=== bcd_serial_add_ctrl ===
bcd_serial_add_ctrl/clk_routes.png
Drawn at 4 px/um.
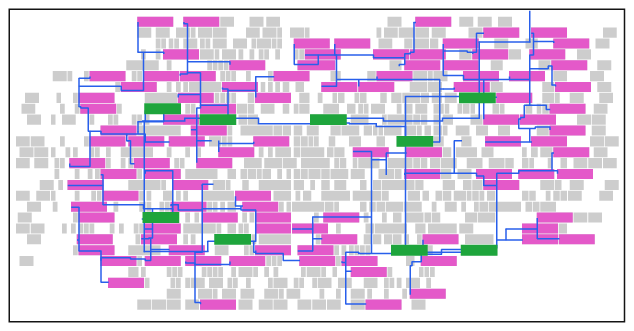

`config.mk`:
```
export PLATFORM = sky130hd
export DESIGN_NAME = bcd_serial_add_ctrl
export DESIGN_NICKNAME = d
export VERILOG_FILES = /design/src/rtl/bcd_pkg.sv /design/src/rtl/bcd_digit_pair_add.sv /design/src/rtl/bcd_serial_add_ctrl.sv
export SDC_FILE = /design/constraint.sdc
export NUM_CORES = 1
export LEC_CHECK = 0
export CORE_ASPECT_RATIO = 0.5
export CORE_UTILIZATION = 46
export CTS_CLUSTER_DIAMETER = 100
export CTS_CLUSTER_SIZE = 28
export DETAILED_ROUTE_END_ITERATION = 8
export PLACE_DENSITY = 0.8
export SYNTH_ARGS = -nofsm -noshare
export SYNTH_HDL_FRONTEND = slang
export SYNTH_SLANG_ARGS = --single-unit
export TNS_END_PERCENT = 20
```
`constraint.sdc`:
```
create_clock -name clk -period 9.8 [get_ports clk]
set_input_delay 2.45 -clock clk [delete_from_list [all_inputs] [get_ports clk]]
set_output_delay 2.45 -clock clk [all_outputs]
set_load 0.02 [all_outputs]
```
`src/rtl/bcd_pkg.sv`:
```
// Shared types and the single-digit decimal add rule used by the BCD adder slice.
package bcd_pkg;

  typedef enum logic [1:0] {
    IDLE,
    ADD,
    DONE
  } state_t;

  localparam logic [3:0] BCD_MAX  = 4'd9;
  localparam logic [3:0] BCD_CORR = 4'd6;

  // Returns {c_out, digit}; invalid nibbles follow the same rule, flagged elsewhere.
  function automatic logic [4:0] bcd_digit_add(input logic [3:0] a,
                                               input logic [3:0] b,
                                               input logic       c);
    logic [4:0] s;
    s = {1'b0, a} + {1'b0, b} + {4'b0, c};
    if (s > {1'b0, BCD_MAX}) return {1'b1, s[3:0] + BCD_CORR};
    else                     return {1'b0, s[3:0]};
  endfunction

endpackage

```
`src/rtl/bcd_digit_pair_add.sv`:
```
// Combinational two-digit BCD adder slice with per-digit invalid-nibble flags.
module bcd_digit_pair_add
  import bcd_pkg::*;
(
  input  logic [7:0] a,
  input  logic [7:0] b,
  input  logic       cin,
  output logic [7:0] sum,
  output logic       cout,
  output logic [1:0] bad
);

  logic [4:0] lo;
  logic [4:0] hi;

  always_comb begin
    lo   = bcd_digit_add(a[3:0], b[3:0], cin);
    hi   = bcd_digit_add(a[7:4], b[7:4], lo[4]);
    sum  = {hi[3:0], lo[3:0]};
    cout = hi[4];
    bad[0] = (a[3:0] > BCD_MAX) || (b[3:0] > BCD_MAX);
    bad[1] = (a[7:4] > BCD_MAX) || (b[7:4] > BCD_MAX);
  end

endmodule

```
`src/rtl/bcd_serial_add_ctrl.sv`:
```
// Serial packed-BCD adder: one digit pair per cycle through a shared slice,
// with valid/ready handshakes on operands and result.
module bcd_serial_add_ctrl
  import bcd_pkg::*;
#(
  parameter int unsigned NDIG = 8,
  parameter int unsigned PW   = 3
) (
  input  logic              clk,
  input  logic              rst_n,
  input  logic              in_valid,
  output logic              in_ready,
  input  logic [4*NDIG-1:0] a,
  input  logic [4*NDIG-1:0] b,
  input  logic              cin,
  output logic              out_valid,
  input  logic              out_ready,
  output logic [4*NDIG-1:0] sum,
  output logic              cout,
  output logic              err
);

  localparam logic [PW-1:0] LAST = PW'(NDIG / 2 - 1);

  state_t            state;
  state_t            state_nx;
  logic [PW-1:0]     idx;
  logic              carry;
  logic [4*NDIG-1:0] a_q;
  logic [4*NDIG-1:0] b_q;

  logic [7:0]        pair_a;
  logic [7:0]        pair_b;
  logic [7:0]        pair_sum;
  logic              pair_cout;
  logic [1:0]        pair_bad;

  assign pair_a = a_q[8*idx +: 8];
  assign pair_b = b_q[8*idx +: 8];

  bcd_digit_pair_add u_slice (
    .a    (pair_a),
    .b    (pair_b),
    .cin  (carry),
    .sum  (pair_sum),
    .cout (pair_cout),
    .bad  (pair_bad)
  );

  always_ff @(posedge clk or negedge rst_n) begin
    if (!rst_n) state <= IDLE;
    else        state <= state_nx;
  end

  always_comb begin
    state_nx  = state;
    in_ready  = 1'b0;
    out_valid = 1'b0;
    case (state)
      IDLE: begin
        in_ready = 1'b1;
        if (in_valid) state_nx = ADD;
      end
      ADD: begin
        if (idx == LAST) state_nx = DONE;
      end
      DONE: begin
        out_valid = 1'b1;
        if (out_ready) state_nx = IDLE;
      end
      default: state_nx = IDLE;
    endcase
  end

  always_ff @(posedge clk or negedge rst_n) begin
    if (!rst_n) begin
      a_q   <= '0;
      b_q   <= '0;
      idx   <= '0;
      carry <= 1'b0;
      sum   <= '0;
      cout  <= 1'b0;
      err   <= 1'b0;
    end else begin
      case (state)
        IDLE: begin
          if (in_valid) begin
            a_q   <= a;
            b_q   <= b;
            carry <= cin;
            idx   <= '0;
            sum   <= '0;
            cout  <= 1'b0;
            err   <= 1'b0;
          end
        end
        ADD: begin
          sum[8*idx +: 8] <= pair_sum;
          carry           <= pair_cout;
          err             <= err | (|pair_bad);
          if (idx == LAST) cout <= pair_cout;
          else             idx  <= idx + 1'b1;
        end
        default: ;
      endcase
    end
  end

endmodule
```
=== seq_det_prog ===
[src/rtl/seq_det_prog.sv]
// seq_det_prog: bit-serial detector for a programmable 1..PAT_W bit pattern, with overlap
// mode and a saturating match counter. Define SEQ_DET_REG_OUT_EN for a registered yout.
`default_nettype none

module seq_det_prog #(
  parameter int               PAT_W   = 8,
  parameter int               LEN_W   = 4,
  parameter int               CNT_W   = 8,
  parameter logic [PAT_W-1:0] RST_PAT = PAT_W'(8'b0001_0110),
  parameter logic [LEN_W-1:0] RST_LEN = LEN_W'(5)
) (
  input  logic             clk,
  input  logic             reset_n,
  input  logic             xin,
  input  logic             xin_valid,
  input  logic             pat_load,
  input  logic [PAT_W-1:0] pat_in,
  input  logic [LEN_W-1:0] len_in,
  input  logic             overlap,
  input  logic             clr_cnt,
  output logic             yout,
  output logic [CNT_W-1:0] match_cnt,
  output logic             cfg_err
);

  localparam logic [LEN_W:0] PAT_W_L = (LEN_W+1)'(PAT_W);

  logic [PAT_W-1:0] pat_reg;
  logic [LEN_W-1:0] len_reg;
  logic [LEN_W-1:0] fill;
  logic [PAT_W-2:0] hist;

  logic             accept;
  logic             load_ok;
  logic             filled;
  logic             match;
  logic             cnt_inc;
  logic [PAT_W-1:0] window;
  logic [PAT_W-1:0] mask;
  logic [LEN_W:0]   fill_p1;

  assign accept  = xin_valid & ~pat_load;
  assign load_ok = (len_in != '0) && ({1'b0, len_in} <= PAT_W_L);
  assign window  = {hist, xin};
  assign fill_p1 = {1'b0, fill} + 1'b1;
  assign filled  = fill_p1 >= {1'b0, len_reg};

  // Only the low len_reg bits of the window take part in the comparison.
  always_comb begin
    mask = '0;
    for (int i = 0; i < PAT_W; i++) begin
      mask[i] = (i < int'(len_reg));
    end
  end

  assign match = accept & filled & (((window ^ pat_reg) & mask) == '0);

  always_ff @(posedge clk or negedge reset_n) begin
    if (!reset_n) begin
      pat_reg <= RST_PAT;
      len_reg <= RST_LEN;
      hist    <= '0;
      fill    <= '0;
      cfg_err <= 1'b0;
    end else if (pat_load) begin
      if (load_ok) begin
        pat_reg <= pat_in;
        len_reg <= len_in;
        hist    <= '0;
        fill    <= '0;
      end else begin
        cfg_err <= 1'b1;
      end
    end else if (xin_valid) begin
      hist <= window[PAT_W-2:0];
      // A non-overlapping match restarts the fill so the next match needs fresh bits.
      if (match && !overlap) begin
        fill <= '0;
      end else if (fill < len_reg) begin
        fill <= fill + 1'b1;
      end
    end
  end

`ifdef SEQ_DET_REG_OUT_EN
  logic yout_r;

  always_ff @(posedge clk or negedge reset_n) begin
    if (!reset_n) begin
      yout_r <= 1'b0;
    end else begin
      yout_r <= match;
    end
  end

  assign yout    = yout_r;
  assign cnt_inc = yout_r;
`else
  assign yout    = match;
  assign cnt_inc = match;
`endif

  always_ff @(posedge clk or negedge reset_n) begin
    if (!reset_n) begin
      match_cnt <= '0;
    end else if (clr_cnt) begin
      match_cnt <= cnt_inc ? CNT_W'(1) : '0;
    end else if (cnt_inc && !(&match_cnt)) begin
      match_cnt <= match_cnt + 1'b1;
    end
  end

endmodule

`default_nettype wire

[config.mk]
export PLATFORM = sky130hd
export DESIGN_NAME = seq_det_prog
export DESIGN_NICKNAME = d
export VERILOG_FILES = /design/src/rtl/seq_det_prog.sv
export SDC_FILE = /design/constraint.sdc
export NUM_CORES = 1
export LEC_CHECK = 0
export CORE_ASPECT_RATIO = 2
export CORE_UTILIZATION = 25
export CTS_CLUSTER_DIAMETER = 30
export DETAILED_ROUTE_END_ITERATION = 8
export GPL_TIMING_DRIVEN = 0
export PLACE_DENSITY = 0.44
export SLEW_MARGIN = 10
export SYNTH_ARGS = -nofsm -noshare
export SYNTH_HDL_FRONTEND = slang
export SYNTH_SLANG_ARGS = --single-unit
[constraint.sdc]
create_clock -name clk -period 3.78 [get_ports clk]
set_input_delay 0.567 -clock clk [delete_from_list [all_inputs] [get_ports clk]]
set_output_delay 0.567 -clock clk [all_outputs]
set_load 0.03 [all_outputs]

==> screenshots <==
Signal wires by layer.
image #1
Drawn at 3 px/um.
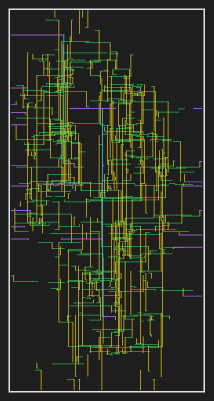
image #2
Drawn at 2 px/um.
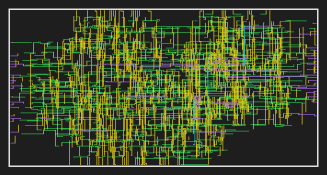
bcd_serial_add_ctrl -> image #2
seq_det_prog -> image #1

seq_det_prog/clocks.png
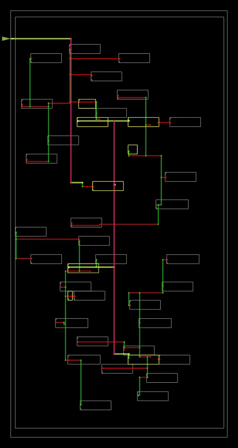
post-route clock skew: 0.00302 ns
Num CTS Buffers: 5

==> results.sh, seq_det_prog <==
# implementation run metrics
export IMPL_status="completed"
export IMPL_num_vias=1480
export IMPL_antenna_cells=0
export IMPL_critical_path_top_delay_family="buffers and inverters"
export IMPL_rsz0062_at_grt="no"
export IMPL_finalSetupViolations=0
export IMPL_fp_dieH_um=127
export IMPL_crit_path_top_delay_cell="clkdlybuf4s50_1"
export IMPL_wl_met2_um=2350
export IMPL_common_cells="dfrtp_1, nand2_1, nor2_1"
export IMPL_regArea_um2=807
export IMPL_area_leaders="dfrtp_1, mux2_2, dfstp_2"
export IMPL_final_nets=251
export IMPL_die_area_mm2=0.00819
export IMPL_syn_nets=215
export IMPL_cp_cell_sequence="ha_1 > ha_1 > a21boi_0 > o31ai_1 > a211o_1 > buf_4 > nor2_1 > clkdlybuf4s50_1"
export IMPL_cts_sinks=32
export IMPL_drc=0
export IMPL_rows=45
export IMPL_mux_share_pct=11.3
export IMPL_start_kind="register"
export IMPL_drt_first_pass_iters=4
export IMPL_warnings=27
## seq_det_prog: worst paths after layout
check | startpoint | endpoint | slack (ns) | cells after the start
worst max-delay path | fill[0] | yout | 0.29 | 8
worst min-delay path | reset_n | pat_reg[7] | 0.23 | 2
worst max register to register | fill[0] | match_cnt[2] | 1.17 | 8
worst min register to register | cfg_err | cfg_err | 0.46 | 1
max in group asynchronous | reset_n | pat_reg[4] | 3.29 | 2
min in group clk | cfg_err | cfg_err | 0.46 | 1
bcd_serial_add_ctrl/clocks.png
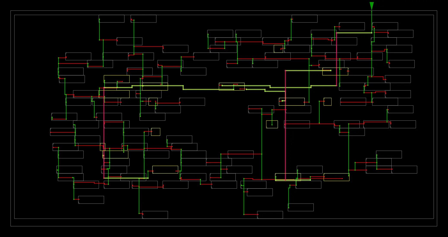
clkbuf count: 9
Clock Sinks: 104
Flops: 104
Late-Pin Clk Latency: 0.35 ns
post-route clock skew: 0.00568 ns

bcd_serial_add_ctrl/layer_met3.png
Drawn at 4 px/um.
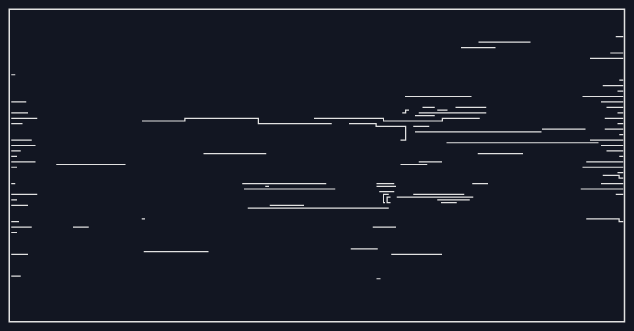
nets with wire on the layer	76
main direction	horizontal
drt total wl: 12600 um
GR Util met3: 5.03%
routed via count: 4202

Notes on bcd_serial_add_ctrl/clk_routes.png above:
[blue] clock wires | length: 1250 um
[magenta] flip-flops | count: 104
[green] clock drivers | count: 9
flops lie	spread over the die
routed clock nets	10

==> results.sh, bcd_serial_add_ctrl <==
# implementation run metrics
export IMPL_antenna_cells=0
export IMPL_wl_met1_um=5930
export IMPL_cp_endpoint="sum[14]"
export IMPL_rsz0062_at_grt="no"
export IMPL_numCtsBuffers=9
export IMPL_netlist_area_mm2=0.00528
export IMPL_status="completed"
export IMPL_fp_dieH_um=77.7
export IMPL_die_w_um=153
export IMPL_numSynthFlops=104
export IMPL_simple_gate_share_pct=23.2
export IMPL_top_usage_layer="met2"
export IMPL_crit_top_cell="fa_1"
export IMPL_crit_fanout=37
export IMPL_num_io_pins=105
-- bcd_serial_add_ctrl: layout make-up --
class | instances | area, um2
fill | 957 | 4340
sequential | 104 | 2600
multi-input combinational | 403 | 2520
timing repair buffer | 109 | 1080
clock buffer | 9 | 225
tap | 145 | 181
clock inverter | 7 | 80.1
inverter | 14 | 52.6
-- bcd_serial_add_ctrl: registers in the layout, indices dropped and copies added, names as in the netlist --
name   cells
err        1
a_q       32
b_q       32
state      2
sum       32
cout       1
idx        3
carry      1

=== rx_frame_receiver ===
### src/rtl/rx_pkg.sv
// Shared definitions for the serial frame receiver: FSM state encoding,
// line-level constants and the parity helper.
package rx_pkg;

    typedef enum logic [2:0] {
        ST_IDLE      = 3'd0,
        ST_START     = 3'd1,
        ST_DATA      = 3'd2,
        ST_PARITY    = 3'd3,
        ST_STOP      = 3'd4,
        ST_WAIT_IDLE = 3'd5
    } rx_state_e;

    localparam logic START_LEVEL = 1'b0;
    localparam logic STOP_LEVEL  = 1'b1;
    localparam logic PARITY_EVEN = 1'b0;
    localparam logic PARITY_ODD  = 1'b1;

    // Word is zero-extended to 16 bits; the extra zeros leave the XOR unchanged.
    function automatic logic parity_mismatch(input logic [15:0] word,
                                             input logic        pbit,
                                             input logic        odd);
        return ((^{word, pbit}) != odd);
    endfunction

endpackage

### src/rtl/rx_bit_timer.sv
// Per-bit cycle counter with synchronous clear; ticks are registered and
// reflect the counter value in the same cycle (mid-bit and last cycle of bit).
module rx_bit_timer #(
    parameter int CLKS_PER_BIT = 5
) (
    input  logic clk,
    input  logic rst,
    input  logic clr,
    output logic mid_tick,
    output logic bit_tick
);
    localparam int CW = $clog2(CLKS_PER_BIT);
    localparam logic [CW-1:0] MID  = CW'(CLKS_PER_BIT / 2);
    localparam logic [CW-1:0] LAST = CW'(CLKS_PER_BIT - 1);

    logic [CW-1:0] cnt_r;
    logic [CW-1:0] cnt_nx_s;
    logic          mid_tick_r;
    logic          bit_tick_r;

    // Next counter value: clear wins, otherwise wrap at the end of a bit.
    always_comb begin
        cnt_nx_s = cnt_r;
        if (clr) begin
            cnt_nx_s = '0;
        end else if (cnt_r == LAST) begin
            cnt_nx_s = '0;
        end else begin
            cnt_nx_s = cnt_r + CW'(1);
        end
    end

    // Counter and tick registers; ticks are precomputed from the next value.
    always_ff @(posedge clk) begin
        if (rst) begin
            cnt_r      <= '0;
            mid_tick_r <= 1'b0;
            bit_tick_r <= 1'b0;
        end else begin
            cnt_r      <= cnt_nx_s;
            mid_tick_r <= (cnt_nx_s == MID);
            bit_tick_r <= (cnt_nx_s == LAST);
        end
    end

    assign mid_tick = mid_tick_r;
    assign bit_tick = bit_tick_r;

endmodule

### src/rtl/rx_frame_receiver.sv
// Asynchronous serial frame receiver: synchroniser, frame FSM, shift register
// and a one-deep valid/ready output register with framing/parity/overrun flags.
module rx_frame_receiver
    import rx_pkg::*;
#(
    parameter int DATA_BITS    = 8,
    parameter int CLKS_PER_BIT = 5,
    parameter int PARITY_EN    = 0,
    parameter int PARITY_ODD   = 0,
    parameter int STOP_BITS    = 1
) (
    input  logic                 clk,
    input  logic                 rst,
    input  logic                 rx_en,
    input  logic                 rx_data,
    output logic [DATA_BITS-1:0] rx_word,
    output logic                 rx_valid,
    input  logic                 rx_ready,
    output logic                 frame_err,
    output logic                 parity_err,
    output logic                 overrun_err,
    output logic                 busy
);
    localparam int BCW = $clog2(DATA_BITS + 1);

    logic                 sync1_r, rxs_r;
    rx_state_e            state_r, state_nx_s;
    logic [BCW-1:0]       bit_cnt_r;
    logic [DATA_BITS-1:0] shift_r, rx_word_r;
    logic                 rx_valid_r, frame_err_r, parity_err_r, overrun_err_r, busy_r;
    logic                 stop_bad_r, parity_bad_r;
    logic                 clr_s, mid_tick_s, bit_tick_s;
    logic                 last_data_s, last_stop_s, done_s, frame_bad_s;

    // Data and parity bits are sampled one full bit after the start-bit mid
    // sample, so after START the timer is used at its last-cycle tick.
    rx_bit_timer #(.CLKS_PER_BIT(CLKS_PER_BIT)) u_timer (
        .clk      (clk),
        .rst      (rst),
        .clr      (clr_s),
        .mid_tick (mid_tick_s),
        .bit_tick (bit_tick_s)
    );

    assign last_data_s = (bit_cnt_r == BCW'(DATA_BITS - 1));
    assign last_stop_s = (bit_cnt_r == BCW'(STOP_BITS - 1));
    assign frame_bad_s = stop_bad_r || (rxs_r != STOP_LEVEL);
    assign done_s      = rx_en && (state_r == ST_STOP) && bit_tick_s && last_stop_s;
    assign clr_s       = (state_nx_s != state_r) || (state_r == ST_IDLE);

    // Two-flop synchroniser for the asynchronous serial line (idles high).
    always_ff @(posedge clk) begin
        if (rst) begin
            sync1_r <= 1'b1;
            rxs_r   <= 1'b1;
        end else begin
            sync1_r <= rx_data;
            rxs_r   <= sync1_r;
        end
    end

    // Frame FSM next-state decision.
    always_comb begin
        state_nx_s = state_r;
        if (!rx_en) begin
            state_nx_s = ST_IDLE;
        end else begin
            case (state_r)
                ST_IDLE: begin
                    if (rxs_r == START_LEVEL) state_nx_s = ST_START;
                    else                      state_nx_s = ST_IDLE;
                end
                ST_START: begin
                    if (mid_tick_s) state_nx_s = (rxs_r == START_LEVEL) ? ST_DATA : ST_IDLE;
                    else            state_nx_s = ST_START;
                end
                ST_DATA: begin
                    if (bit_tick_s && last_data_s)
                        state_nx_s = (PARITY_EN != 32'sd0) ? ST_PARITY : ST_STOP;
                    else
                        state_nx_s = ST_DATA;
                end
                ST_PARITY: begin
                    if (bit_tick_s) state_nx_s = ST_STOP;
                    else            state_nx_s = ST_PARITY;
                end
                ST_STOP: begin
                    if (bit_tick_s && last_stop_s)
                        state_nx_s = frame_bad_s ? ST_WAIT_IDLE : ST_IDLE;
                    else
                        state_nx_s = ST_STOP;
                end
                ST_WAIT_IDLE: begin
                    if (rxs_r == STOP_LEVEL) state_nx_s = ST_IDLE;
                    else                     state_nx_s = ST_WAIT_IDLE;
                end
                default: state_nx_s = ST_IDLE;
            endcase
        end
    end

    // State, bit counter, shift register, error tracking and output register.
    always_ff @(posedge clk) begin
        if (rst) begin
            state_r       <= ST_IDLE;
            busy_r        <= 1'b0;
            bit_cnt_r     <= '0;
            shift_r       <= '0;
            stop_bad_r    <= 1'b0;
            parity_bad_r  <= 1'b0;
            rx_word_r     <= '0;
            rx_valid_r    <= 1'b0;
            frame_err_r   <= 1'b0;
            parity_err_r  <= 1'b0;
            overrun_err_r <= 1'b0;
        end else begin
            state_r <= state_nx_s;
            busy_r  <= (state_nx_s != ST_IDLE);

            if (clr_s) begin
                bit_cnt_r <= '0;
            end else if (bit_tick_s && ((state_r == ST_DATA) || (state_r == ST_STOP))) begin
                bit_cnt_r <= bit_cnt_r + BCW'(1);
            end

            if ((state_r == ST_DATA) && bit_tick_s) begin
                shift_r <= {rxs_r, shift_r[DATA_BITS-1:1]};
            end

            if (state_r == ST_IDLE) begin
                parity_bad_r <= 1'b0;
                stop_bad_r   <= 1'b0;
            end else begin
                if ((state_r == ST_PARITY) && bit_tick_s)
                    parity_bad_r <= parity_mismatch(16'(shift_r), rxs_r, 1'(PARITY_ODD));
                if ((state_r == ST_STOP) && bit_tick_s)
                    stop_bad_r <= stop_bad_r || (rxs_r != STOP_LEVEL);
            end

            frame_err_r   <= 1'b0;
            parity_err_r  <= 1'b0;
            overrun_err_r <= 1'b0;
            if (rx_valid_r && rx_ready) begin
                rx_valid_r <= 1'b0;
            end
            // Completion outcome; a word accepted this cycle frees the register.
            if (done_s) begin
                if (frame_bad_s) begin
                    frame_err_r <= 1'b1;
                end else if (parity_bad_r) begin
                    parity_err_r <= 1'b1;
                end else if (!rx_valid_r || rx_ready) begin
                    rx_word_r  <= shift_r;
                    rx_valid_r <= 1'b1;
                end else begin
                    overrun_err_r <= 1'b1;
                end
            end
        end
    end

    assign rx_word     = rx_word_r;
    assign rx_valid    = rx_valid_r;
    assign frame_err   = frame_err_r;
    assign parity_err  = parity_err_r;
    assign overrun_err = overrun_err_r;
    assign busy        = busy_r;

endmodule
### config.mk
export PLATFORM = sky130hd
export DESIGN_NAME = rx_frame_receiver
export DESIGN_NICKNAME = d
export VERILOG_FILES = /design/src/rtl/rx_pkg.sv /design/src/rtl/rx_bit_timer.sv /design/src/rtl/rx_frame_receiver.sv
export SDC_FILE = /design/constraint.sdc
export NUM_CORES = 1
export LEC_CHECK = 0
export CORE_AREA = 2 2 88 90
export CTS_BUF_LIST = sky130_fd_sc_hd__clkbuf_2
export DETAILED_ROUTE_END_ITERATION = 16
export DIE_AREA = 0 0 90 92
export PLACE_DENSITY = 0.44
export SLEW_MARGIN = 10
export SYNTH_ARGS = -nofsm -noshare
export SYNTH_HDL_FRONTEND = slang
export SYNTH_SLANG_ARGS = --single-unit
### constraint.sdc
create_clock -name clk -period 3 [get_ports clk]
set_input_delay 0.3 -clock clk [delete_from_list [all_inputs] [get_ports clk]]
set_output_delay 0.3 -clock clk [all_outputs]
set_load 0.005 [all_outputs]
=== tx_fifo_arbiter ===
**src/rtl/tx_arb_pkg.sv**
```systemverilog
`default_nettype none
// ============================================================================
//  Module      : tx_arb_pkg
//  Description : Shared types and constants for the TX FIFO write-port arbiter
//  Revision    : 1.0  initial release
// ============================================================================
package tx_arb_pkg;

   // Arbiter state encoding (2-bit)
   typedef enum logic [1:0] {
      ST_IDLE        = 2'd0,
      ST_SEND_REG    = 2'd1,
      ST_SEND_ALU_LO = 2'd2,
      ST_SEND_ALU_HI = 2'd3
   } tx_state_t;

   // Requester identifiers, also used as bit positions in request/grant vectors
   localparam int unsigned REQ_REG = 0;
   localparam int unsigned REQ_ALU = 1;
   localparam int unsigned NUM_REQ = 2;

   // Number of FIFO bytes that make up one ALU result
   localparam int unsigned ALU_RATIO = 2;

endpackage : tx_arb_pkg
`default_nettype wire

```
**src/rtl/tx_rr_pick.sv**
```systemverilog
`default_nettype none
// ============================================================================
//  Module      : tx_rr_pick
//  Description : Combinational 2-way round-robin pick; the pointer names the
//                requester that wins when both request at once.
//  Revision    : 1.0  initial release
// ============================================================================
module tx_rr_pick
   import tx_arb_pkg::*;
(
   input  logic [NUM_REQ-1:0] req_i,
   input  logic               ptr_i,
   output logic [NUM_REQ-1:0] gnt_o
);

   // One-hot grant: a lone request wins outright, a collision goes to the pointer
   always_comb begin
      gnt_o = '0;
      if (req_i[REQ_REG] && (!req_i[REQ_ALU] || (ptr_i == 1'(REQ_REG)))) begin
         gnt_o[REQ_REG] = 1'b1;
      end else if (req_i[REQ_ALU]) begin
         gnt_o[REQ_ALU] = 1'b1;
      end
   end

endmodule : tx_rr_pick
`default_nettype wire

```
**src/rtl/tx_fifo_arbiter.sv**
```systemverilog
`default_nettype none
// ============================================================================
//  Module      : tx_fifo_arbiter
//  Description : Shares the async FIFO write port between register-file read
//                bytes and 16-bit ALU results (sent as low then high byte).
//                Round-robin req/gnt arbitration, FIFO_FULL back-pressure.
//  Revision    : 1.0  initial release
// ============================================================================
module tx_fifo_arbiter
   import tx_arb_pkg::*;
#(
   parameter int DATA_WIDTH = 8,
   parameter int ALU_WIDTH  = 16
) (
   input  logic                  CLK,
   input  logic                  RST,
   input  logic                  REG_REQ,
   input  logic [DATA_WIDTH-1:0] REG_DATA,
   output logic                  REG_GNT,
   input  logic                  ALU_REQ,
   input  logic [ALU_WIDTH-1:0]  ALU_DATA,
   output logic                  ALU_GNT,
   input  logic                  ALU_HI_EN,
   input  logic                  FIFO_FULL,
   output logic [DATA_WIDTH-1:0] FIFO_WR_DATA,
   output logic                  FIFO_WR_INC,
   output logic                  BUSY
);

   if (ALU_WIDTH != int'(ALU_RATIO) * DATA_WIDTH) begin : g_width_check
      $error("tx_fifo_arbiter: ALU_WIDTH must equal 2*DATA_WIDTH");
   end

   tx_state_t             state_q, state_d;
   logic [ALU_WIDTH-1:0]  hold_q, hold_d;
   logic                  ptr_q, ptr_d;
   logic                  hi_en_q, hi_en_d;
   logic                  reg_gnt_q, reg_gnt_d;
   logic                  alu_gnt_q, alu_gnt_d;
   logic [DATA_WIDTH-1:0] wr_data_q, wr_data_d;
   logic                  wr_inc_q, wr_inc_d;
   logic                  busy_q, busy_d;

   logic [NUM_REQ-1:0]    w_req;
   logic [NUM_REQ-1:0]    w_gnt;
   logic                  w_wr_ok;

   assign w_req[REQ_REG] = REG_REQ;
   assign w_req[REQ_ALU] = ALU_REQ;

   // FULL lags a write by one cycle, so never write in the cycle right after a strobe
   assign w_wr_ok = !FIFO_FULL && !wr_inc_q;

   tx_rr_pick u_pick (
      .req_i (w_req),
      .ptr_i (ptr_q),
      .gnt_o (w_gnt)
   );

   // State register
   always_ff @(posedge CLK) begin
      if (!RST) begin
         state_q <= ST_IDLE;
      end else begin
         state_q <= state_d;
      end
   end

   // Next-state: grant from IDLE, advance on each issued write
   always_comb begin
      state_d = state_q;
      case (state_q)
         ST_IDLE: begin
            if (w_gnt[REQ_REG]) begin
               state_d = ST_SEND_REG;
            end else if (w_gnt[REQ_ALU]) begin
               state_d = ST_SEND_ALU_LO;
            end
         end
         ST_SEND_REG: begin
            if (w_wr_ok) state_d = ST_IDLE;
         end
         ST_SEND_ALU_LO: begin
            if (w_wr_ok) state_d = hi_en_q ? ST_SEND_ALU_HI : ST_IDLE;
         end
         ST_SEND_ALU_HI: begin
            if (w_wr_ok) state_d = ST_IDLE;
         end
         default: state_d = ST_IDLE;
      endcase
   end

   // Output/datapath next values: capture on grant, emit bytes on write issue
   always_comb begin
      hold_d    = hold_q;
      ptr_d     = ptr_q;
      hi_en_d   = hi_en_q;
      reg_gnt_d = 1'b0;
      alu_gnt_d = 1'b0;
      wr_data_d = wr_data_q;
      wr_inc_d  = 1'b0;
      case (state_q)
         ST_IDLE: begin
            if (w_gnt[REQ_REG]) begin
               reg_gnt_d = 1'b1;
               hold_d    = {{(ALU_WIDTH-DATA_WIDTH){1'b0}}, REG_DATA};
               ptr_d     = 1'(REQ_ALU);
            end else if (w_gnt[REQ_ALU]) begin
               alu_gnt_d = 1'b1;
               hold_d    = ALU_DATA;
               hi_en_d   = ALU_HI_EN;
               ptr_d     = 1'(REQ_REG);
            end
         end
         ST_SEND_REG, ST_SEND_ALU_LO: begin
            if (w_wr_ok) begin
               wr_inc_d  = 1'b1;
               wr_data_d = hold_q[DATA_WIDTH-1:0];
            end
         end
         ST_SEND_ALU_HI: begin
            if (w_wr_ok) begin
               wr_inc_d  = 1'b1;
               wr_data_d = hold_q[ALU_WIDTH-1:DATA_WIDTH];
            end
         end
         default: ;
      endcase
      busy_d = (state_d != ST_IDLE);
   end

   // Datapath and registered outputs; reset abandons any pending byte
   always_ff @(posedge CLK) begin
      if (!RST) begin
         hold_q    <= '0;
         ptr_q     <= 1'(REQ_REG);
         hi_en_q   <= 1'b0;
         reg_gnt_q <= 1'b0;
         alu_gnt_q <= 1'b0;
         wr_data_q <= '0;
         wr_inc_q  <= 1'b0;
         busy_q    <= 1'b0;
      end else begin
         hold_q    <= hold_d;
         ptr_q     <= ptr_d;
         hi_en_q   <= hi_en_d;
         reg_gnt_q <= reg_gnt_d;
         alu_gnt_q <= alu_gnt_d;
         wr_data_q <= wr_data_d;
         wr_inc_q  <= wr_inc_d;
         busy_q    <= busy_d;
      end
   end

   assign REG_GNT      = reg_gnt_q;
   assign ALU_GNT      = alu_gnt_q;
   assign FIFO_WR_DATA = wr_data_q;
   assign FIFO_WR_INC  = wr_inc_q;
   assign BUSY         = busy_q;

endmodule : tx_fifo_arbiter
`default_nettype wire

```
**config.mk**
```make
export PLATFORM = sky130hd
export DESIGN_NAME = tx_fifo_arbiter
export DESIGN_NICKNAME = d
export VERILOG_FILES = /design/src/rtl/tx_arb_pkg.sv /design/src/rtl/tx_rr_pick.sv /design/src/rtl/tx_fifo_arbiter.sv
export SDC_FILE = /design/constraint.sdc
export NUM_CORES = 1
export LEC_CHECK = 0
export CAP_MARGIN = 20
export CELL_PAD_IN_SITES_DETAIL_PLACEMENT = 0
export CELL_PAD_IN_SITES_GLOBAL_PLACEMENT = 1
export CORE_MARGIN = 2
export CORE_UTILIZATION = 38
export DETAILED_ROUTE_END_ITERATION = 8
export PLACE_DENSITY = 0.9
export SLEW_MARGIN = 20
export SYNTH_ARGS = -nofsm -noshare
export SYNTH_HDL_FRONTEND = slang
export SYNTH_HIERARCHICAL = 1
export SYNTH_SLANG_ARGS = --single-unit
```
**constraint.sdc**
```tcl
create_clock -name CLK -period 2.5 [get_ports CLK]
set_input_delay 0.5 -clock CLK [delete_from_list [all_inputs] [get_ports CLK]]
set_output_delay 0.5 -clock CLK [all_outputs]
set_load 0.01 [all_outputs]
```
=== bringup_pattern_driver_flat ===
[src/rtl/bringup_pattern_driver_pkg.sv]
`default_nettype none
// +--------------------------------------------------------------------------+
// | bringup_pattern_driver_pkg                                               |
// | Mode codes and FSM state encodings shared by the bring-up pin driver.    |
// | Revision: 1.0                                                            |
// +--------------------------------------------------------------------------+
package bringup_pattern_driver_pkg;

  localparam logic [2:0] MODE_RELEASE    = 3'd0;
  localparam logic [2:0] MODE_DRIVE_LOW  = 3'd1;
  localparam logic [2:0] MODE_DRIVE_HIGH = 3'd2;
  localparam logic [2:0] MODE_TOGGLE     = 3'd3;
  localparam logic [2:0] MODE_SCAN       = 3'd4;

  typedef enum logic [2:0] {
    ST_IDLE       = 3'd0,
    ST_STATIC     = 3'd1,
    ST_TOGGLE     = 3'd2,
    ST_SCAN_DRIVE = 3'd3,
    ST_SCAN_GAP   = 3'd4
  } state_e;

endpackage
`default_nettype wire

[src/rtl/bringup_pattern_driver_if.sv]
`default_nettype none
// +--------------------------------------------------------------------------+
// | bringup_pattern_driver_if                                                |
// | Command handshake and pin-drive bundle between decoder and pin driver.   |
// | Revision: 1.0                                                            |
// +--------------------------------------------------------------------------+
interface bringup_pattern_driver_if #(
  parameter int NUM_PINS = 8
);
  localparam int PW = $clog2(NUM_PINS);

  logic                cmd_valid;
  logic                cmd_ready;
  logic [2:0]          cmd_mode;
  logic [PW-1:0]       cmd_pin;
  logic [NUM_PINS-1:0] pins_o;
  logic [NUM_PINS-1:0] pins_oe;
  logic                busy;
  logic [PW-1:0]       scan_pin;
  logic                done;

  modport master (
    output cmd_valid, cmd_mode, cmd_pin,
    input  cmd_ready, pins_o, pins_oe, busy, scan_pin, done
  );

  modport slave (
    input  cmd_valid, cmd_mode, cmd_pin,
    output cmd_ready, pins_o, pins_oe, busy, scan_pin, done
  );

endinterface
`default_nettype wire

[src/rtl/bringup_pattern_driver_tick.sv]
`default_nettype none
// +--------------------------------------------------------------------------+
// | bringup_tick                                                             |
// | Reloadable down-counter producing one tick every PERIOD clocks.          |
// | Revision: 1.0                                                            |
// +--------------------------------------------------------------------------+
module bringup_tick #(
  parameter int PERIOD = 6000
) (
  input  logic clock,
  input  logic reset_n,
  input  logic restart,
  output logic tick,
  output logic pre_tick
);

  localparam int CW = $clog2(PERIOD + 1);
  localparam logic [CW-1:0] C_RELOAD = CW'(PERIOD - 1);

  logic [CW-1:0] cnt_q, cnt_d;
  logic          armed_q;

  always_comb begin
    cnt_d = cnt_q - CW'(1);
    if (restart || (cnt_q == '0)) begin
      cnt_d = C_RELOAD;
    end
  end

  always_ff @(posedge clock) begin
    if (!reset_n) begin
      cnt_q   <= '0;
      armed_q <= 1'b0;
    end else begin
      cnt_q   <= cnt_d;
      armed_q <= armed_q | restart;
    end
  end

  // pre_tick lets the owner land a registered change exactly on the tick cycle.
  assign tick     = armed_q && (cnt_q == '0);
  assign pre_tick = armed_q && (cnt_q == CW'(1));

endmodule
`default_nettype wire

[src/rtl/bringup_pattern_driver.sv]
`default_nettype none
// +--------------------------------------------------------------------------+
// | bringup_pattern_driver                                                   |
// | Drives one pin low/high/toggling, or scans all pins in turn with gaps.   |
// | Revision: 1.0                                                            |
// +--------------------------------------------------------------------------+
module bringup_pattern_driver
  import bringup_pattern_driver_pkg::*;
#(
  parameter int NUM_PINS          = 8,
  parameter int CLOCKS_PER_TOGGLE = 6000,
  parameter int DWELL_TOGGLES     = 256,
  parameter int GAP_TICKS         = 256
) (
  input  logic                      clock,
  input  logic                      reset_n,
  bringup_pattern_driver_if.slave   bus
);

  localparam int PW = $clog2(NUM_PINS);
  localparam int TW = $clog2(DWELL_TOGGLES + 1);
  localparam int GW = $clog2(GAP_TICKS + 1);

  localparam logic [TW-1:0] C_LAST_TRANS = TW'(DWELL_TOGGLES - 1);
  localparam logic [GW-1:0] C_LAST_GAP   = GW'(GAP_TICKS - 1);
  localparam logic [PW-1:0] C_LAST_PIN   = PW'(NUM_PINS - 1);

  state_e              state_q;
  logic [NUM_PINS-1:0] pins_o_q;
  logic [NUM_PINS-1:0] pins_oe_q;
  logic [PW-1:0]       scan_pin_q;
  logic [TW-1:0]       trans_q;
  logic [GW-1:0]       gap_q;
  logic                done_q;

  logic                w_scanning;
  logic                w_accept;
  logic                w_tick;
  logic                w_pre_tick;
  logic                w_pin_ok;
  logic [NUM_PINS-1:0] w_cmd_mask;
  logic [PW-1:0]       w_next_pin;
  logic [NUM_PINS-1:0] w_next_mask;
  logic                w_last_pin;

  assign w_scanning  = (state_q == ST_SCAN_DRIVE) || (state_q == ST_SCAN_GAP);
  assign w_accept    = bus.cmd_valid && !w_scanning;
  assign w_pin_ok    = {1'b0, bus.cmd_pin} < (PW + 1)'(NUM_PINS);
  assign w_cmd_mask  = NUM_PINS'(1) << bus.cmd_pin;
  assign w_next_pin  = scan_pin_q + PW'(1);
  assign w_next_mask = NUM_PINS'(1) << w_next_pin;
  assign w_last_pin  = (scan_pin_q == C_LAST_PIN);

  bringup_tick #(
    .PERIOD (CLOCKS_PER_TOGGLE)
  ) u_tick (
    .clock    (clock),
    .reset_n  (reset_n),
    .restart  (w_accept),
    .tick     (w_tick),
    .pre_tick (w_pre_tick)
  );

  always_ff @(posedge clock) begin
    if (!reset_n) begin
      state_q    <= ST_IDLE;
      pins_o_q   <= '0;
      pins_oe_q  <= '0;
      scan_pin_q <= '0;
      trans_q    <= '0;
      gap_q      <= '0;
      done_q     <= 1'b0;
    end else begin
      done_q <= 1'b0;
      if (w_accept) begin
        pins_o_q   <= '0;
        pins_oe_q  <= '0;
        scan_pin_q <= '0;
        trans_q    <= '0;
        gap_q      <= '0;
        state_q    <= ST_IDLE;
        case (bus.cmd_mode)
          MODE_DRIVE_LOW, MODE_DRIVE_HIGH: begin
            if (w_pin_ok) begin
              state_q   <= ST_STATIC;
              pins_oe_q <= w_cmd_mask;
              pins_o_q  <= (bus.cmd_mode == MODE_DRIVE_HIGH) ? w_cmd_mask : '0;
            end
          end
          MODE_TOGGLE: begin
            if (w_pin_ok) begin
              state_q   <= ST_TOGGLE;
              pins_oe_q <= w_cmd_mask;
            end
          end
          MODE_SCAN: begin
            state_q   <= ST_SCAN_DRIVE;
            pins_oe_q <= NUM_PINS'(1);
          end
          default: state_q <= ST_IDLE;
        endcase
      end else begin
        case (state_q)
          ST_TOGGLE: begin
            if (w_tick) pins_o_q <= pins_o_q ^ pins_oe_q;
          end
          ST_SCAN_DRIVE: begin
            if (w_tick) begin
              if (trans_q == C_LAST_TRANS) begin
                pins_o_q  <= '0;
                pins_oe_q <= '0;
                gap_q     <= '0;
                state_q   <= ST_SCAN_GAP;
              end else begin
                pins_o_q <= pins_o_q ^ pins_oe_q;
                trans_q  <= trans_q + TW'(1);
              end
            end
          end
          ST_SCAN_GAP: begin
            // Finish one cycle early so done lands on the final gap tick.
            if (w_last_pin && (gap_q == C_LAST_GAP) && w_pre_tick) begin
              state_q    <= ST_IDLE;
              scan_pin_q <= '0;
              done_q     <= 1'b1;
            end else if (w_tick) begin
              if ((gap_q == C_LAST_GAP) && !w_last_pin) begin
                scan_pin_q <= w_next_pin;
                pins_oe_q  <= w_next_mask;
                pins_o_q   <= '0;
                trans_q    <= '0;
                state_q    <= ST_SCAN_DRIVE;
              end else begin
                gap_q <= gap_q + GW'(1);
              end
            end
          end
          default: ;
        endcase
      end
    end
  end

  assign bus.cmd_ready = !w_scanning;
  assign bus.busy      = w_scanning;
  assign bus.pins_o    = pins_o_q;
  assign bus.pins_oe   = pins_oe_q;
  assign bus.scan_pin  = scan_pin_q;
  assign bus.done      = done_q;

endmodule
`default_nettype wire
[src/flat_wrapper.sv]
// flat-port wrapper written by rule: the top's interface ports become plain ports
module bringup_pattern_driver_flat import bringup_pattern_driver_pkg::*;
#(
  parameter int NUM_PINS          = 8,
  parameter int CLOCKS_PER_TOGGLE = 6000,
  parameter int DWELL_TOGGLES     = 256,
  parameter int GAP_TICKS         = 256
)
  (clock, reset_n, bus_cmd_valid, bus_cmd_mode, bus_cmd_pin, bus_cmd_ready, bus_pins_o, bus_pins_oe, bus_busy, bus_scan_pin, bus_done);
  bringup_pattern_driver_if #(.NUM_PINS(NUM_PINS)) bus_i ();
  input  logic clock;
  input  logic reset_n;
  input wire logic [$bits(bus_i.cmd_valid)-1:0] bus_cmd_valid;
  input wire logic [$bits(bus_i.cmd_mode)-1:0] bus_cmd_mode;
  input wire logic [$bits(bus_i.cmd_pin)-1:0] bus_cmd_pin;
  output wire logic [$bits(bus_i.cmd_ready)-1:0] bus_cmd_ready;
  output wire logic [$bits(bus_i.pins_o)-1:0] bus_pins_o;
  output wire logic [$bits(bus_i.pins_oe)-1:0] bus_pins_oe;
  output wire logic [$bits(bus_i.busy)-1:0] bus_busy;
  output wire logic [$bits(bus_i.scan_pin)-1:0] bus_scan_pin;
  output wire logic [$bits(bus_i.done)-1:0] bus_done;
  assign bus_i.cmd_valid = bus_cmd_valid;
  assign bus_i.cmd_mode = bus_cmd_mode;
  assign bus_i.cmd_pin = bus_cmd_pin;
  assign bus_cmd_ready = bus_i.cmd_ready;
  assign bus_pins_o = bus_i.pins_o;
  assign bus_pins_oe = bus_i.pins_oe;
  assign bus_busy = bus_i.busy;
  assign bus_scan_pin = bus_i.scan_pin;
  assign bus_done = bus_i.done;
  bringup_pattern_driver #(.NUM_PINS(NUM_PINS), .CLOCKS_PER_TOGGLE(CLOCKS_PER_TOGGLE), .DWELL_TOGGLES(DWELL_TOGGLES), .GAP_TICKS(GAP_TICKS)) u_core (.clock(clock), .reset_n(reset_n), .bus(bus_i));
endmodule
[config.mk]
export PLATFORM = sky130hd
export DESIGN_NAME = bringup_pattern_driver_flat
export DESIGN_NICKNAME = d
export VERILOG_FILES = /design/src/rtl/bringup_pattern_driver_pkg.sv /design/src/rtl/bringup_pattern_driver_if.sv /design/src/rtl/bringup_pattern_driver_tick.sv /design/src/rtl/bringup_pattern_driver.sv /design/src/flat_wrapper.sv
export SDC_FILE = /design/constraint.sdc
export NUM_CORES = 1
export LEC_CHECK = 0
export CELL_PAD_IN_SITES_DETAIL_PLACEMENT = 0
export CELL_PAD_IN_SITES_GLOBAL_PLACEMENT = 1
export CORE_ASPECT_RATIO = 0.9
export CORE_MARGIN = 1.5
export CORE_UTILIZATION = 45
export CTS_BUF_LIST = sky130_fd_sc_hd__clkbuf_8
export CTS_CLUSTER_SIZE = 8
export DETAILED_ROUTE_END_ITERATION = 10
export HOLD_SLACK_MARGIN = 0.02
export PLACE_DENSITY = 0.84
export SYNTH_ARGS = -nofsm -noshare
export SYNTH_HDL_FRONTEND = slang
export SYNTH_SLANG_ARGS = --single-unit
[constraint.sdc]
create_clock -name clock -period 2.8 [get_ports clock]
set_input_delay 0.56 -clock clock [delete_from_list [all_inputs] [get_ports clock]]
set_output_delay 0.56 -clock clock [all_outputs]
set_load 0.005 [all_outputs]
bringup_pattern_driver_flat/clk_routes.png
Drawn at 6 px/um.
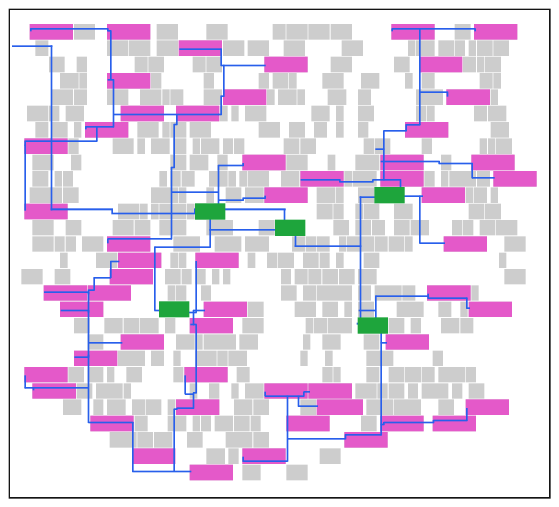
[blue] clock wires | length: 686 um
[magenta] flip-flops | count: 55
[green] clock drivers | count: 5
routed clock nets	6
Late-Pin Clk Latency: 0.32 ns
clock share of power: 29.2%

bringup_pattern_driver_flat/layer_met3.png
Drawn at 6 px/um.
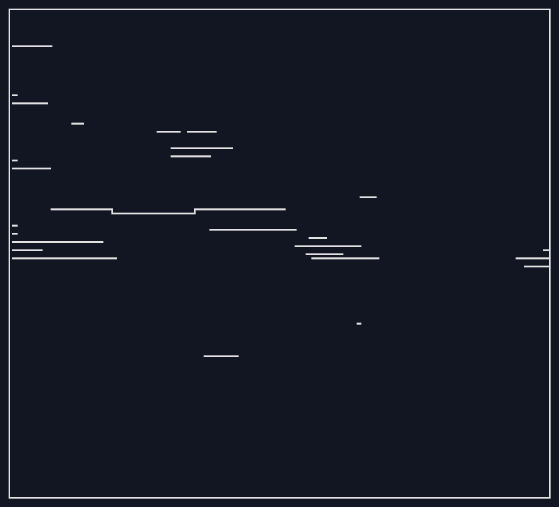
wire length on this layer	188 um
main direction	horizontal
share of all routed wire	2.8%
GR Util met3: 4.59%
drt total wl: 6690 um
routed via count: 2636

==> results.sh, bringup_pattern_driver_flat <==
# implementation run metrics
export IMPL_status="completed"
export IMPL_drt_first_pass_iters=4
export IMPL_synth_cell_type_count=61
export IMPL_p_clk_uw=444
export IMPL_stdcell_area_mm2=0.00358
export IMPL_antenna_cells=0
export IMPL_p_leak_uw=0.00141
export IMPL_inverters_excl_clock=20
export IMPL_dpl_hpwl_um=4870
export IMPL_grt_pass1_vias=2337
export IMPL_pwr_share_comb_pct=14.9
export IMPL_fp_util_pct=46.4
export IMPL_clockBufferDepth=2
export IMPL_use_met1_pct=25.1
export IMPL_setup_tns_ns=0
export IMPL_dr_first_iter_drc_count=86
export IMPL_comb_share_pct=50.8
bringup_pattern_driver_flat: flip-flops by register name, indices dropped and copies added (netlist names):
| signal | count |
|---|---|
| u_core.bus.done | 1 |
| u_core.trans_q | 9 |
| u_core.u_tick.armed_q | 1 |
| u_core.gap_q | 9 |
| u_core.bus.pins_oe | 8 |
| u_core.bus.pins_o | 8 |
| u_core.bus.scan_pin | 3 |
| u_core.u_tick.cnt_q | 13 |
| u_core.state_q | 3 |
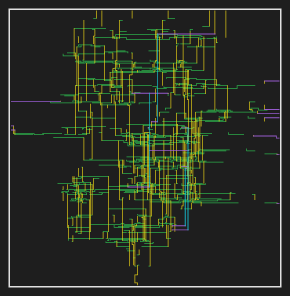
rx_frame_receiver/wires.png
Drawn at 3 px/um.
colour	layer	wire length
cyan	metal 4	114 um
green	metal 1	1810 um
yellow	metal 2	1490 um
purple	metal 3	118 um
drt total wl: 3530 um
Tot GR Track Use: 8.95%
DR WL/cell: 11.4 um
routed via count: 1322

==> results.sh, rx_frame_receiver <==
# implementation run metrics
export IMPL_status="completed"
export IMPL_gp_congestion=0.756
export IMPL_ff2ff_path_depth=6
export IMPL_layout_cells_most_common="dfxtp_1"
export IMPL_dr_first_iter_drc_count=100
export IMPL_final_nets=215
export IMPL_ys_warn_count=0
export IMPL_lay_top_cells="dfxtp_1, clkdlybuf4s50_1, nor2_1"
export IMPL_ys_cells=192
export IMPL_syn_nets=201
export IMPL_post_cts_setup_buffer_count=0
export IMPL_timing_rr_end="u_timer.cnt_r[0]"
export IMPL_n_tap_cell=102
export IMPL_synth_cell_type_count=45
export IMPL_wl_met1_um=1810
==> rx_frame_receiver: power breakdown <==
group / switching [uW] / internal (uW)
Sequential: 3.09 / 494
Clock: 172 / 55.1
Combinational: 19.7 / 14.9
Total: 195 / 564
==> rx_frame_receiver: kinds of logic (layout without fill, tap and decap cells) <==
group	count (synthesis)	after routing	share of synthesized area, %
buf+inv	17	32	5.23
simple gates	78	78	25.6
flops	37	37	41.3
mux	10	10	5.58
xor+xnor	13	13	6.35
fa+ha+maj	4	4	2.79
compound gates	33	33	13.1
tx_fifo_arbiter/clk_routes.png
Drawn at 8 px/um.
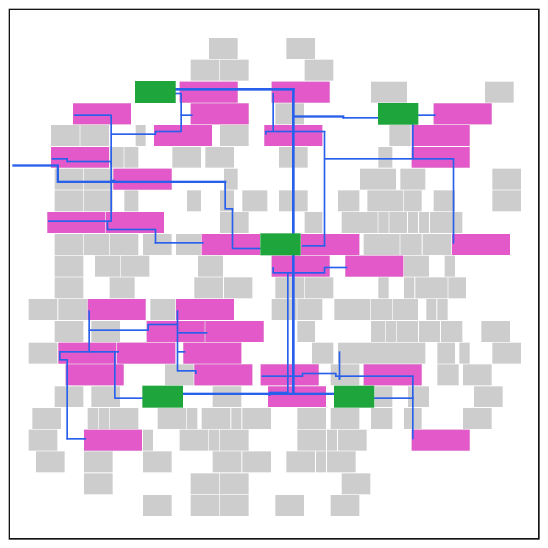
[blue] clock wires | length: 396 um
[green] clock drivers | count: 5
[magenta] flip-flops | count: 32
routed clock nets	6
Late-Pin Clk Latency: 0.28 ns
P_clk: 480 uW

==> results.sh, tx_fifo_arbiter <==
# implementation run metrics
export IMPL_totalWireLength_um=3200
export IMPL_postRouteAntennaNets=0
export IMPL_grt_pass1_wl_um=5470
export IMPL_post_cts_setup_buffer_count=0
export IMPL_grt_pass1_vias=1287
export IMPL_ys_cells=138
export IMPL_status="completed"
export IMPL_core_mm2=0.00369
export IMPL_cp_endpoint="hold_q[8]"
export IMPL_crit_fanout=9
export IMPL_post_cts_resized=0
export IMPL_fp_dieH_um=66.0
export IMPL_inverters_excl_clock=3
export IMPL_gp_congestion=0.833
export IMPL_mi_logic_area_um2=744
export IMPL_synthAoiAreaFrac_pct=22.4
export IMPL_wl_met2_um=1640
export IMPL_wl_met3_um=185
export IMPL_critical_path_top_delay_family="simple AND/OR/NAND/NOR gates"
export IMPL_cts_htree_levels=2
export IMPL_min_from="hold_q[10]"
export IMPL_use_met1_pct=18.3
==> tx_fifo_arbiter: flip-flops by register name, indices dropped and copies added, names as in the netlist <==
register      count
ALU_GNT           1
BUSY              1
FIFO_WR_DATA      8
FIFO_WR_INC       1
REG_GNT           1
hi_en_q           1
hold_q           16
ptr_q             1
state_q           2
==> tx_fifo_arbiter: power by group through the flow <==
stage	registers, uW	clock network (uW)	logic, uW
2_1_floorplan	618	0	195
3_3_place_gp	615	0	316
4_1_cts	607	498	327
5_1_grt	613	522	361
3_5_place_dp	617	0	325
6_report	606	480	325

=== saes_decrypt_ctrl_flat ===
saes_decrypt_ctrl_flat/clk_routes.png
Drawn at 4 px/um.
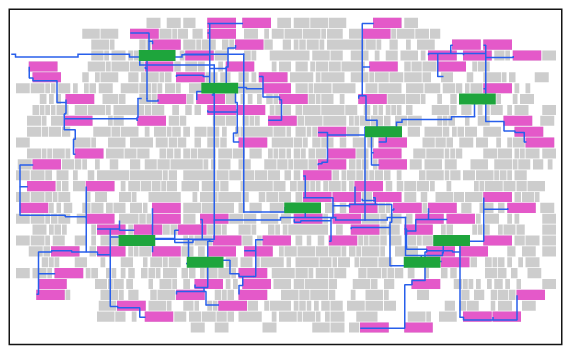

`src/rtl/saes_pkg.sv`:
```
// ---------------------------------------------------------------------------
// saes_pkg
// Shared types, constants and nibble-level helpers for the S-AES decryption
// slice: FSM state encoding, key-schedule round constants, forward/inverse
// S-boxes and the byte/block permutations built on them.
// ---------------------------------------------------------------------------
package saes_pkg;

    typedef enum logic [2:0] {
        S_IDLE,
        S_KEY,
        S_R1,
        S_R2,
        S_OUT
    } state_t;

    localparam logic [7:0] RCON1 = 8'h80;
    localparam logic [7:0] RCON2 = 8'h30;

    localparam logic [3:0] SBOX [16] = '{
        4'h9, 4'h4, 4'hA, 4'hB, 4'hD, 4'h1, 4'h8, 4'h5,
        4'h6, 4'h2, 4'h0, 4'h3, 4'hC, 4'hE, 4'hF, 4'h7
    };

    localparam logic [3:0] INV_SBOX [16] = '{
        4'hA, 4'h5, 4'h9, 4'hB, 4'h1, 4'h7, 4'h8, 4'hF,
        4'h6, 4'h0, 4'h2, 4'h3, 4'hC, 4'h4, 4'hD, 4'hE
    };

    function automatic logic [3:0] sbox(input logic [3:0] n);
        return SBOX[n];
    endfunction

    function automatic logic [3:0] inv_sbox(input logic [3:0] n);
        return INV_SBOX[n];
    endfunction

    function automatic logic [7:0] sub_nib8(input logic [7:0] b);
        return {sbox(b[7:4]), sbox(b[3:0])};
    endfunction

    function automatic logic [7:0] rot_nib8(input logic [7:0] b);
        return {b[3:0], b[7:4]};
    endfunction

    // Nibbles n1 and n3 form the second row of the 2x2 state matrix.
    function automatic logic [15:0] inv_shift_rows16(input logic [15:0] s);
        return {s[15:12], s[3:0], s[7:4], s[11:8]};
    endfunction

    function automatic logic [15:0] inv_sub_nib16(input logic [15:0] s);
        return {inv_sbox(s[15:12]), inv_sbox(s[11:8]),
                inv_sbox(s[7:4]),   inv_sbox(s[3:0])};
    endfunction

endpackage

```
`src/rtl/saes_decrypt_ctrl_if.sv`:
```
// ---------------------------------------------------------------------------
// saes_decrypt_ctrl_if
// Handshake bundle between the ciphertext source, the decryption engine and
// the plaintext consumer.
//   in_valid/in_ready/in_ct/in_key : ciphertext + key input channel
//   out_valid/out_ready/out_pt     : plaintext output channel
//   busy                           : engine is processing a block
// Modports: master = source/consumer side, slave = engine side.
// ---------------------------------------------------------------------------
interface saes_decrypt_ctrl_if;
    logic        in_valid;
    logic        in_ready;
    logic [15:0] in_ct;
    logic [15:0] in_key;
    logic        out_valid;
    logic        out_ready;
    logic [15:0] out_pt;
    logic        busy;

    modport master (
        output in_valid, in_ct, in_key, out_ready,
        input  in_ready, out_valid, out_pt, busy
    );

    modport slave (
        input  in_valid, in_ct, in_key, out_ready,
        output in_ready, out_valid, out_pt, busy
    );
endinterface

```
`src/rtl/saes_inv_mixcol.sv`:
```
// ---------------------------------------------------------------------------
// saes_inv_mixcol
// Combinational 16-bit inverse MixColumns: each column (n0,n1), (n2,n3) is
// multiplied by [[9,2],[2,9]] over GF(2^4) with modulus x^4+x+1.
//   din  : 16-bit state in
//   dout : 16-bit state out
// ---------------------------------------------------------------------------
module saes_inv_mixcol (
    input  logic [15:0] din,
    output logic [15:0] dout
);

    // Shift-and-add multiply; 4'h3 folds x^4 back as x+1.
    function automatic logic [3:0] gf_mul(input logic [3:0] a, input logic [3:0] b);
        logic [3:0] p;
        logic [3:0] x;
        p = 4'h0;
        x = a;
        for (int i = 0; i < 4; i++) begin
            if (b[i]) p = p ^ x;
            x = {x[2:0], 1'b0} ^ (x[3] ? 4'h3 : 4'h0);
        end
        return p;
    endfunction

    assign dout = {gf_mul(4'h9, din[15:12]) ^ gf_mul(4'h2, din[11:8]),
                   gf_mul(4'h2, din[15:12]) ^ gf_mul(4'h9, din[11:8]),
                   gf_mul(4'h9, din[7:4])   ^ gf_mul(4'h2, din[3:0]),
                   gf_mul(4'h2, din[7:4])   ^ gf_mul(4'h9, din[3:0])};

endmodule

```
`src/rtl/saes_key_expand.sv`:
```
// ---------------------------------------------------------------------------
// saes_key_expand
// Combinational S-AES key schedule.
//   key        : 16-bit cipher key
//   k0, k1, k2 : round keys {w0,w1}, {w2,w3}, {w4,w5}
// ---------------------------------------------------------------------------
module saes_key_expand
    import saes_pkg::*;
(
    input  logic [15:0] key,
    output logic [15:0] k0,
    output logic [15:0] k1,
    output logic [15:0] k2
);

    logic [7:0] w0, w1, w2, w3, w4, w5;

    assign w0 = key[15:8];
    assign w1 = key[7:0];
    assign w2 = w0 ^ RCON1 ^ sub_nib8(rot_nib8(w1));
    assign w3 = w2 ^ w1;
    assign w4 = w2 ^ RCON2 ^ sub_nib8(rot_nib8(w3));
    assign w5 = w4 ^ w3;

    assign k0 = {w0, w1};
    assign k1 = {w2, w3};
    assign k2 = {w4, w5};

endmodule

```
`src/rtl/saes_decrypt_ctrl.sv`:
```
// ---------------------------------------------------------------------------
// saes_decrypt_ctrl
// Iterative S-AES decryption engine. One block is processed at a time:
// optional key expansion, round 1, round 2 (the only user of the shared
// inverse-MixColumns unit), then the plaintext is held until consumed.
// The expanded key is cached so a block under the previous key skips S_KEY.
//   clk   : rising-edge clock
//   rst_n : synchronous active-low reset
//   bus   : handshake bundle (engine side), see saes_decrypt_ctrl_if
// Parameter KEY_CACHE: 1 = reuse round keys when in_key matches, 0 = always
// expand.
// ---------------------------------------------------------------------------
module saes_decrypt_ctrl
    import saes_pkg::*;
#(
    parameter int KEY_CACHE = 1
) (
    input  logic                clk,
    input  logic                rst_n,
    saes_decrypt_ctrl_if.slave  bus
);

    state_t      state_q, state_d;
    logic [15:0] blk_q;
    logic [15:0] key_q;
    logic [15:0] k0_q, k1_q, k2_q;
    logic        cache_vld_q;
    logic [15:0] out_pt_q;
    logic        out_valid_q;

    logic [15:0] k0_w, k1_w, k2_w;
    logic [15:0] mix_w;
    logic        key_hit;
    logic        in_ready_c;
    logic        busy_c;

    // key_q holds the key of the last accepted block; once S_KEY has run for
    // it (cache_vld_q) the round-key registers match it.
    assign key_hit = (KEY_CACHE != 0) && cache_vld_q && (bus.in_key == key_q);

    saes_key_expand u_key_expand (
        .key (key_q),
        .k0  (k0_w),
        .k1  (k1_w),
        .k2  (k2_w)
    );

    // Output is consumed only in S_R2.
    saes_inv_mixcol u_inv_mixcol (
        .din  (blk_q ^ k1_q),
        .dout (mix_w)
    );

    always_comb begin
        state_d    = state_q;
        in_ready_c = 1'b0;
        busy_c     = 1'b1;
        case (state_q)
            S_IDLE: begin
                in_ready_c = 1'b1;
                busy_c     = 1'b0;
                if (bus.in_valid) state_d = key_hit ? S_R1 : S_KEY;
            end
            S_KEY:   state_d = S_R1;
            S_R1:    state_d = S_R2;
            S_R2:    state_d = S_OUT;
            S_OUT:   if (bus.out_ready) state_d = S_IDLE;
            default: state_d = S_IDLE;
        endcase
    end

    always_ff @(posedge clk) begin
        if (!rst_n) begin
            state_q     <= S_IDLE;
            blk_q       <= '0;
            key_q       <= '0;
            k0_q        <= '0;
            k1_q        <= '0;
            k2_q        <= '0;
            cache_vld_q <= 1'b0;
            out_pt_q    <= '0;
            out_valid_q <= 1'b0;
        end else begin
            state_q <= state_d;
            case (state_q)
                S_IDLE: begin
                    if (bus.in_valid) begin
                        blk_q <= bus.in_ct;
                        key_q <= bus.in_key;
                    end
                end
                S_KEY: begin
                    k0_q        <= k0_w;
                    k1_q        <= k1_w;
                    k2_q        <= k2_w;
                    cache_vld_q <= 1'b1;
                end
                S_R1: begin
                    blk_q <= inv_sub_nib16(inv_shift_rows16(blk_q ^ k2_q));
                end
                S_R2: begin
                    out_pt_q    <= inv_sub_nib16(inv_shift_rows16(mix_w)) ^ k0_q;
                    out_valid_q <= 1'b1;
                end
                S_OUT: begin
                    if (bus.out_ready) out_valid_q <= 1'b0;
                end
                default: ;
            endcase
        end
    end

    assign bus.in_ready  = in_ready_c;
    assign bus.busy      = busy_c;
    assign bus.out_valid = out_valid_q;
    assign bus.out_pt    = out_pt_q;

endmodule

```
`src/flat_wrapper.sv`:
```
// flat-port wrapper written by rule: the top's interface ports become plain ports
module saes_decrypt_ctrl_flat import saes_pkg::*;
#(
    parameter int KEY_CACHE = 1
)
  (clk, rst_n, bus_in_valid, bus_in_ct, bus_in_key, bus_out_ready, bus_in_ready, bus_out_valid, bus_out_pt, bus_busy);
  saes_decrypt_ctrl_if bus_i ();
  input  logic clk;
  input  logic rst_n;
  input wire logic [$bits(bus_i.in_valid)-1:0] bus_in_valid;
  input wire logic [$bits(bus_i.in_ct)-1:0] bus_in_ct;
  input wire logic [$bits(bus_i.in_key)-1:0] bus_in_key;
  input wire logic [$bits(bus_i.out_ready)-1:0] bus_out_ready;
  output wire logic [$bits(bus_i.in_ready)-1:0] bus_in_ready;
  output wire logic [$bits(bus_i.out_valid)-1:0] bus_out_valid;
  output wire logic [$bits(bus_i.out_pt)-1:0] bus_out_pt;
  output wire logic [$bits(bus_i.busy)-1:0] bus_busy;
  assign bus_i.in_valid = bus_in_valid;
  assign bus_i.in_ct = bus_in_ct;
  assign bus_i.in_key = bus_in_key;
  assign bus_i.out_ready = bus_out_ready;
  assign bus_in_ready = bus_i.in_ready;
  assign bus_out_valid = bus_i.out_valid;
  assign bus_out_pt = bus_i.out_pt;
  assign bus_busy = bus_i.busy;
  saes_decrypt_ctrl #(.KEY_CACHE(KEY_CACHE)) u_core (.clk(clk), .rst_n(rst_n), .bus(bus_i));
endmodule
```
`config.mk`:
```
export PLATFORM = sky130hd
export DESIGN_NAME = saes_decrypt_ctrl_flat
export DESIGN_NICKNAME = d
export VERILOG_FILES = /design/src/rtl/saes_pkg.sv /design/src/rtl/saes_decrypt_ctrl_if.sv /design/src/rtl/saes_inv_mixcol.sv /design/src/rtl/saes_key_expand.sv /design/src/rtl/saes_decrypt_ctrl.sv /design/src/flat_wrapper.sv
export SDC_FILE = /design/constraint.sdc
export NUM_CORES = 1
export LEC_CHECK = 0
export ABC_AREA = 0
export CORE_ASPECT_RATIO = 0.6
export CORE_UTILIZATION = 64
export CTS_CLUSTER_SIZE = 10
export DETAILED_ROUTE_END_ITERATION = 10
export MAX_ROUTING_LAYER = met4
export PLACE_DENSITY = 0.87
export REMOVE_ABC_BUFFERS = 1
export SLEW_MARGIN = 20
export SYNTH_ARGS = -nofsm -noshare
export SYNTH_HDL_FRONTEND = slang
export SYNTH_SLANG_ARGS = --single-unit
```
`constraint.sdc`:
```
create_clock -name clk -period 5.9 [get_ports clk]
set_input_delay 0.59 -clock clk [delete_from_list [all_inputs] [get_ports clk]]
set_output_delay 0.59 -clock clk [all_outputs]
set_load 0.01 [all_outputs]
```
=== gdp_controller ===
===== config.mk =====
export PLATFORM = sky130hd
export DESIGN_NAME = gdp_controller
export DESIGN_NICKNAME = d
export VERILOG_FILES = /design/src/rtl/gdp_controller.sv
export SDC_FILE = /design/constraint.sdc
export NUM_CORES = 2
export LEC_CHECK = 0
export CORE_ASPECT_RATIO = 1.75
export CORE_MARGIN = 1.5
export CORE_UTILIZATION = 60
export DETAILED_ROUTE_END_ITERATION = 6
export PLACE_DENSITY_LB_ADDON = 0.2
export RECOVER_POWER = 50
export SLEW_MARGIN = 20
export SYNTH_ARGS = -nofsm -noshare
export SYNTH_HDL_FRONTEND = slang
export SYNTH_SLANG_ARGS = --single-unit

===== constraint.sdc =====
create_clock -name clk -period 26.8 [get_ports clk]
set_clock_uncertainty 0.1 [all_clocks]
set_input_delay 2.68 -clock clk [delete_from_list [all_inputs] [get_ports clk]]
set_output_delay 2.68 -clock clk [all_outputs]
set_load 0.02 [all_outputs]

===== src/rtl/gdp_controller.sv =====
// gdp_controller: scores every senone as k - sum(omega*(x-mean)^2) for each new feature vector.
module gdp_controller #(
    parameter int NUM_DIMS    = 26,
    parameter int NUM_SENONES = 256,
    parameter int FRAC_BITS   = 8
) (
    input  logic                              clk,
    input  logic                              reset,
    input  logic                              new_vector_available,
    input  logic [NUM_DIMS-1:0][15:0]         x,
    input  logic signed [15:0]                mean,
    input  logic signed [15:0]                omega,
    input  logic signed [15:0]                k,
    input  logic                              new_stats_available,
    output logic                              get_new_stats,
    output logic [7:0]                        senone_index,
    output logic signed [15:0]                senone_score,
    output logic                              score_ready,
    output logic                              gdp_idle
);
    localparam int DW = $clog2(NUM_DIMS);

    typedef enum logic [1:0] {IDLE, FETCH, EMIT} state_t;

    state_t                      state, state_n;
    logic [NUM_DIMS-1:0][15:0]   x_q;
    logic [DW-1:0]               dim;
    logic signed [39:0]          acc;
    logic signed [15:0]          k_q, score_q, sat;
    logic signed [16:0]          diff;
    logic signed [33:0]          sq_full;
    logic signed [25:0]          sq;
    logic signed [41:0]          term_full;
    logic signed [39:0]          term;
    logic signed [40:0]          res;
    logic                        hs, last_dim, last_sen;

    assign hs       = state == FETCH && new_stats_available;
    assign last_dim = dim == DW'(NUM_DIMS - 1);
    assign last_sen = senone_index == 8'(NUM_SENONES - 1);

    // Squared difference is non-negative and below 2^24 after rescaling, so 26 bits suffice.
    assign diff      = 17'($signed(x_q[dim])) - 17'(mean);
    assign sq_full   = diff * diff;
    assign sq        = 26'(sq_full >>> FRAC_BITS);
    assign term_full = sq * omega;
    assign term      = 40'(term_full >>> FRAC_BITS);

    assign res = 41'(k_q) - 41'(acc);
    assign sat = res > 41'sd32767 ? 16'sh7fff : res < -41'sd32768 ? 16'sh8000 : res[15:0];

    assign get_new_stats = state == FETCH;
    assign gdp_idle      = state == IDLE;
    assign score_ready   = state == EMIT;
    assign senone_score  = score_ready ? sat : score_q;

    always_comb begin
        state_n = state;
        unique case (state)
            IDLE:    state_n = new_vector_available ? FETCH : IDLE;
            FETCH:   state_n = hs && last_dim ? EMIT : FETCH;
            EMIT:    state_n = last_sen ? IDLE : FETCH;
            default: state_n = IDLE;
        endcase
    end

    always_ff @(posedge clk) begin
        if (reset) begin
            state        <= IDLE;
            x_q          <= '0;
            dim          <= '0;
            acc          <= '0;
            k_q          <= '0;
            score_q      <= '0;
            senone_index <= '0;
        end else begin
            state <= state_n;
            if (state == IDLE && new_vector_available) begin
                x_q          <= x;
                senone_index <= '0;
                dim          <= '0;
                acc          <= '0;
            end
            if (hs) begin
                acc <= acc + term;
                dim <= dim + 1'b1;
                if (dim == '0)
                    k_q <= k;
            end
            if (state == EMIT) begin
                score_q <= sat;
                if (!last_sen) begin
                    senone_index <= senone_index + 1'b1;
                    dim          <= '0;
                    acc          <= '0;
                end
            end
        end
    end
endmodule


=== sp_unit_flat ===
--- src/rtl/sp_unit_if.sv ---
// sp_unit_if: request and stack-memory bus between the control unit and sp_unit.
//   master : control unit side; drives op_valid/op/burst_len/load_val/flags_clr
//            and receives the handshake, SP, memory strobe and status outputs.
//   slave  : sp_unit side, with the opposite directions.
interface sp_unit_if #(
    parameter int WIDTH = 16
);
    logic             op_valid;
    logic             op_ready;
    logic [2:0]       op;
    logic [2:0]       burst_len;
    logic [WIDTH-1:0] load_val;
    logic             flags_clr;
    logic [WIDTH-1:0] sp_out;
    logic [WIDTH-1:0] mem_addr;
    logic             mem_en;
    logic             mem_we;
    logic             busy;
    logic             burst_done;
    logic             ovf;
    logic             unf;

    modport master (
        output op_valid, op, burst_len, load_val, flags_clr,
        input  op_ready, sp_out, mem_addr, mem_en, mem_we, busy, burst_done, ovf, unf
    );

    modport slave (
        input  op_valid, op, burst_len, load_val, flags_clr,
        output op_ready, sp_out, mem_addr, mem_en, mem_we, busy, burst_done, ovf, unf
    );
endinterface

--- src/rtl/sp_unit.sv ---
// sp_unit: registered, bounds-checked stack pointer with single and burst
// push/pop, direct load, stack memory address/strobe generation and sticky
// overflow/underflow flags.
//   clk    : rising-edge clock
//   rst_n  : synchronous active-low reset
//   bus    : sp_unit_if.slave -- request handshake (op_valid/op_ready, op,
//            burst_len, load_val, flags_clr) and outputs (sp_out, mem_addr,
//            mem_en, mem_we, busy, burst_done, ovf, unf)
module sp_unit #(
    parameter int              WIDTH       = 16,
    parameter int              STEP        = 2,
    parameter logic [WIDTH-1:0] STACK_TOP   = 16'h0400,
    parameter logic [WIDTH-1:0] STACK_LIMIT = 16'h0380,
    parameter int              MAX_BURST   = 4
) (
    input  logic        clk,
    input  logic        rst_n,
    sp_unit_if.slave    bus
);
    localparam logic [2:0] OP_PUSH  = 3'd1;
    localparam logic [2:0] OP_POP   = 3'd2;
    localparam logic [2:0] OP_LOAD  = 3'd3;
    localparam logic [2:0] OP_BPUSH = 3'd4;
    localparam logic [2:0] OP_BPOP  = 3'd5;

    localparam logic [WIDTH-1:0] STEP_W     = WIDTH'(STEP);
    localparam logic [WIDTH:0]   STEP_X     = (WIDTH+1)'(STEP);
    localparam logic [WIDTH-1:0] ALIGN_MASK = ~(STEP_W - WIDTH'(1));
    localparam logic [2:0]       MAX_LEN    = 3'(MAX_BURST);

    typedef enum logic {ST_IDLE, ST_BURST} state_t;

    state_t           state, state_d;
    logic [WIDTH-1:0] sp, sp_d, addr, addr_d;
    logic             en, en_d, we, we_d, done, done_d;
    logic             ovf, ovf_d, unf, unf_d, dir, dir_d;
    logic [2:0]       rem, rem_d, len_c;
    logic [WIDTH:0]   push_x, pop_x;
    logic             push_ok, pop_ok, accept, go, word_push, word_ok;

    // Bound checks in WIDTH+1 bits: a push below 0 goes negative and a pop
    // past 2^WIDTH-1 carries out, so neither can wrap back into range.
    assign push_x  = {1'b0, sp} - STEP_X;
    assign pop_x   = {1'b0, sp} + STEP_X;
    assign push_ok = $signed(push_x) >= $signed({1'b0, STACK_LIMIT});
    assign pop_ok  = pop_x <= {1'b0, STACK_TOP};

    assign accept = bus.op_valid && (state == ST_IDLE);
    assign len_c  = (bus.burst_len > MAX_LEN) ? MAX_LEN : bus.burst_len;

    always_comb begin
        state_d = state;
        sp_d    = sp;
        addr_d  = addr;
        en_d    = 1'b0;
        we_d    = we;
        done_d  = 1'b0;
        ovf_d   = ovf & ~bus.flags_clr;
        unf_d   = unf & ~bus.flags_clr;
        rem_d   = rem;
        dir_d   = dir;
        go      = 1'b0;

        // Direction of the word that would be issued this cycle.
        word_push = (state == ST_BURST) ? dir : (bus.op == OP_PUSH || bus.op == OP_BPUSH);
        word_ok   = word_push ? push_ok : pop_ok;

        case (state)
            ST_IDLE: begin
                if (accept) begin
                    case (bus.op)
                        OP_PUSH, OP_POP: go = 1'b1;
                        OP_LOAD:         sp_d = bus.load_val & ALIGN_MASK;
                        OP_BPUSH, OP_BPOP: begin
                            if (len_c != 3'd0) begin
                                go    = 1'b1;
                                dir_d = word_push;
                                // A blocked first word ends the burst at once.
                                if (word_ok && len_c >= 3'd2) begin
                                    state_d = ST_BURST;
                                    rem_d   = len_c - 3'd1;
                                end else begin
                                    done_d = 1'b1;
                                end
                            end
                        end
                        default: ;
                    endcase
                end
            end
            ST_BURST: begin
                go    = 1'b1;
                rem_d = rem - 3'd1;
                if (!word_ok || rem == 3'd1) begin
                    done_d  = 1'b1;
                    state_d = ST_IDLE;
                end
            end
            default: state_d = ST_IDLE;
        endcase

        if (go) begin
            if (word_ok) begin
                en_d   = 1'b1;
                we_d   = word_push;
                // Push writes at the new SP; pop reads at the old SP.
                addr_d = word_push ? (sp - STEP_W) : sp;
                sp_d   = word_push ? (sp - STEP_W) : (sp + STEP_W);
            end else if (word_push) begin
                ovf_d = 1'b1;
            end else begin
                unf_d = 1'b1;
            end
        end
    end

    always_ff @(posedge clk) begin
        if (!rst_n) begin
            state <= ST_IDLE;
            sp    <= STACK_TOP;
            addr  <= '0;
            en    <= 1'b0;
            we    <= 1'b0;
            done  <= 1'b0;
            ovf   <= 1'b0;
            unf   <= 1'b0;
            rem   <= 3'd0;
            dir   <= 1'b0;
        end else begin
            state <= state_d;
            sp    <= sp_d;
            addr  <= addr_d;
            en    <= en_d;
            we    <= we_d;
            done  <= done_d;
            ovf   <= ovf_d;
            unf   <= unf_d;
            rem   <= rem_d;
            dir   <= dir_d;
        end
    end

    assign bus.op_ready   = (state == ST_IDLE);
    assign bus.busy       = (state == ST_BURST);
    assign bus.sp_out     = sp;
    assign bus.mem_addr   = addr;
    assign bus.mem_en     = en;
    assign bus.mem_we     = we;
    assign bus.burst_done = done;
    assign bus.ovf        = ovf;
    assign bus.unf        = unf;
endmodule

--- src/flat_wrapper.sv ---
// flat-port wrapper written by rule: the top's interface ports become plain ports
module sp_unit_flat 
#(
    parameter int              WIDTH       = 16,
    parameter int              STEP        = 2,
    parameter logic [WIDTH-1:0] STACK_TOP   = 16'h0400,
    parameter logic [WIDTH-1:0] STACK_LIMIT = 16'h0380,
    parameter int              MAX_BURST   = 4
)
  (clk, rst_n, bus_op_valid, bus_op, bus_burst_len, bus_load_val, bus_flags_clr, bus_op_ready, bus_sp_out, bus_mem_addr, bus_mem_en, bus_mem_we, bus_busy, bus_burst_done, bus_ovf, bus_unf);
  sp_unit_if #(.WIDTH(WIDTH)) bus_i ();
  input  logic clk;
  input  logic rst_n;
  input wire logic [$bits(bus_i.op_valid)-1:0] bus_op_valid;
  input wire logic [$bits(bus_i.op)-1:0] bus_op;
  input wire logic [$bits(bus_i.burst_len)-1:0] bus_burst_len;
  input wire logic [$bits(bus_i.load_val)-1:0] bus_load_val;
  input wire logic [$bits(bus_i.flags_clr)-1:0] bus_flags_clr;
  output wire logic [$bits(bus_i.op_ready)-1:0] bus_op_ready;
  output wire logic [$bits(bus_i.sp_out)-1:0] bus_sp_out;
  output wire logic [$bits(bus_i.mem_addr)-1:0] bus_mem_addr;
  output wire logic [$bits(bus_i.mem_en)-1:0] bus_mem_en;
  output wire logic [$bits(bus_i.mem_we)-1:0] bus_mem_we;
  output wire logic [$bits(bus_i.busy)-1:0] bus_busy;
  output wire logic [$bits(bus_i.burst_done)-1:0] bus_burst_done;
  output wire logic [$bits(bus_i.ovf)-1:0] bus_ovf;
  output wire logic [$bits(bus_i.unf)-1:0] bus_unf;
  assign bus_i.op_valid = bus_op_valid;
  assign bus_i.op = bus_op;
  assign bus_i.burst_len = bus_burst_len;
  assign bus_i.load_val = bus_load_val;
  assign bus_i.flags_clr = bus_flags_clr;
  assign bus_op_ready = bus_i.op_ready;
  assign bus_sp_out = bus_i.sp_out;
  assign bus_mem_addr = bus_i.mem_addr;
  assign bus_mem_en = bus_i.mem_en;
  assign bus_mem_we = bus_i.mem_we;
  assign bus_busy = bus_i.busy;
  assign bus_burst_done = bus_i.burst_done;
  assign bus_ovf = bus_i.ovf;
  assign bus_unf = bus_i.unf;
  sp_unit #(.WIDTH(WIDTH), .STEP(STEP), .STACK_TOP(STACK_TOP), .STACK_LIMIT(STACK_LIMIT), .MAX_BURST(MAX_BURST)) u_core (.clk(clk), .rst_n(rst_n), .bus(bus_i));
endmodule
--- config.mk ---
export PLATFORM = sky130hd
export DESIGN_NAME = sp_unit_flat
export DESIGN_NICKNAME = d
export VERILOG_FILES = /design/src/rtl/sp_unit_if.sv /design/src/rtl/sp_unit.sv /design/src/flat_wrapper.sv
export SDC_FILE = /design/constraint.sdc
export NUM_CORES = 1
export LEC_CHECK = 0
export CORE_MARGIN = 3
export CORE_UTILIZATION = 35
export DETAILED_ROUTE_END_ITERATION = 8
export PLACE_DENSITY = 0.61
export SLEW_MARGIN = 20
export SYNTH_ARGS = -nofsm -noshare
export SYNTH_HDL_FRONTEND = slang
export SYNTH_SLANG_ARGS = --single-unit
--- constraint.sdc ---
create_clock -name clk -period 2.8 [get_ports clk]
set_input_delay 0.28 -clock clk [delete_from_list [all_inputs] [get_ports clk]]
set_output_delay 0.28 -clock clk [all_outputs]
set_load 0.1 [all_outputs]
=== bp_update_ctrl ===
File: config.mk
export PLATFORM = sky130hd
export DESIGN_NAME = bp_update_ctrl
export DESIGN_NICKNAME = d
export VERILOG_FILES = /design/src/rtl/bp_update_ctrl.sv
export SDC_FILE = /design/constraint.sdc
export NUM_CORES = 1
export LEC_CHECK = 0
export ABC_CLOCK_PERIOD_IN_PS = 6200
export CORE_UTILIZATION = 55
export CTS_CLUSTER_DIAMETER = 50
export DETAILED_ROUTE_END_ITERATION = 7
export PLACE_DENSITY_LB_ADDON = 0.2
export SLEW_MARGIN = 25
export SYNTH_ARGS = -nofsm -noshare
export SYNTH_HDL_FRONTEND = slang
export SYNTH_SLANG_ARGS = --single-unit
File: constraint.sdc
create_clock -name clock -period 6.2 [get_ports clock]
set_input_delay 1.24 -clock clock [delete_from_list [all_inputs] [get_ports clock]]
set_output_delay 1.24 -clock clock [all_outputs]
set_load 0.03 [all_outputs]
File: src/rtl/bp_update_ctrl.sv
// BTB update controller: buffers resolved branches, flags mispredictions, and is the sole BTB writer.
// Optional build macro BP_NT_ALLOC_EN: allocate BTB entries on not-taken misses (dropped otherwise).
module bp_update_ctrl #(
    parameter int          FIFO_DEPTH = 4,
    parameter logic [15:0] PC_STEP    = 16'd1
) (
    input  logic        clock,
    input  logic        reset,
    input  logic        res_valid,
    output logic        res_ready,
    input  logic [15:0] res_pc,
    input  logic [15:0] res_target,
    input  logic        res_taken,
    input  logic        res_pred_taken,
    input  logic [15:0] res_pred_target,
    input  logic [3:0]  bp_hit_idx,
    output logic [15:0] bp_pc_out,
    output logic [15:0] bp_bta_out,
    output logic        bp_hist_out,
    output logic [2:0]  bp_addr_out,
    output logic        bp_we,
    output logic        mispredict,
    output logic [15:0] redirect_pc,
    output logic        busy
);

    localparam int             AW      = $clog2(FIFO_DEPTH);
    localparam logic [AW:0]    DEPTH_C = (AW + 1)'(FIFO_DEPTH);

    localparam logic [1:0] S_IDLE   = 2'd0;
    localparam logic [1:0] S_LOOKUP = 2'd1;
    localparam logic [1:0] S_WRITE  = 2'd2;

    logic [15:0]   fifo_pc    [FIFO_DEPTH];
    logic [15:0]   fifo_tgt   [FIFO_DEPTH];
    logic          fifo_taken [FIFO_DEPTH];
    logic [AW-1:0] wr_ptr;
    logic [AW-1:0] rd_ptr;
    logic [AW:0]   count;

    logic [1:0]    state;
    logic [2:0]    tgt_idx_q;
    logic          alloc_q;
    logic [2:0]    repl_ptr;

    logic          fifo_full;
    logic          fifo_empty;
    logic          push;
    logic          pop;
    logic          drop;
    logic          hit;
    logic [2:0]    lookup_idx;
    logic [15:0]   head_pc;
    logic [15:0]   head_tgt;
    logic          head_taken;
    logic          mp_now;
    logic [15:0]   redir_now;

    assign fifo_full  = (count == DEPTH_C);
    assign fifo_empty = (count == '0);
    assign res_ready  = !fifo_full;
    assign push       = res_valid && !fifo_full;

    assign head_pc    = fifo_pc[rd_ptr];
    assign head_tgt   = fifo_tgt[rd_ptr];
    assign head_taken = fifo_taken[rd_ptr];

    assign hit        = bp_hit_idx[3];
    assign lookup_idx = hit ? bp_hit_idx[2:0] : repl_ptr;

`ifdef BP_NT_ALLOC_EN
    assign drop = 1'b0;
`else
    // A not-taken branch that misses carries nothing worth caching.
    assign drop = (state == S_LOOKUP) && !hit && !head_taken;
`endif

    assign pop = (state == S_WRITE) || drop;

    // NOTE: FIFO storage is deliberately not reset; occupancy is tracked by count,
    // so stale entries are never observed and the array maps onto plain RAM/flops.
    always_ff @(posedge clock) begin
        if (push) begin
            fifo_pc[wr_ptr]    <= res_pc;
            fifo_tgt[wr_ptr]   <= res_target;
            fifo_taken[wr_ptr] <= res_taken;
        end
    end

    // NOTE: sequential state uses non-blocking assignments so every flop samples
    // pre-edge values regardless of statement order.
    always_ff @(posedge clock or negedge reset) begin
        if (!reset) begin
            wr_ptr <= '0;
            rd_ptr <= '0;
            count  <= '0;
        end else begin
            if (push) wr_ptr <= wr_ptr + 1'b1;
            if (pop)  rd_ptr <= rd_ptr + 1'b1;
            case ({push, pop})
                2'b10:   count <= count + 1'b1;
                2'b01:   count <= count - 1'b1;
                default: count <= count;
            endcase
        end
    end

    always_ff @(posedge clock or negedge reset) begin
        if (!reset) begin
            state     <= S_IDLE;
            tgt_idx_q <= '0;
            alloc_q   <= 1'b0;
            repl_ptr  <= '0;
        end else begin
            case (state)
                S_IDLE: begin
                    if (!fifo_empty) state <= S_LOOKUP;
                end
                S_LOOKUP: begin
                    tgt_idx_q <= lookup_idx;
                    alloc_q   <= !hit;
                    state     <= drop ? S_IDLE : S_WRITE;
                end
                S_WRITE: begin
                    if (alloc_q) repl_ptr <= repl_ptr + 1'b1;
                    state <= S_IDLE;
                end
                default: state <= S_IDLE;
            endcase
        end
    end

    assign mp_now    = (res_taken != res_pred_taken) ||
                       (res_taken && (res_target != res_pred_target));
    assign redir_now = res_taken ? res_target : res_pc + PC_STEP;

    always_ff @(posedge clock or negedge reset) begin
        if (!reset) begin
            mispredict  <= 1'b0;
            redirect_pc <= '0;
        end else begin
            mispredict <= push && mp_now;
            if (push) redirect_pc <= redir_now;
        end
    end

    // Head fields stay put from LOOKUP through WRITE because the pop lands on the WRITE edge.
    assign bp_pc_out   = fifo_empty ? '0 : head_pc;
    assign bp_bta_out  = fifo_empty ? '0 : head_tgt;
    assign bp_hist_out = (state == S_WRITE) && head_taken;
    assign bp_addr_out = (state == S_LOOKUP) ? lookup_idx : tgt_idx_q;
    assign bp_we       = (state == S_WRITE);
    assign busy        = !fifo_empty || (state != S_IDLE);

endmodule

bp_update_ctrl/layer_met3.png
Drawn at 4 px/um.
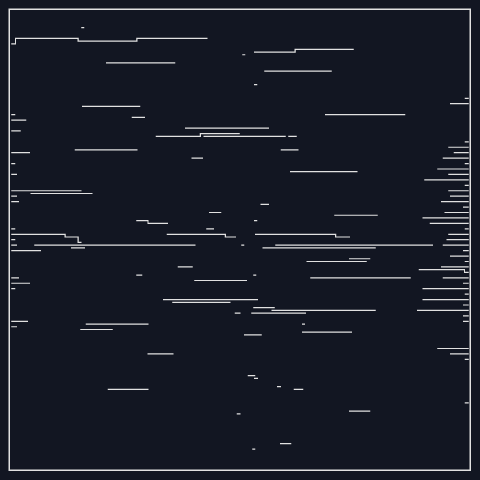
share of all routed wire	6.1%
nets with wire on the layer	90
GR Util met3: 5.11%
routed via count: 4130

==> results.sh, bp_update_ctrl <==
# implementation run metrics
export IMPL_status="complete, but fails checks"
export IMPL_failed_checks="design-rule violations"
export IMPL_slew_headroom_pct=43.9
export IMPL_drc=1
export IMPL_clock_fmax_mhz=237
export IMPL_lay_top_cells="edfxtp_1, clkdlybuf4s50_1, nor2b_1, mux4_2, dfrtp_1"
export IMPL_track_usage_pct=25.3
export IMPL_core_mm2=0.0122
export IMPL_adder_share_pct=1.54
export IMPL_clockBufferDepth=2
export IMPL_fp_dieH_um=115
export IMPL_die_w_um=115
export IMPL_common_cells="edfxtp_1, dfrtp_1, mux4_2, nor2b_1"
export IMPL_min_period_ns=4.22
export IMPL_fillers=788
export IMPL_die_area_mm2=0.0132
export IMPL_cp_data_arrival_time_ns=2.98
export IMPL_hold_violations=0
export IMPL_cts_sinks=165
export IMPL_grt_start_max_net_pins=34
-- bp_update_ctrl: layout make-up --
type / instances / area, um2 / area share [%]
Clock buffer: 17 / 425 / 4.72
Multi-Input combinational cell: 236 / 2080 / 23.1
Tap cell: 168 / 210 / 2.33
Sequential cell: 165 / 4790 / 53.2
Clock inverter: 15 / 283 / 3.14
Timing Repair Buffer: 121 / 1190 / 13.2
Inverter: 7 / 26.3 / 0.292
-- bp_update_ctrl: routing by layer --
layer	up-vias	track usage, %	wire, um
met3	30	5.11	922
met4	0	12.6	388
met2	163	39.8	7680
met5	-	0	0
met1	2081	34.3	6190
li1	1856	-	-
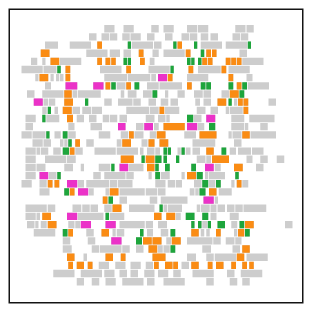
sp_unit_flat/logic_types.png
Drawn at 3 px/um.
colour	family	cells
green	nand cells	66
magenta	non-inverting ao/oa cells	18
orange	aoi and oai cells	96
logic share of the area: 47.9%
Post-Layout Cell Count: 576
Top cell excl fill/tap: buf_4

sp_unit_flat/layer_met3.png
Drawn at 4 px/um.
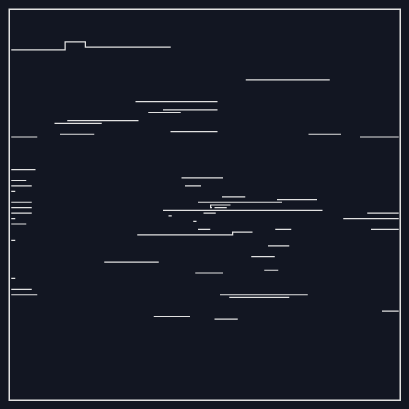
nets with wire on the layer	45
main direction	horizontal
longest straight run	39.6 um
routed via count: 3318
drt total wl: 9770 um

==> results.sh, sp_unit_flat <==
# implementation run metrics
export IMPL_worst_slew_pin_slew_ns=0.759
export IMPL_syn_nets=422
export IMPL_flop_cell="dfxtp_1"
export IMPL_min_period_ns=2.78
export IMPL_inverters_excl_clock=10
export IMPL_seq_cell_share_pct=21.4
export IMPL_ys_cells=387
export IMPL_clk_pin_slew_ns=0.08
export IMPL_synthAoiAreaFrac_pct=27.3
export IMPL_timing_rr_end="u_core.bus.sp_out[7]"
export IMPL_start_kind="register"
export IMPL_common_cells="dfxtp_1, nand2_1, a21oi_1, clkbuf_1, nor2_1"
export IMPL_mux_share_pct=0.343
export IMPL_min_from="u_core.bus.mem_addr[13]"
export IMPL_gp_congestion=0.878
export IMPL_status="completed"
export IMPL_cp_data_arrival_time_ns=2.97
export IMPL_core_mm2=0.00793
export IMPL_hold_violations=0
export IMPL_synth_area_leader_cell="dfxtp_1"
export IMPL_post_cts_setup_buffer_count=2
sp_unit_flat: layer usage:
layer,share of wire [%],up-vias,global-route usage (%)
met2,49,87,33.7
met4,0.79,0,3.94
met1,46,1618,26.5
li1,-,1608,-
met3,4.9,5,2.51
met5,0,-,0
sp_unit_flat: critical path: cells and delay by family, from the launching register on:
family / cells / cell delay [ns]
AND-OR/OR-AND: 4 / 1.12
flip-flops: 1 / 0.34
AND/OR/NAND/NOR: 3 / 1.19
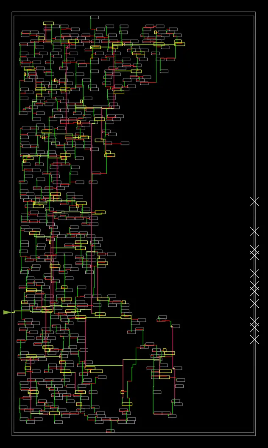
gdp_controller/clocks.png
Flops: 503
Late-Pin Clk Latency: 0.60 ns
Num CTS Buffers: 44

==> results.sh, gdp_controller <==
# implementation run metrics
export IMPL_status="complete, but fails checks"
export IMPL_failed_checks="design-rule violations, max-capacitance violations, max-slew violations"
export IMPL_edf_count=0
export IMPL_syn_inst=5797
export IMPL_drc=22
export IMPL_clk_pin_slew_ns=0.07
export IMPL_gp_congestion=0.973
export IMPL_lay_top_cells="nand2_1, inv_1, fa_1"
export IMPL_stdcell_area_mm2=0.0570
export IMPL_timing_rr_end="acc[38]"
export IMPL_num_io_pins=495
export IMPL_drv_cap=8
export IMPL_die_area_mm2=0.0849
export IMPL_synthToLayoutAreaGrowth_pct=14.4
export IMPL_slew_headroom_pct=-178
export IMPL_maxSlewViolCount=528
export IMPL_timing_final_ws_setup_ns=6.23
export IMPL_grt_pass1_wl_um=231000
export IMPL_clkCellAreaFrac_pct=2.68
[gdp_controller: logic make-up after synthesis]
group	count (synthesis)	synth area share (%)
buffers and inverters	1168	9.03
AND-OR/OR-AND	966	11.8
flip-flops	503	20.2
XOR/XNOR	142	2.49
AND/OR/NAND/NOR	1915	16.6
multiplexers	148	5.82
adder cells (fa/ha/maj)	955	34.1
[gdp_controller: routing by layer]
metal	share of wire, %	routed length [um]	global-route usage [%]
met5	0.092	136	0
met3	6.7	9930	6.13
met2	52	77100	63.6
met1	34	50100	37.8
met4	6.8	10100	21.0
saes_decrypt_ctrl_flat/wires.png
Drawn at 3 px/um.
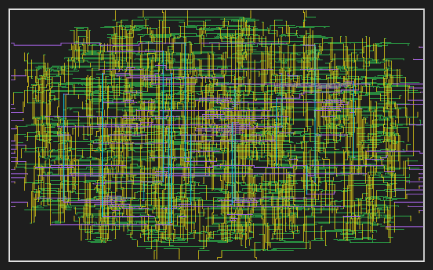
colour	layer	wire length
yellow	metal 2	8090 um
purple	metal 3	1710 um
green	metal 1	8120 um
cyan	metal 4	452 um
DR WL/cell: 18.4 um
drt total wl: 18400 um
routed via count: 6026
Tot GR Track Use: 34.0%

## Picture notes: saes_decrypt_ctrl_flat/clk_routes.png
[magenta] flip-flops | count: 101
[green] clock drivers | count: 9
[blue] clock wires | length: 1190 um
flops lie	spread over the die
routed clock nets	10
post-route clock skew: 0.00929 ns
Late-Pin Clk Latency: 0.36 ns

==> results.sh, saes_decrypt_ctrl_flat <==
# implementation run metrics
export IMPL_status="completed"
export IMPL_timing_rr_end="u_core.k2_q[10]"
export IMPL_dp_cells=983
export IMPL_area_leaders="dfxtp_1, ha_1, xnor2_1"
export IMPL_stdcell_area_mm2=0.00791
export IMPL_hold_violations=0
export IMPL_top_usage_layer="met2"
export IMPL_synth_area_per_cell_um2=8.47
export IMPL_setup_tns_ns=0
export IMPL_numPortBuffers=54
export IMPL_crit_path_top_delay_cell="xnor2_1"
export IMPL_whs_ns=0.471
export IMPL_timing_final_ws_setup_ns=2.66
export IMPL_end_kind="register"
export IMPL_adder_share_pct=11.8
export IMPL_viasPerCell=6.03
export IMPL_post_cts_resized=0
export IMPL_use_met1_pct=45.1
export IMPL_postCtsHoldBufs=0
export IMPL_dominant_cells="multi-input combinational cells"
export IMPL_fp_util_pct=66.4
export IMPL_fillers=737
export IMPL_simple_gate_share_pct=16.0
## saes_decrypt_ctrl_flat: tightest hold or removal path: stages, from the launching register on
cell and delay (ns):
dfxtp_1 0.32, nand2_1 0.05, a21oi_1 0.05
## saes_decrypt_ctrl_flat: cells in the mapped netlist, drive strengths merged (18+ instances only)
cell,number
nand2,141
dfxtp,101
xnor2,77
a21oi,72
ha,67
nor2,60
clkbuf,42
xor2,41
inv,28
o21ai,25
a211oi,20
mux2i,19
nor3,18


==> screenshots <==
Signal wires by layer.
Plate I
Drawn at 2 px/um.
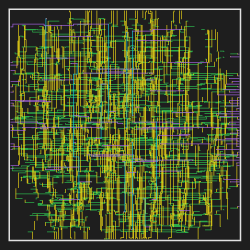
Plate II
Drawn at 3 px/um.
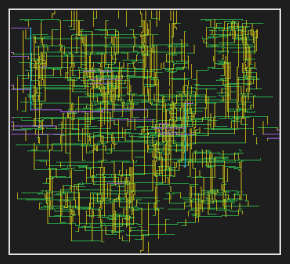
Plate III
Drawn at 1 px/um.
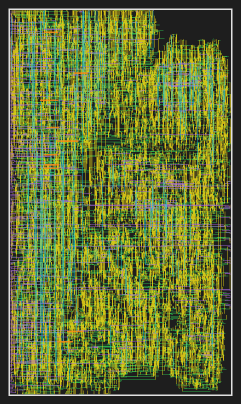
Plate IV
Drawn at 3 px/um.
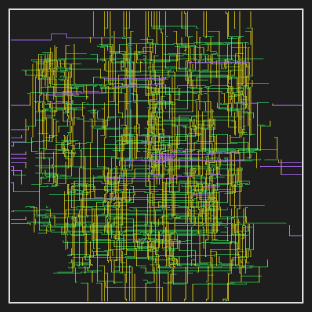
Plate V
Drawn at 4 px/um.
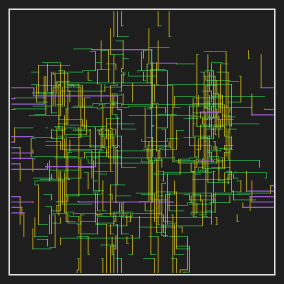
Plate V comes from tx_fifo_arbiter.
Plate II comes from bringup_pattern_driver_flat.
Plate I comes from bp_update_ctrl.
Plate IV comes from sp_unit_flat.
Plate III comes from gdp_controller.
The one with the least wire is Plate V.
The one with the most wire is Plate III.


==> layout pictures side by side <==
Clock wires, drivers and flops.
shot_01.png
Drawn at 4 px/um.
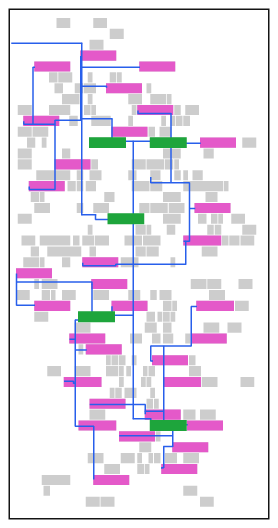
shot_02.png
Drawn at 4 px/um.
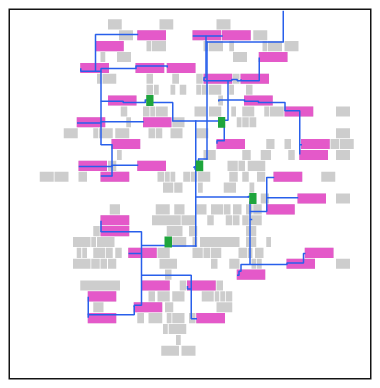
shot_03.png
Drawn at 1.5 px/um.
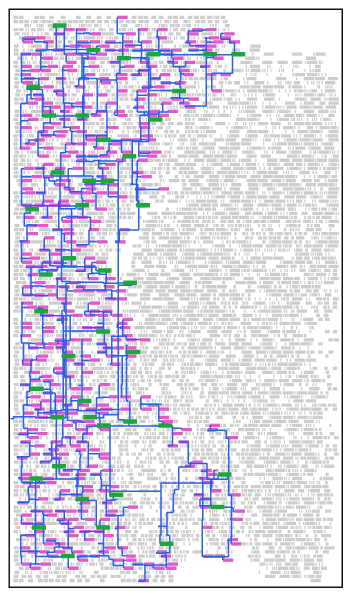
shot_04.png
Drawn at 4 px/um.
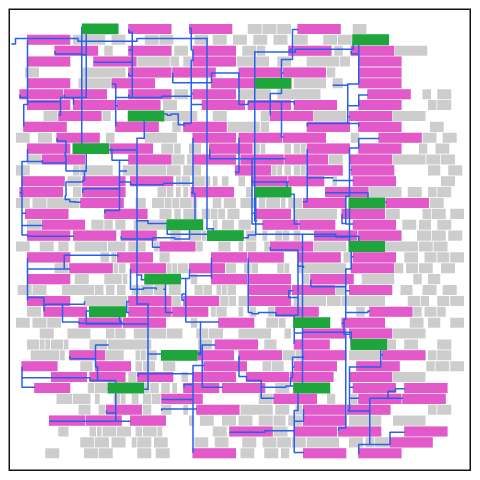
shot_05.png
Drawn at 4 px/um.
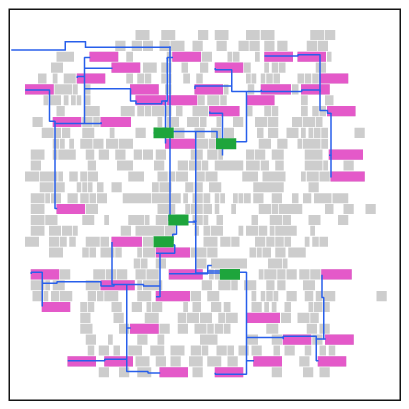
- rx_frame_receiver = shot_02.png
- sp_unit_flat = shot_05.png
- bp_update_ctrl = shot_04.png
- gdp_controller = shot_03.png
- seq_det_prog = shot_01.png
- largest die: shot_03.png
- most sequential cells: shot_03.png

Key to shot_05.png:
[magenta] flip-flops | count: 42
[blue] clock wires | length: 634 um
[green] clock drivers | count: 5
routed clock nets	6
flops lie	spread over the die

Power is estimated from default activity; no workload was simulated.
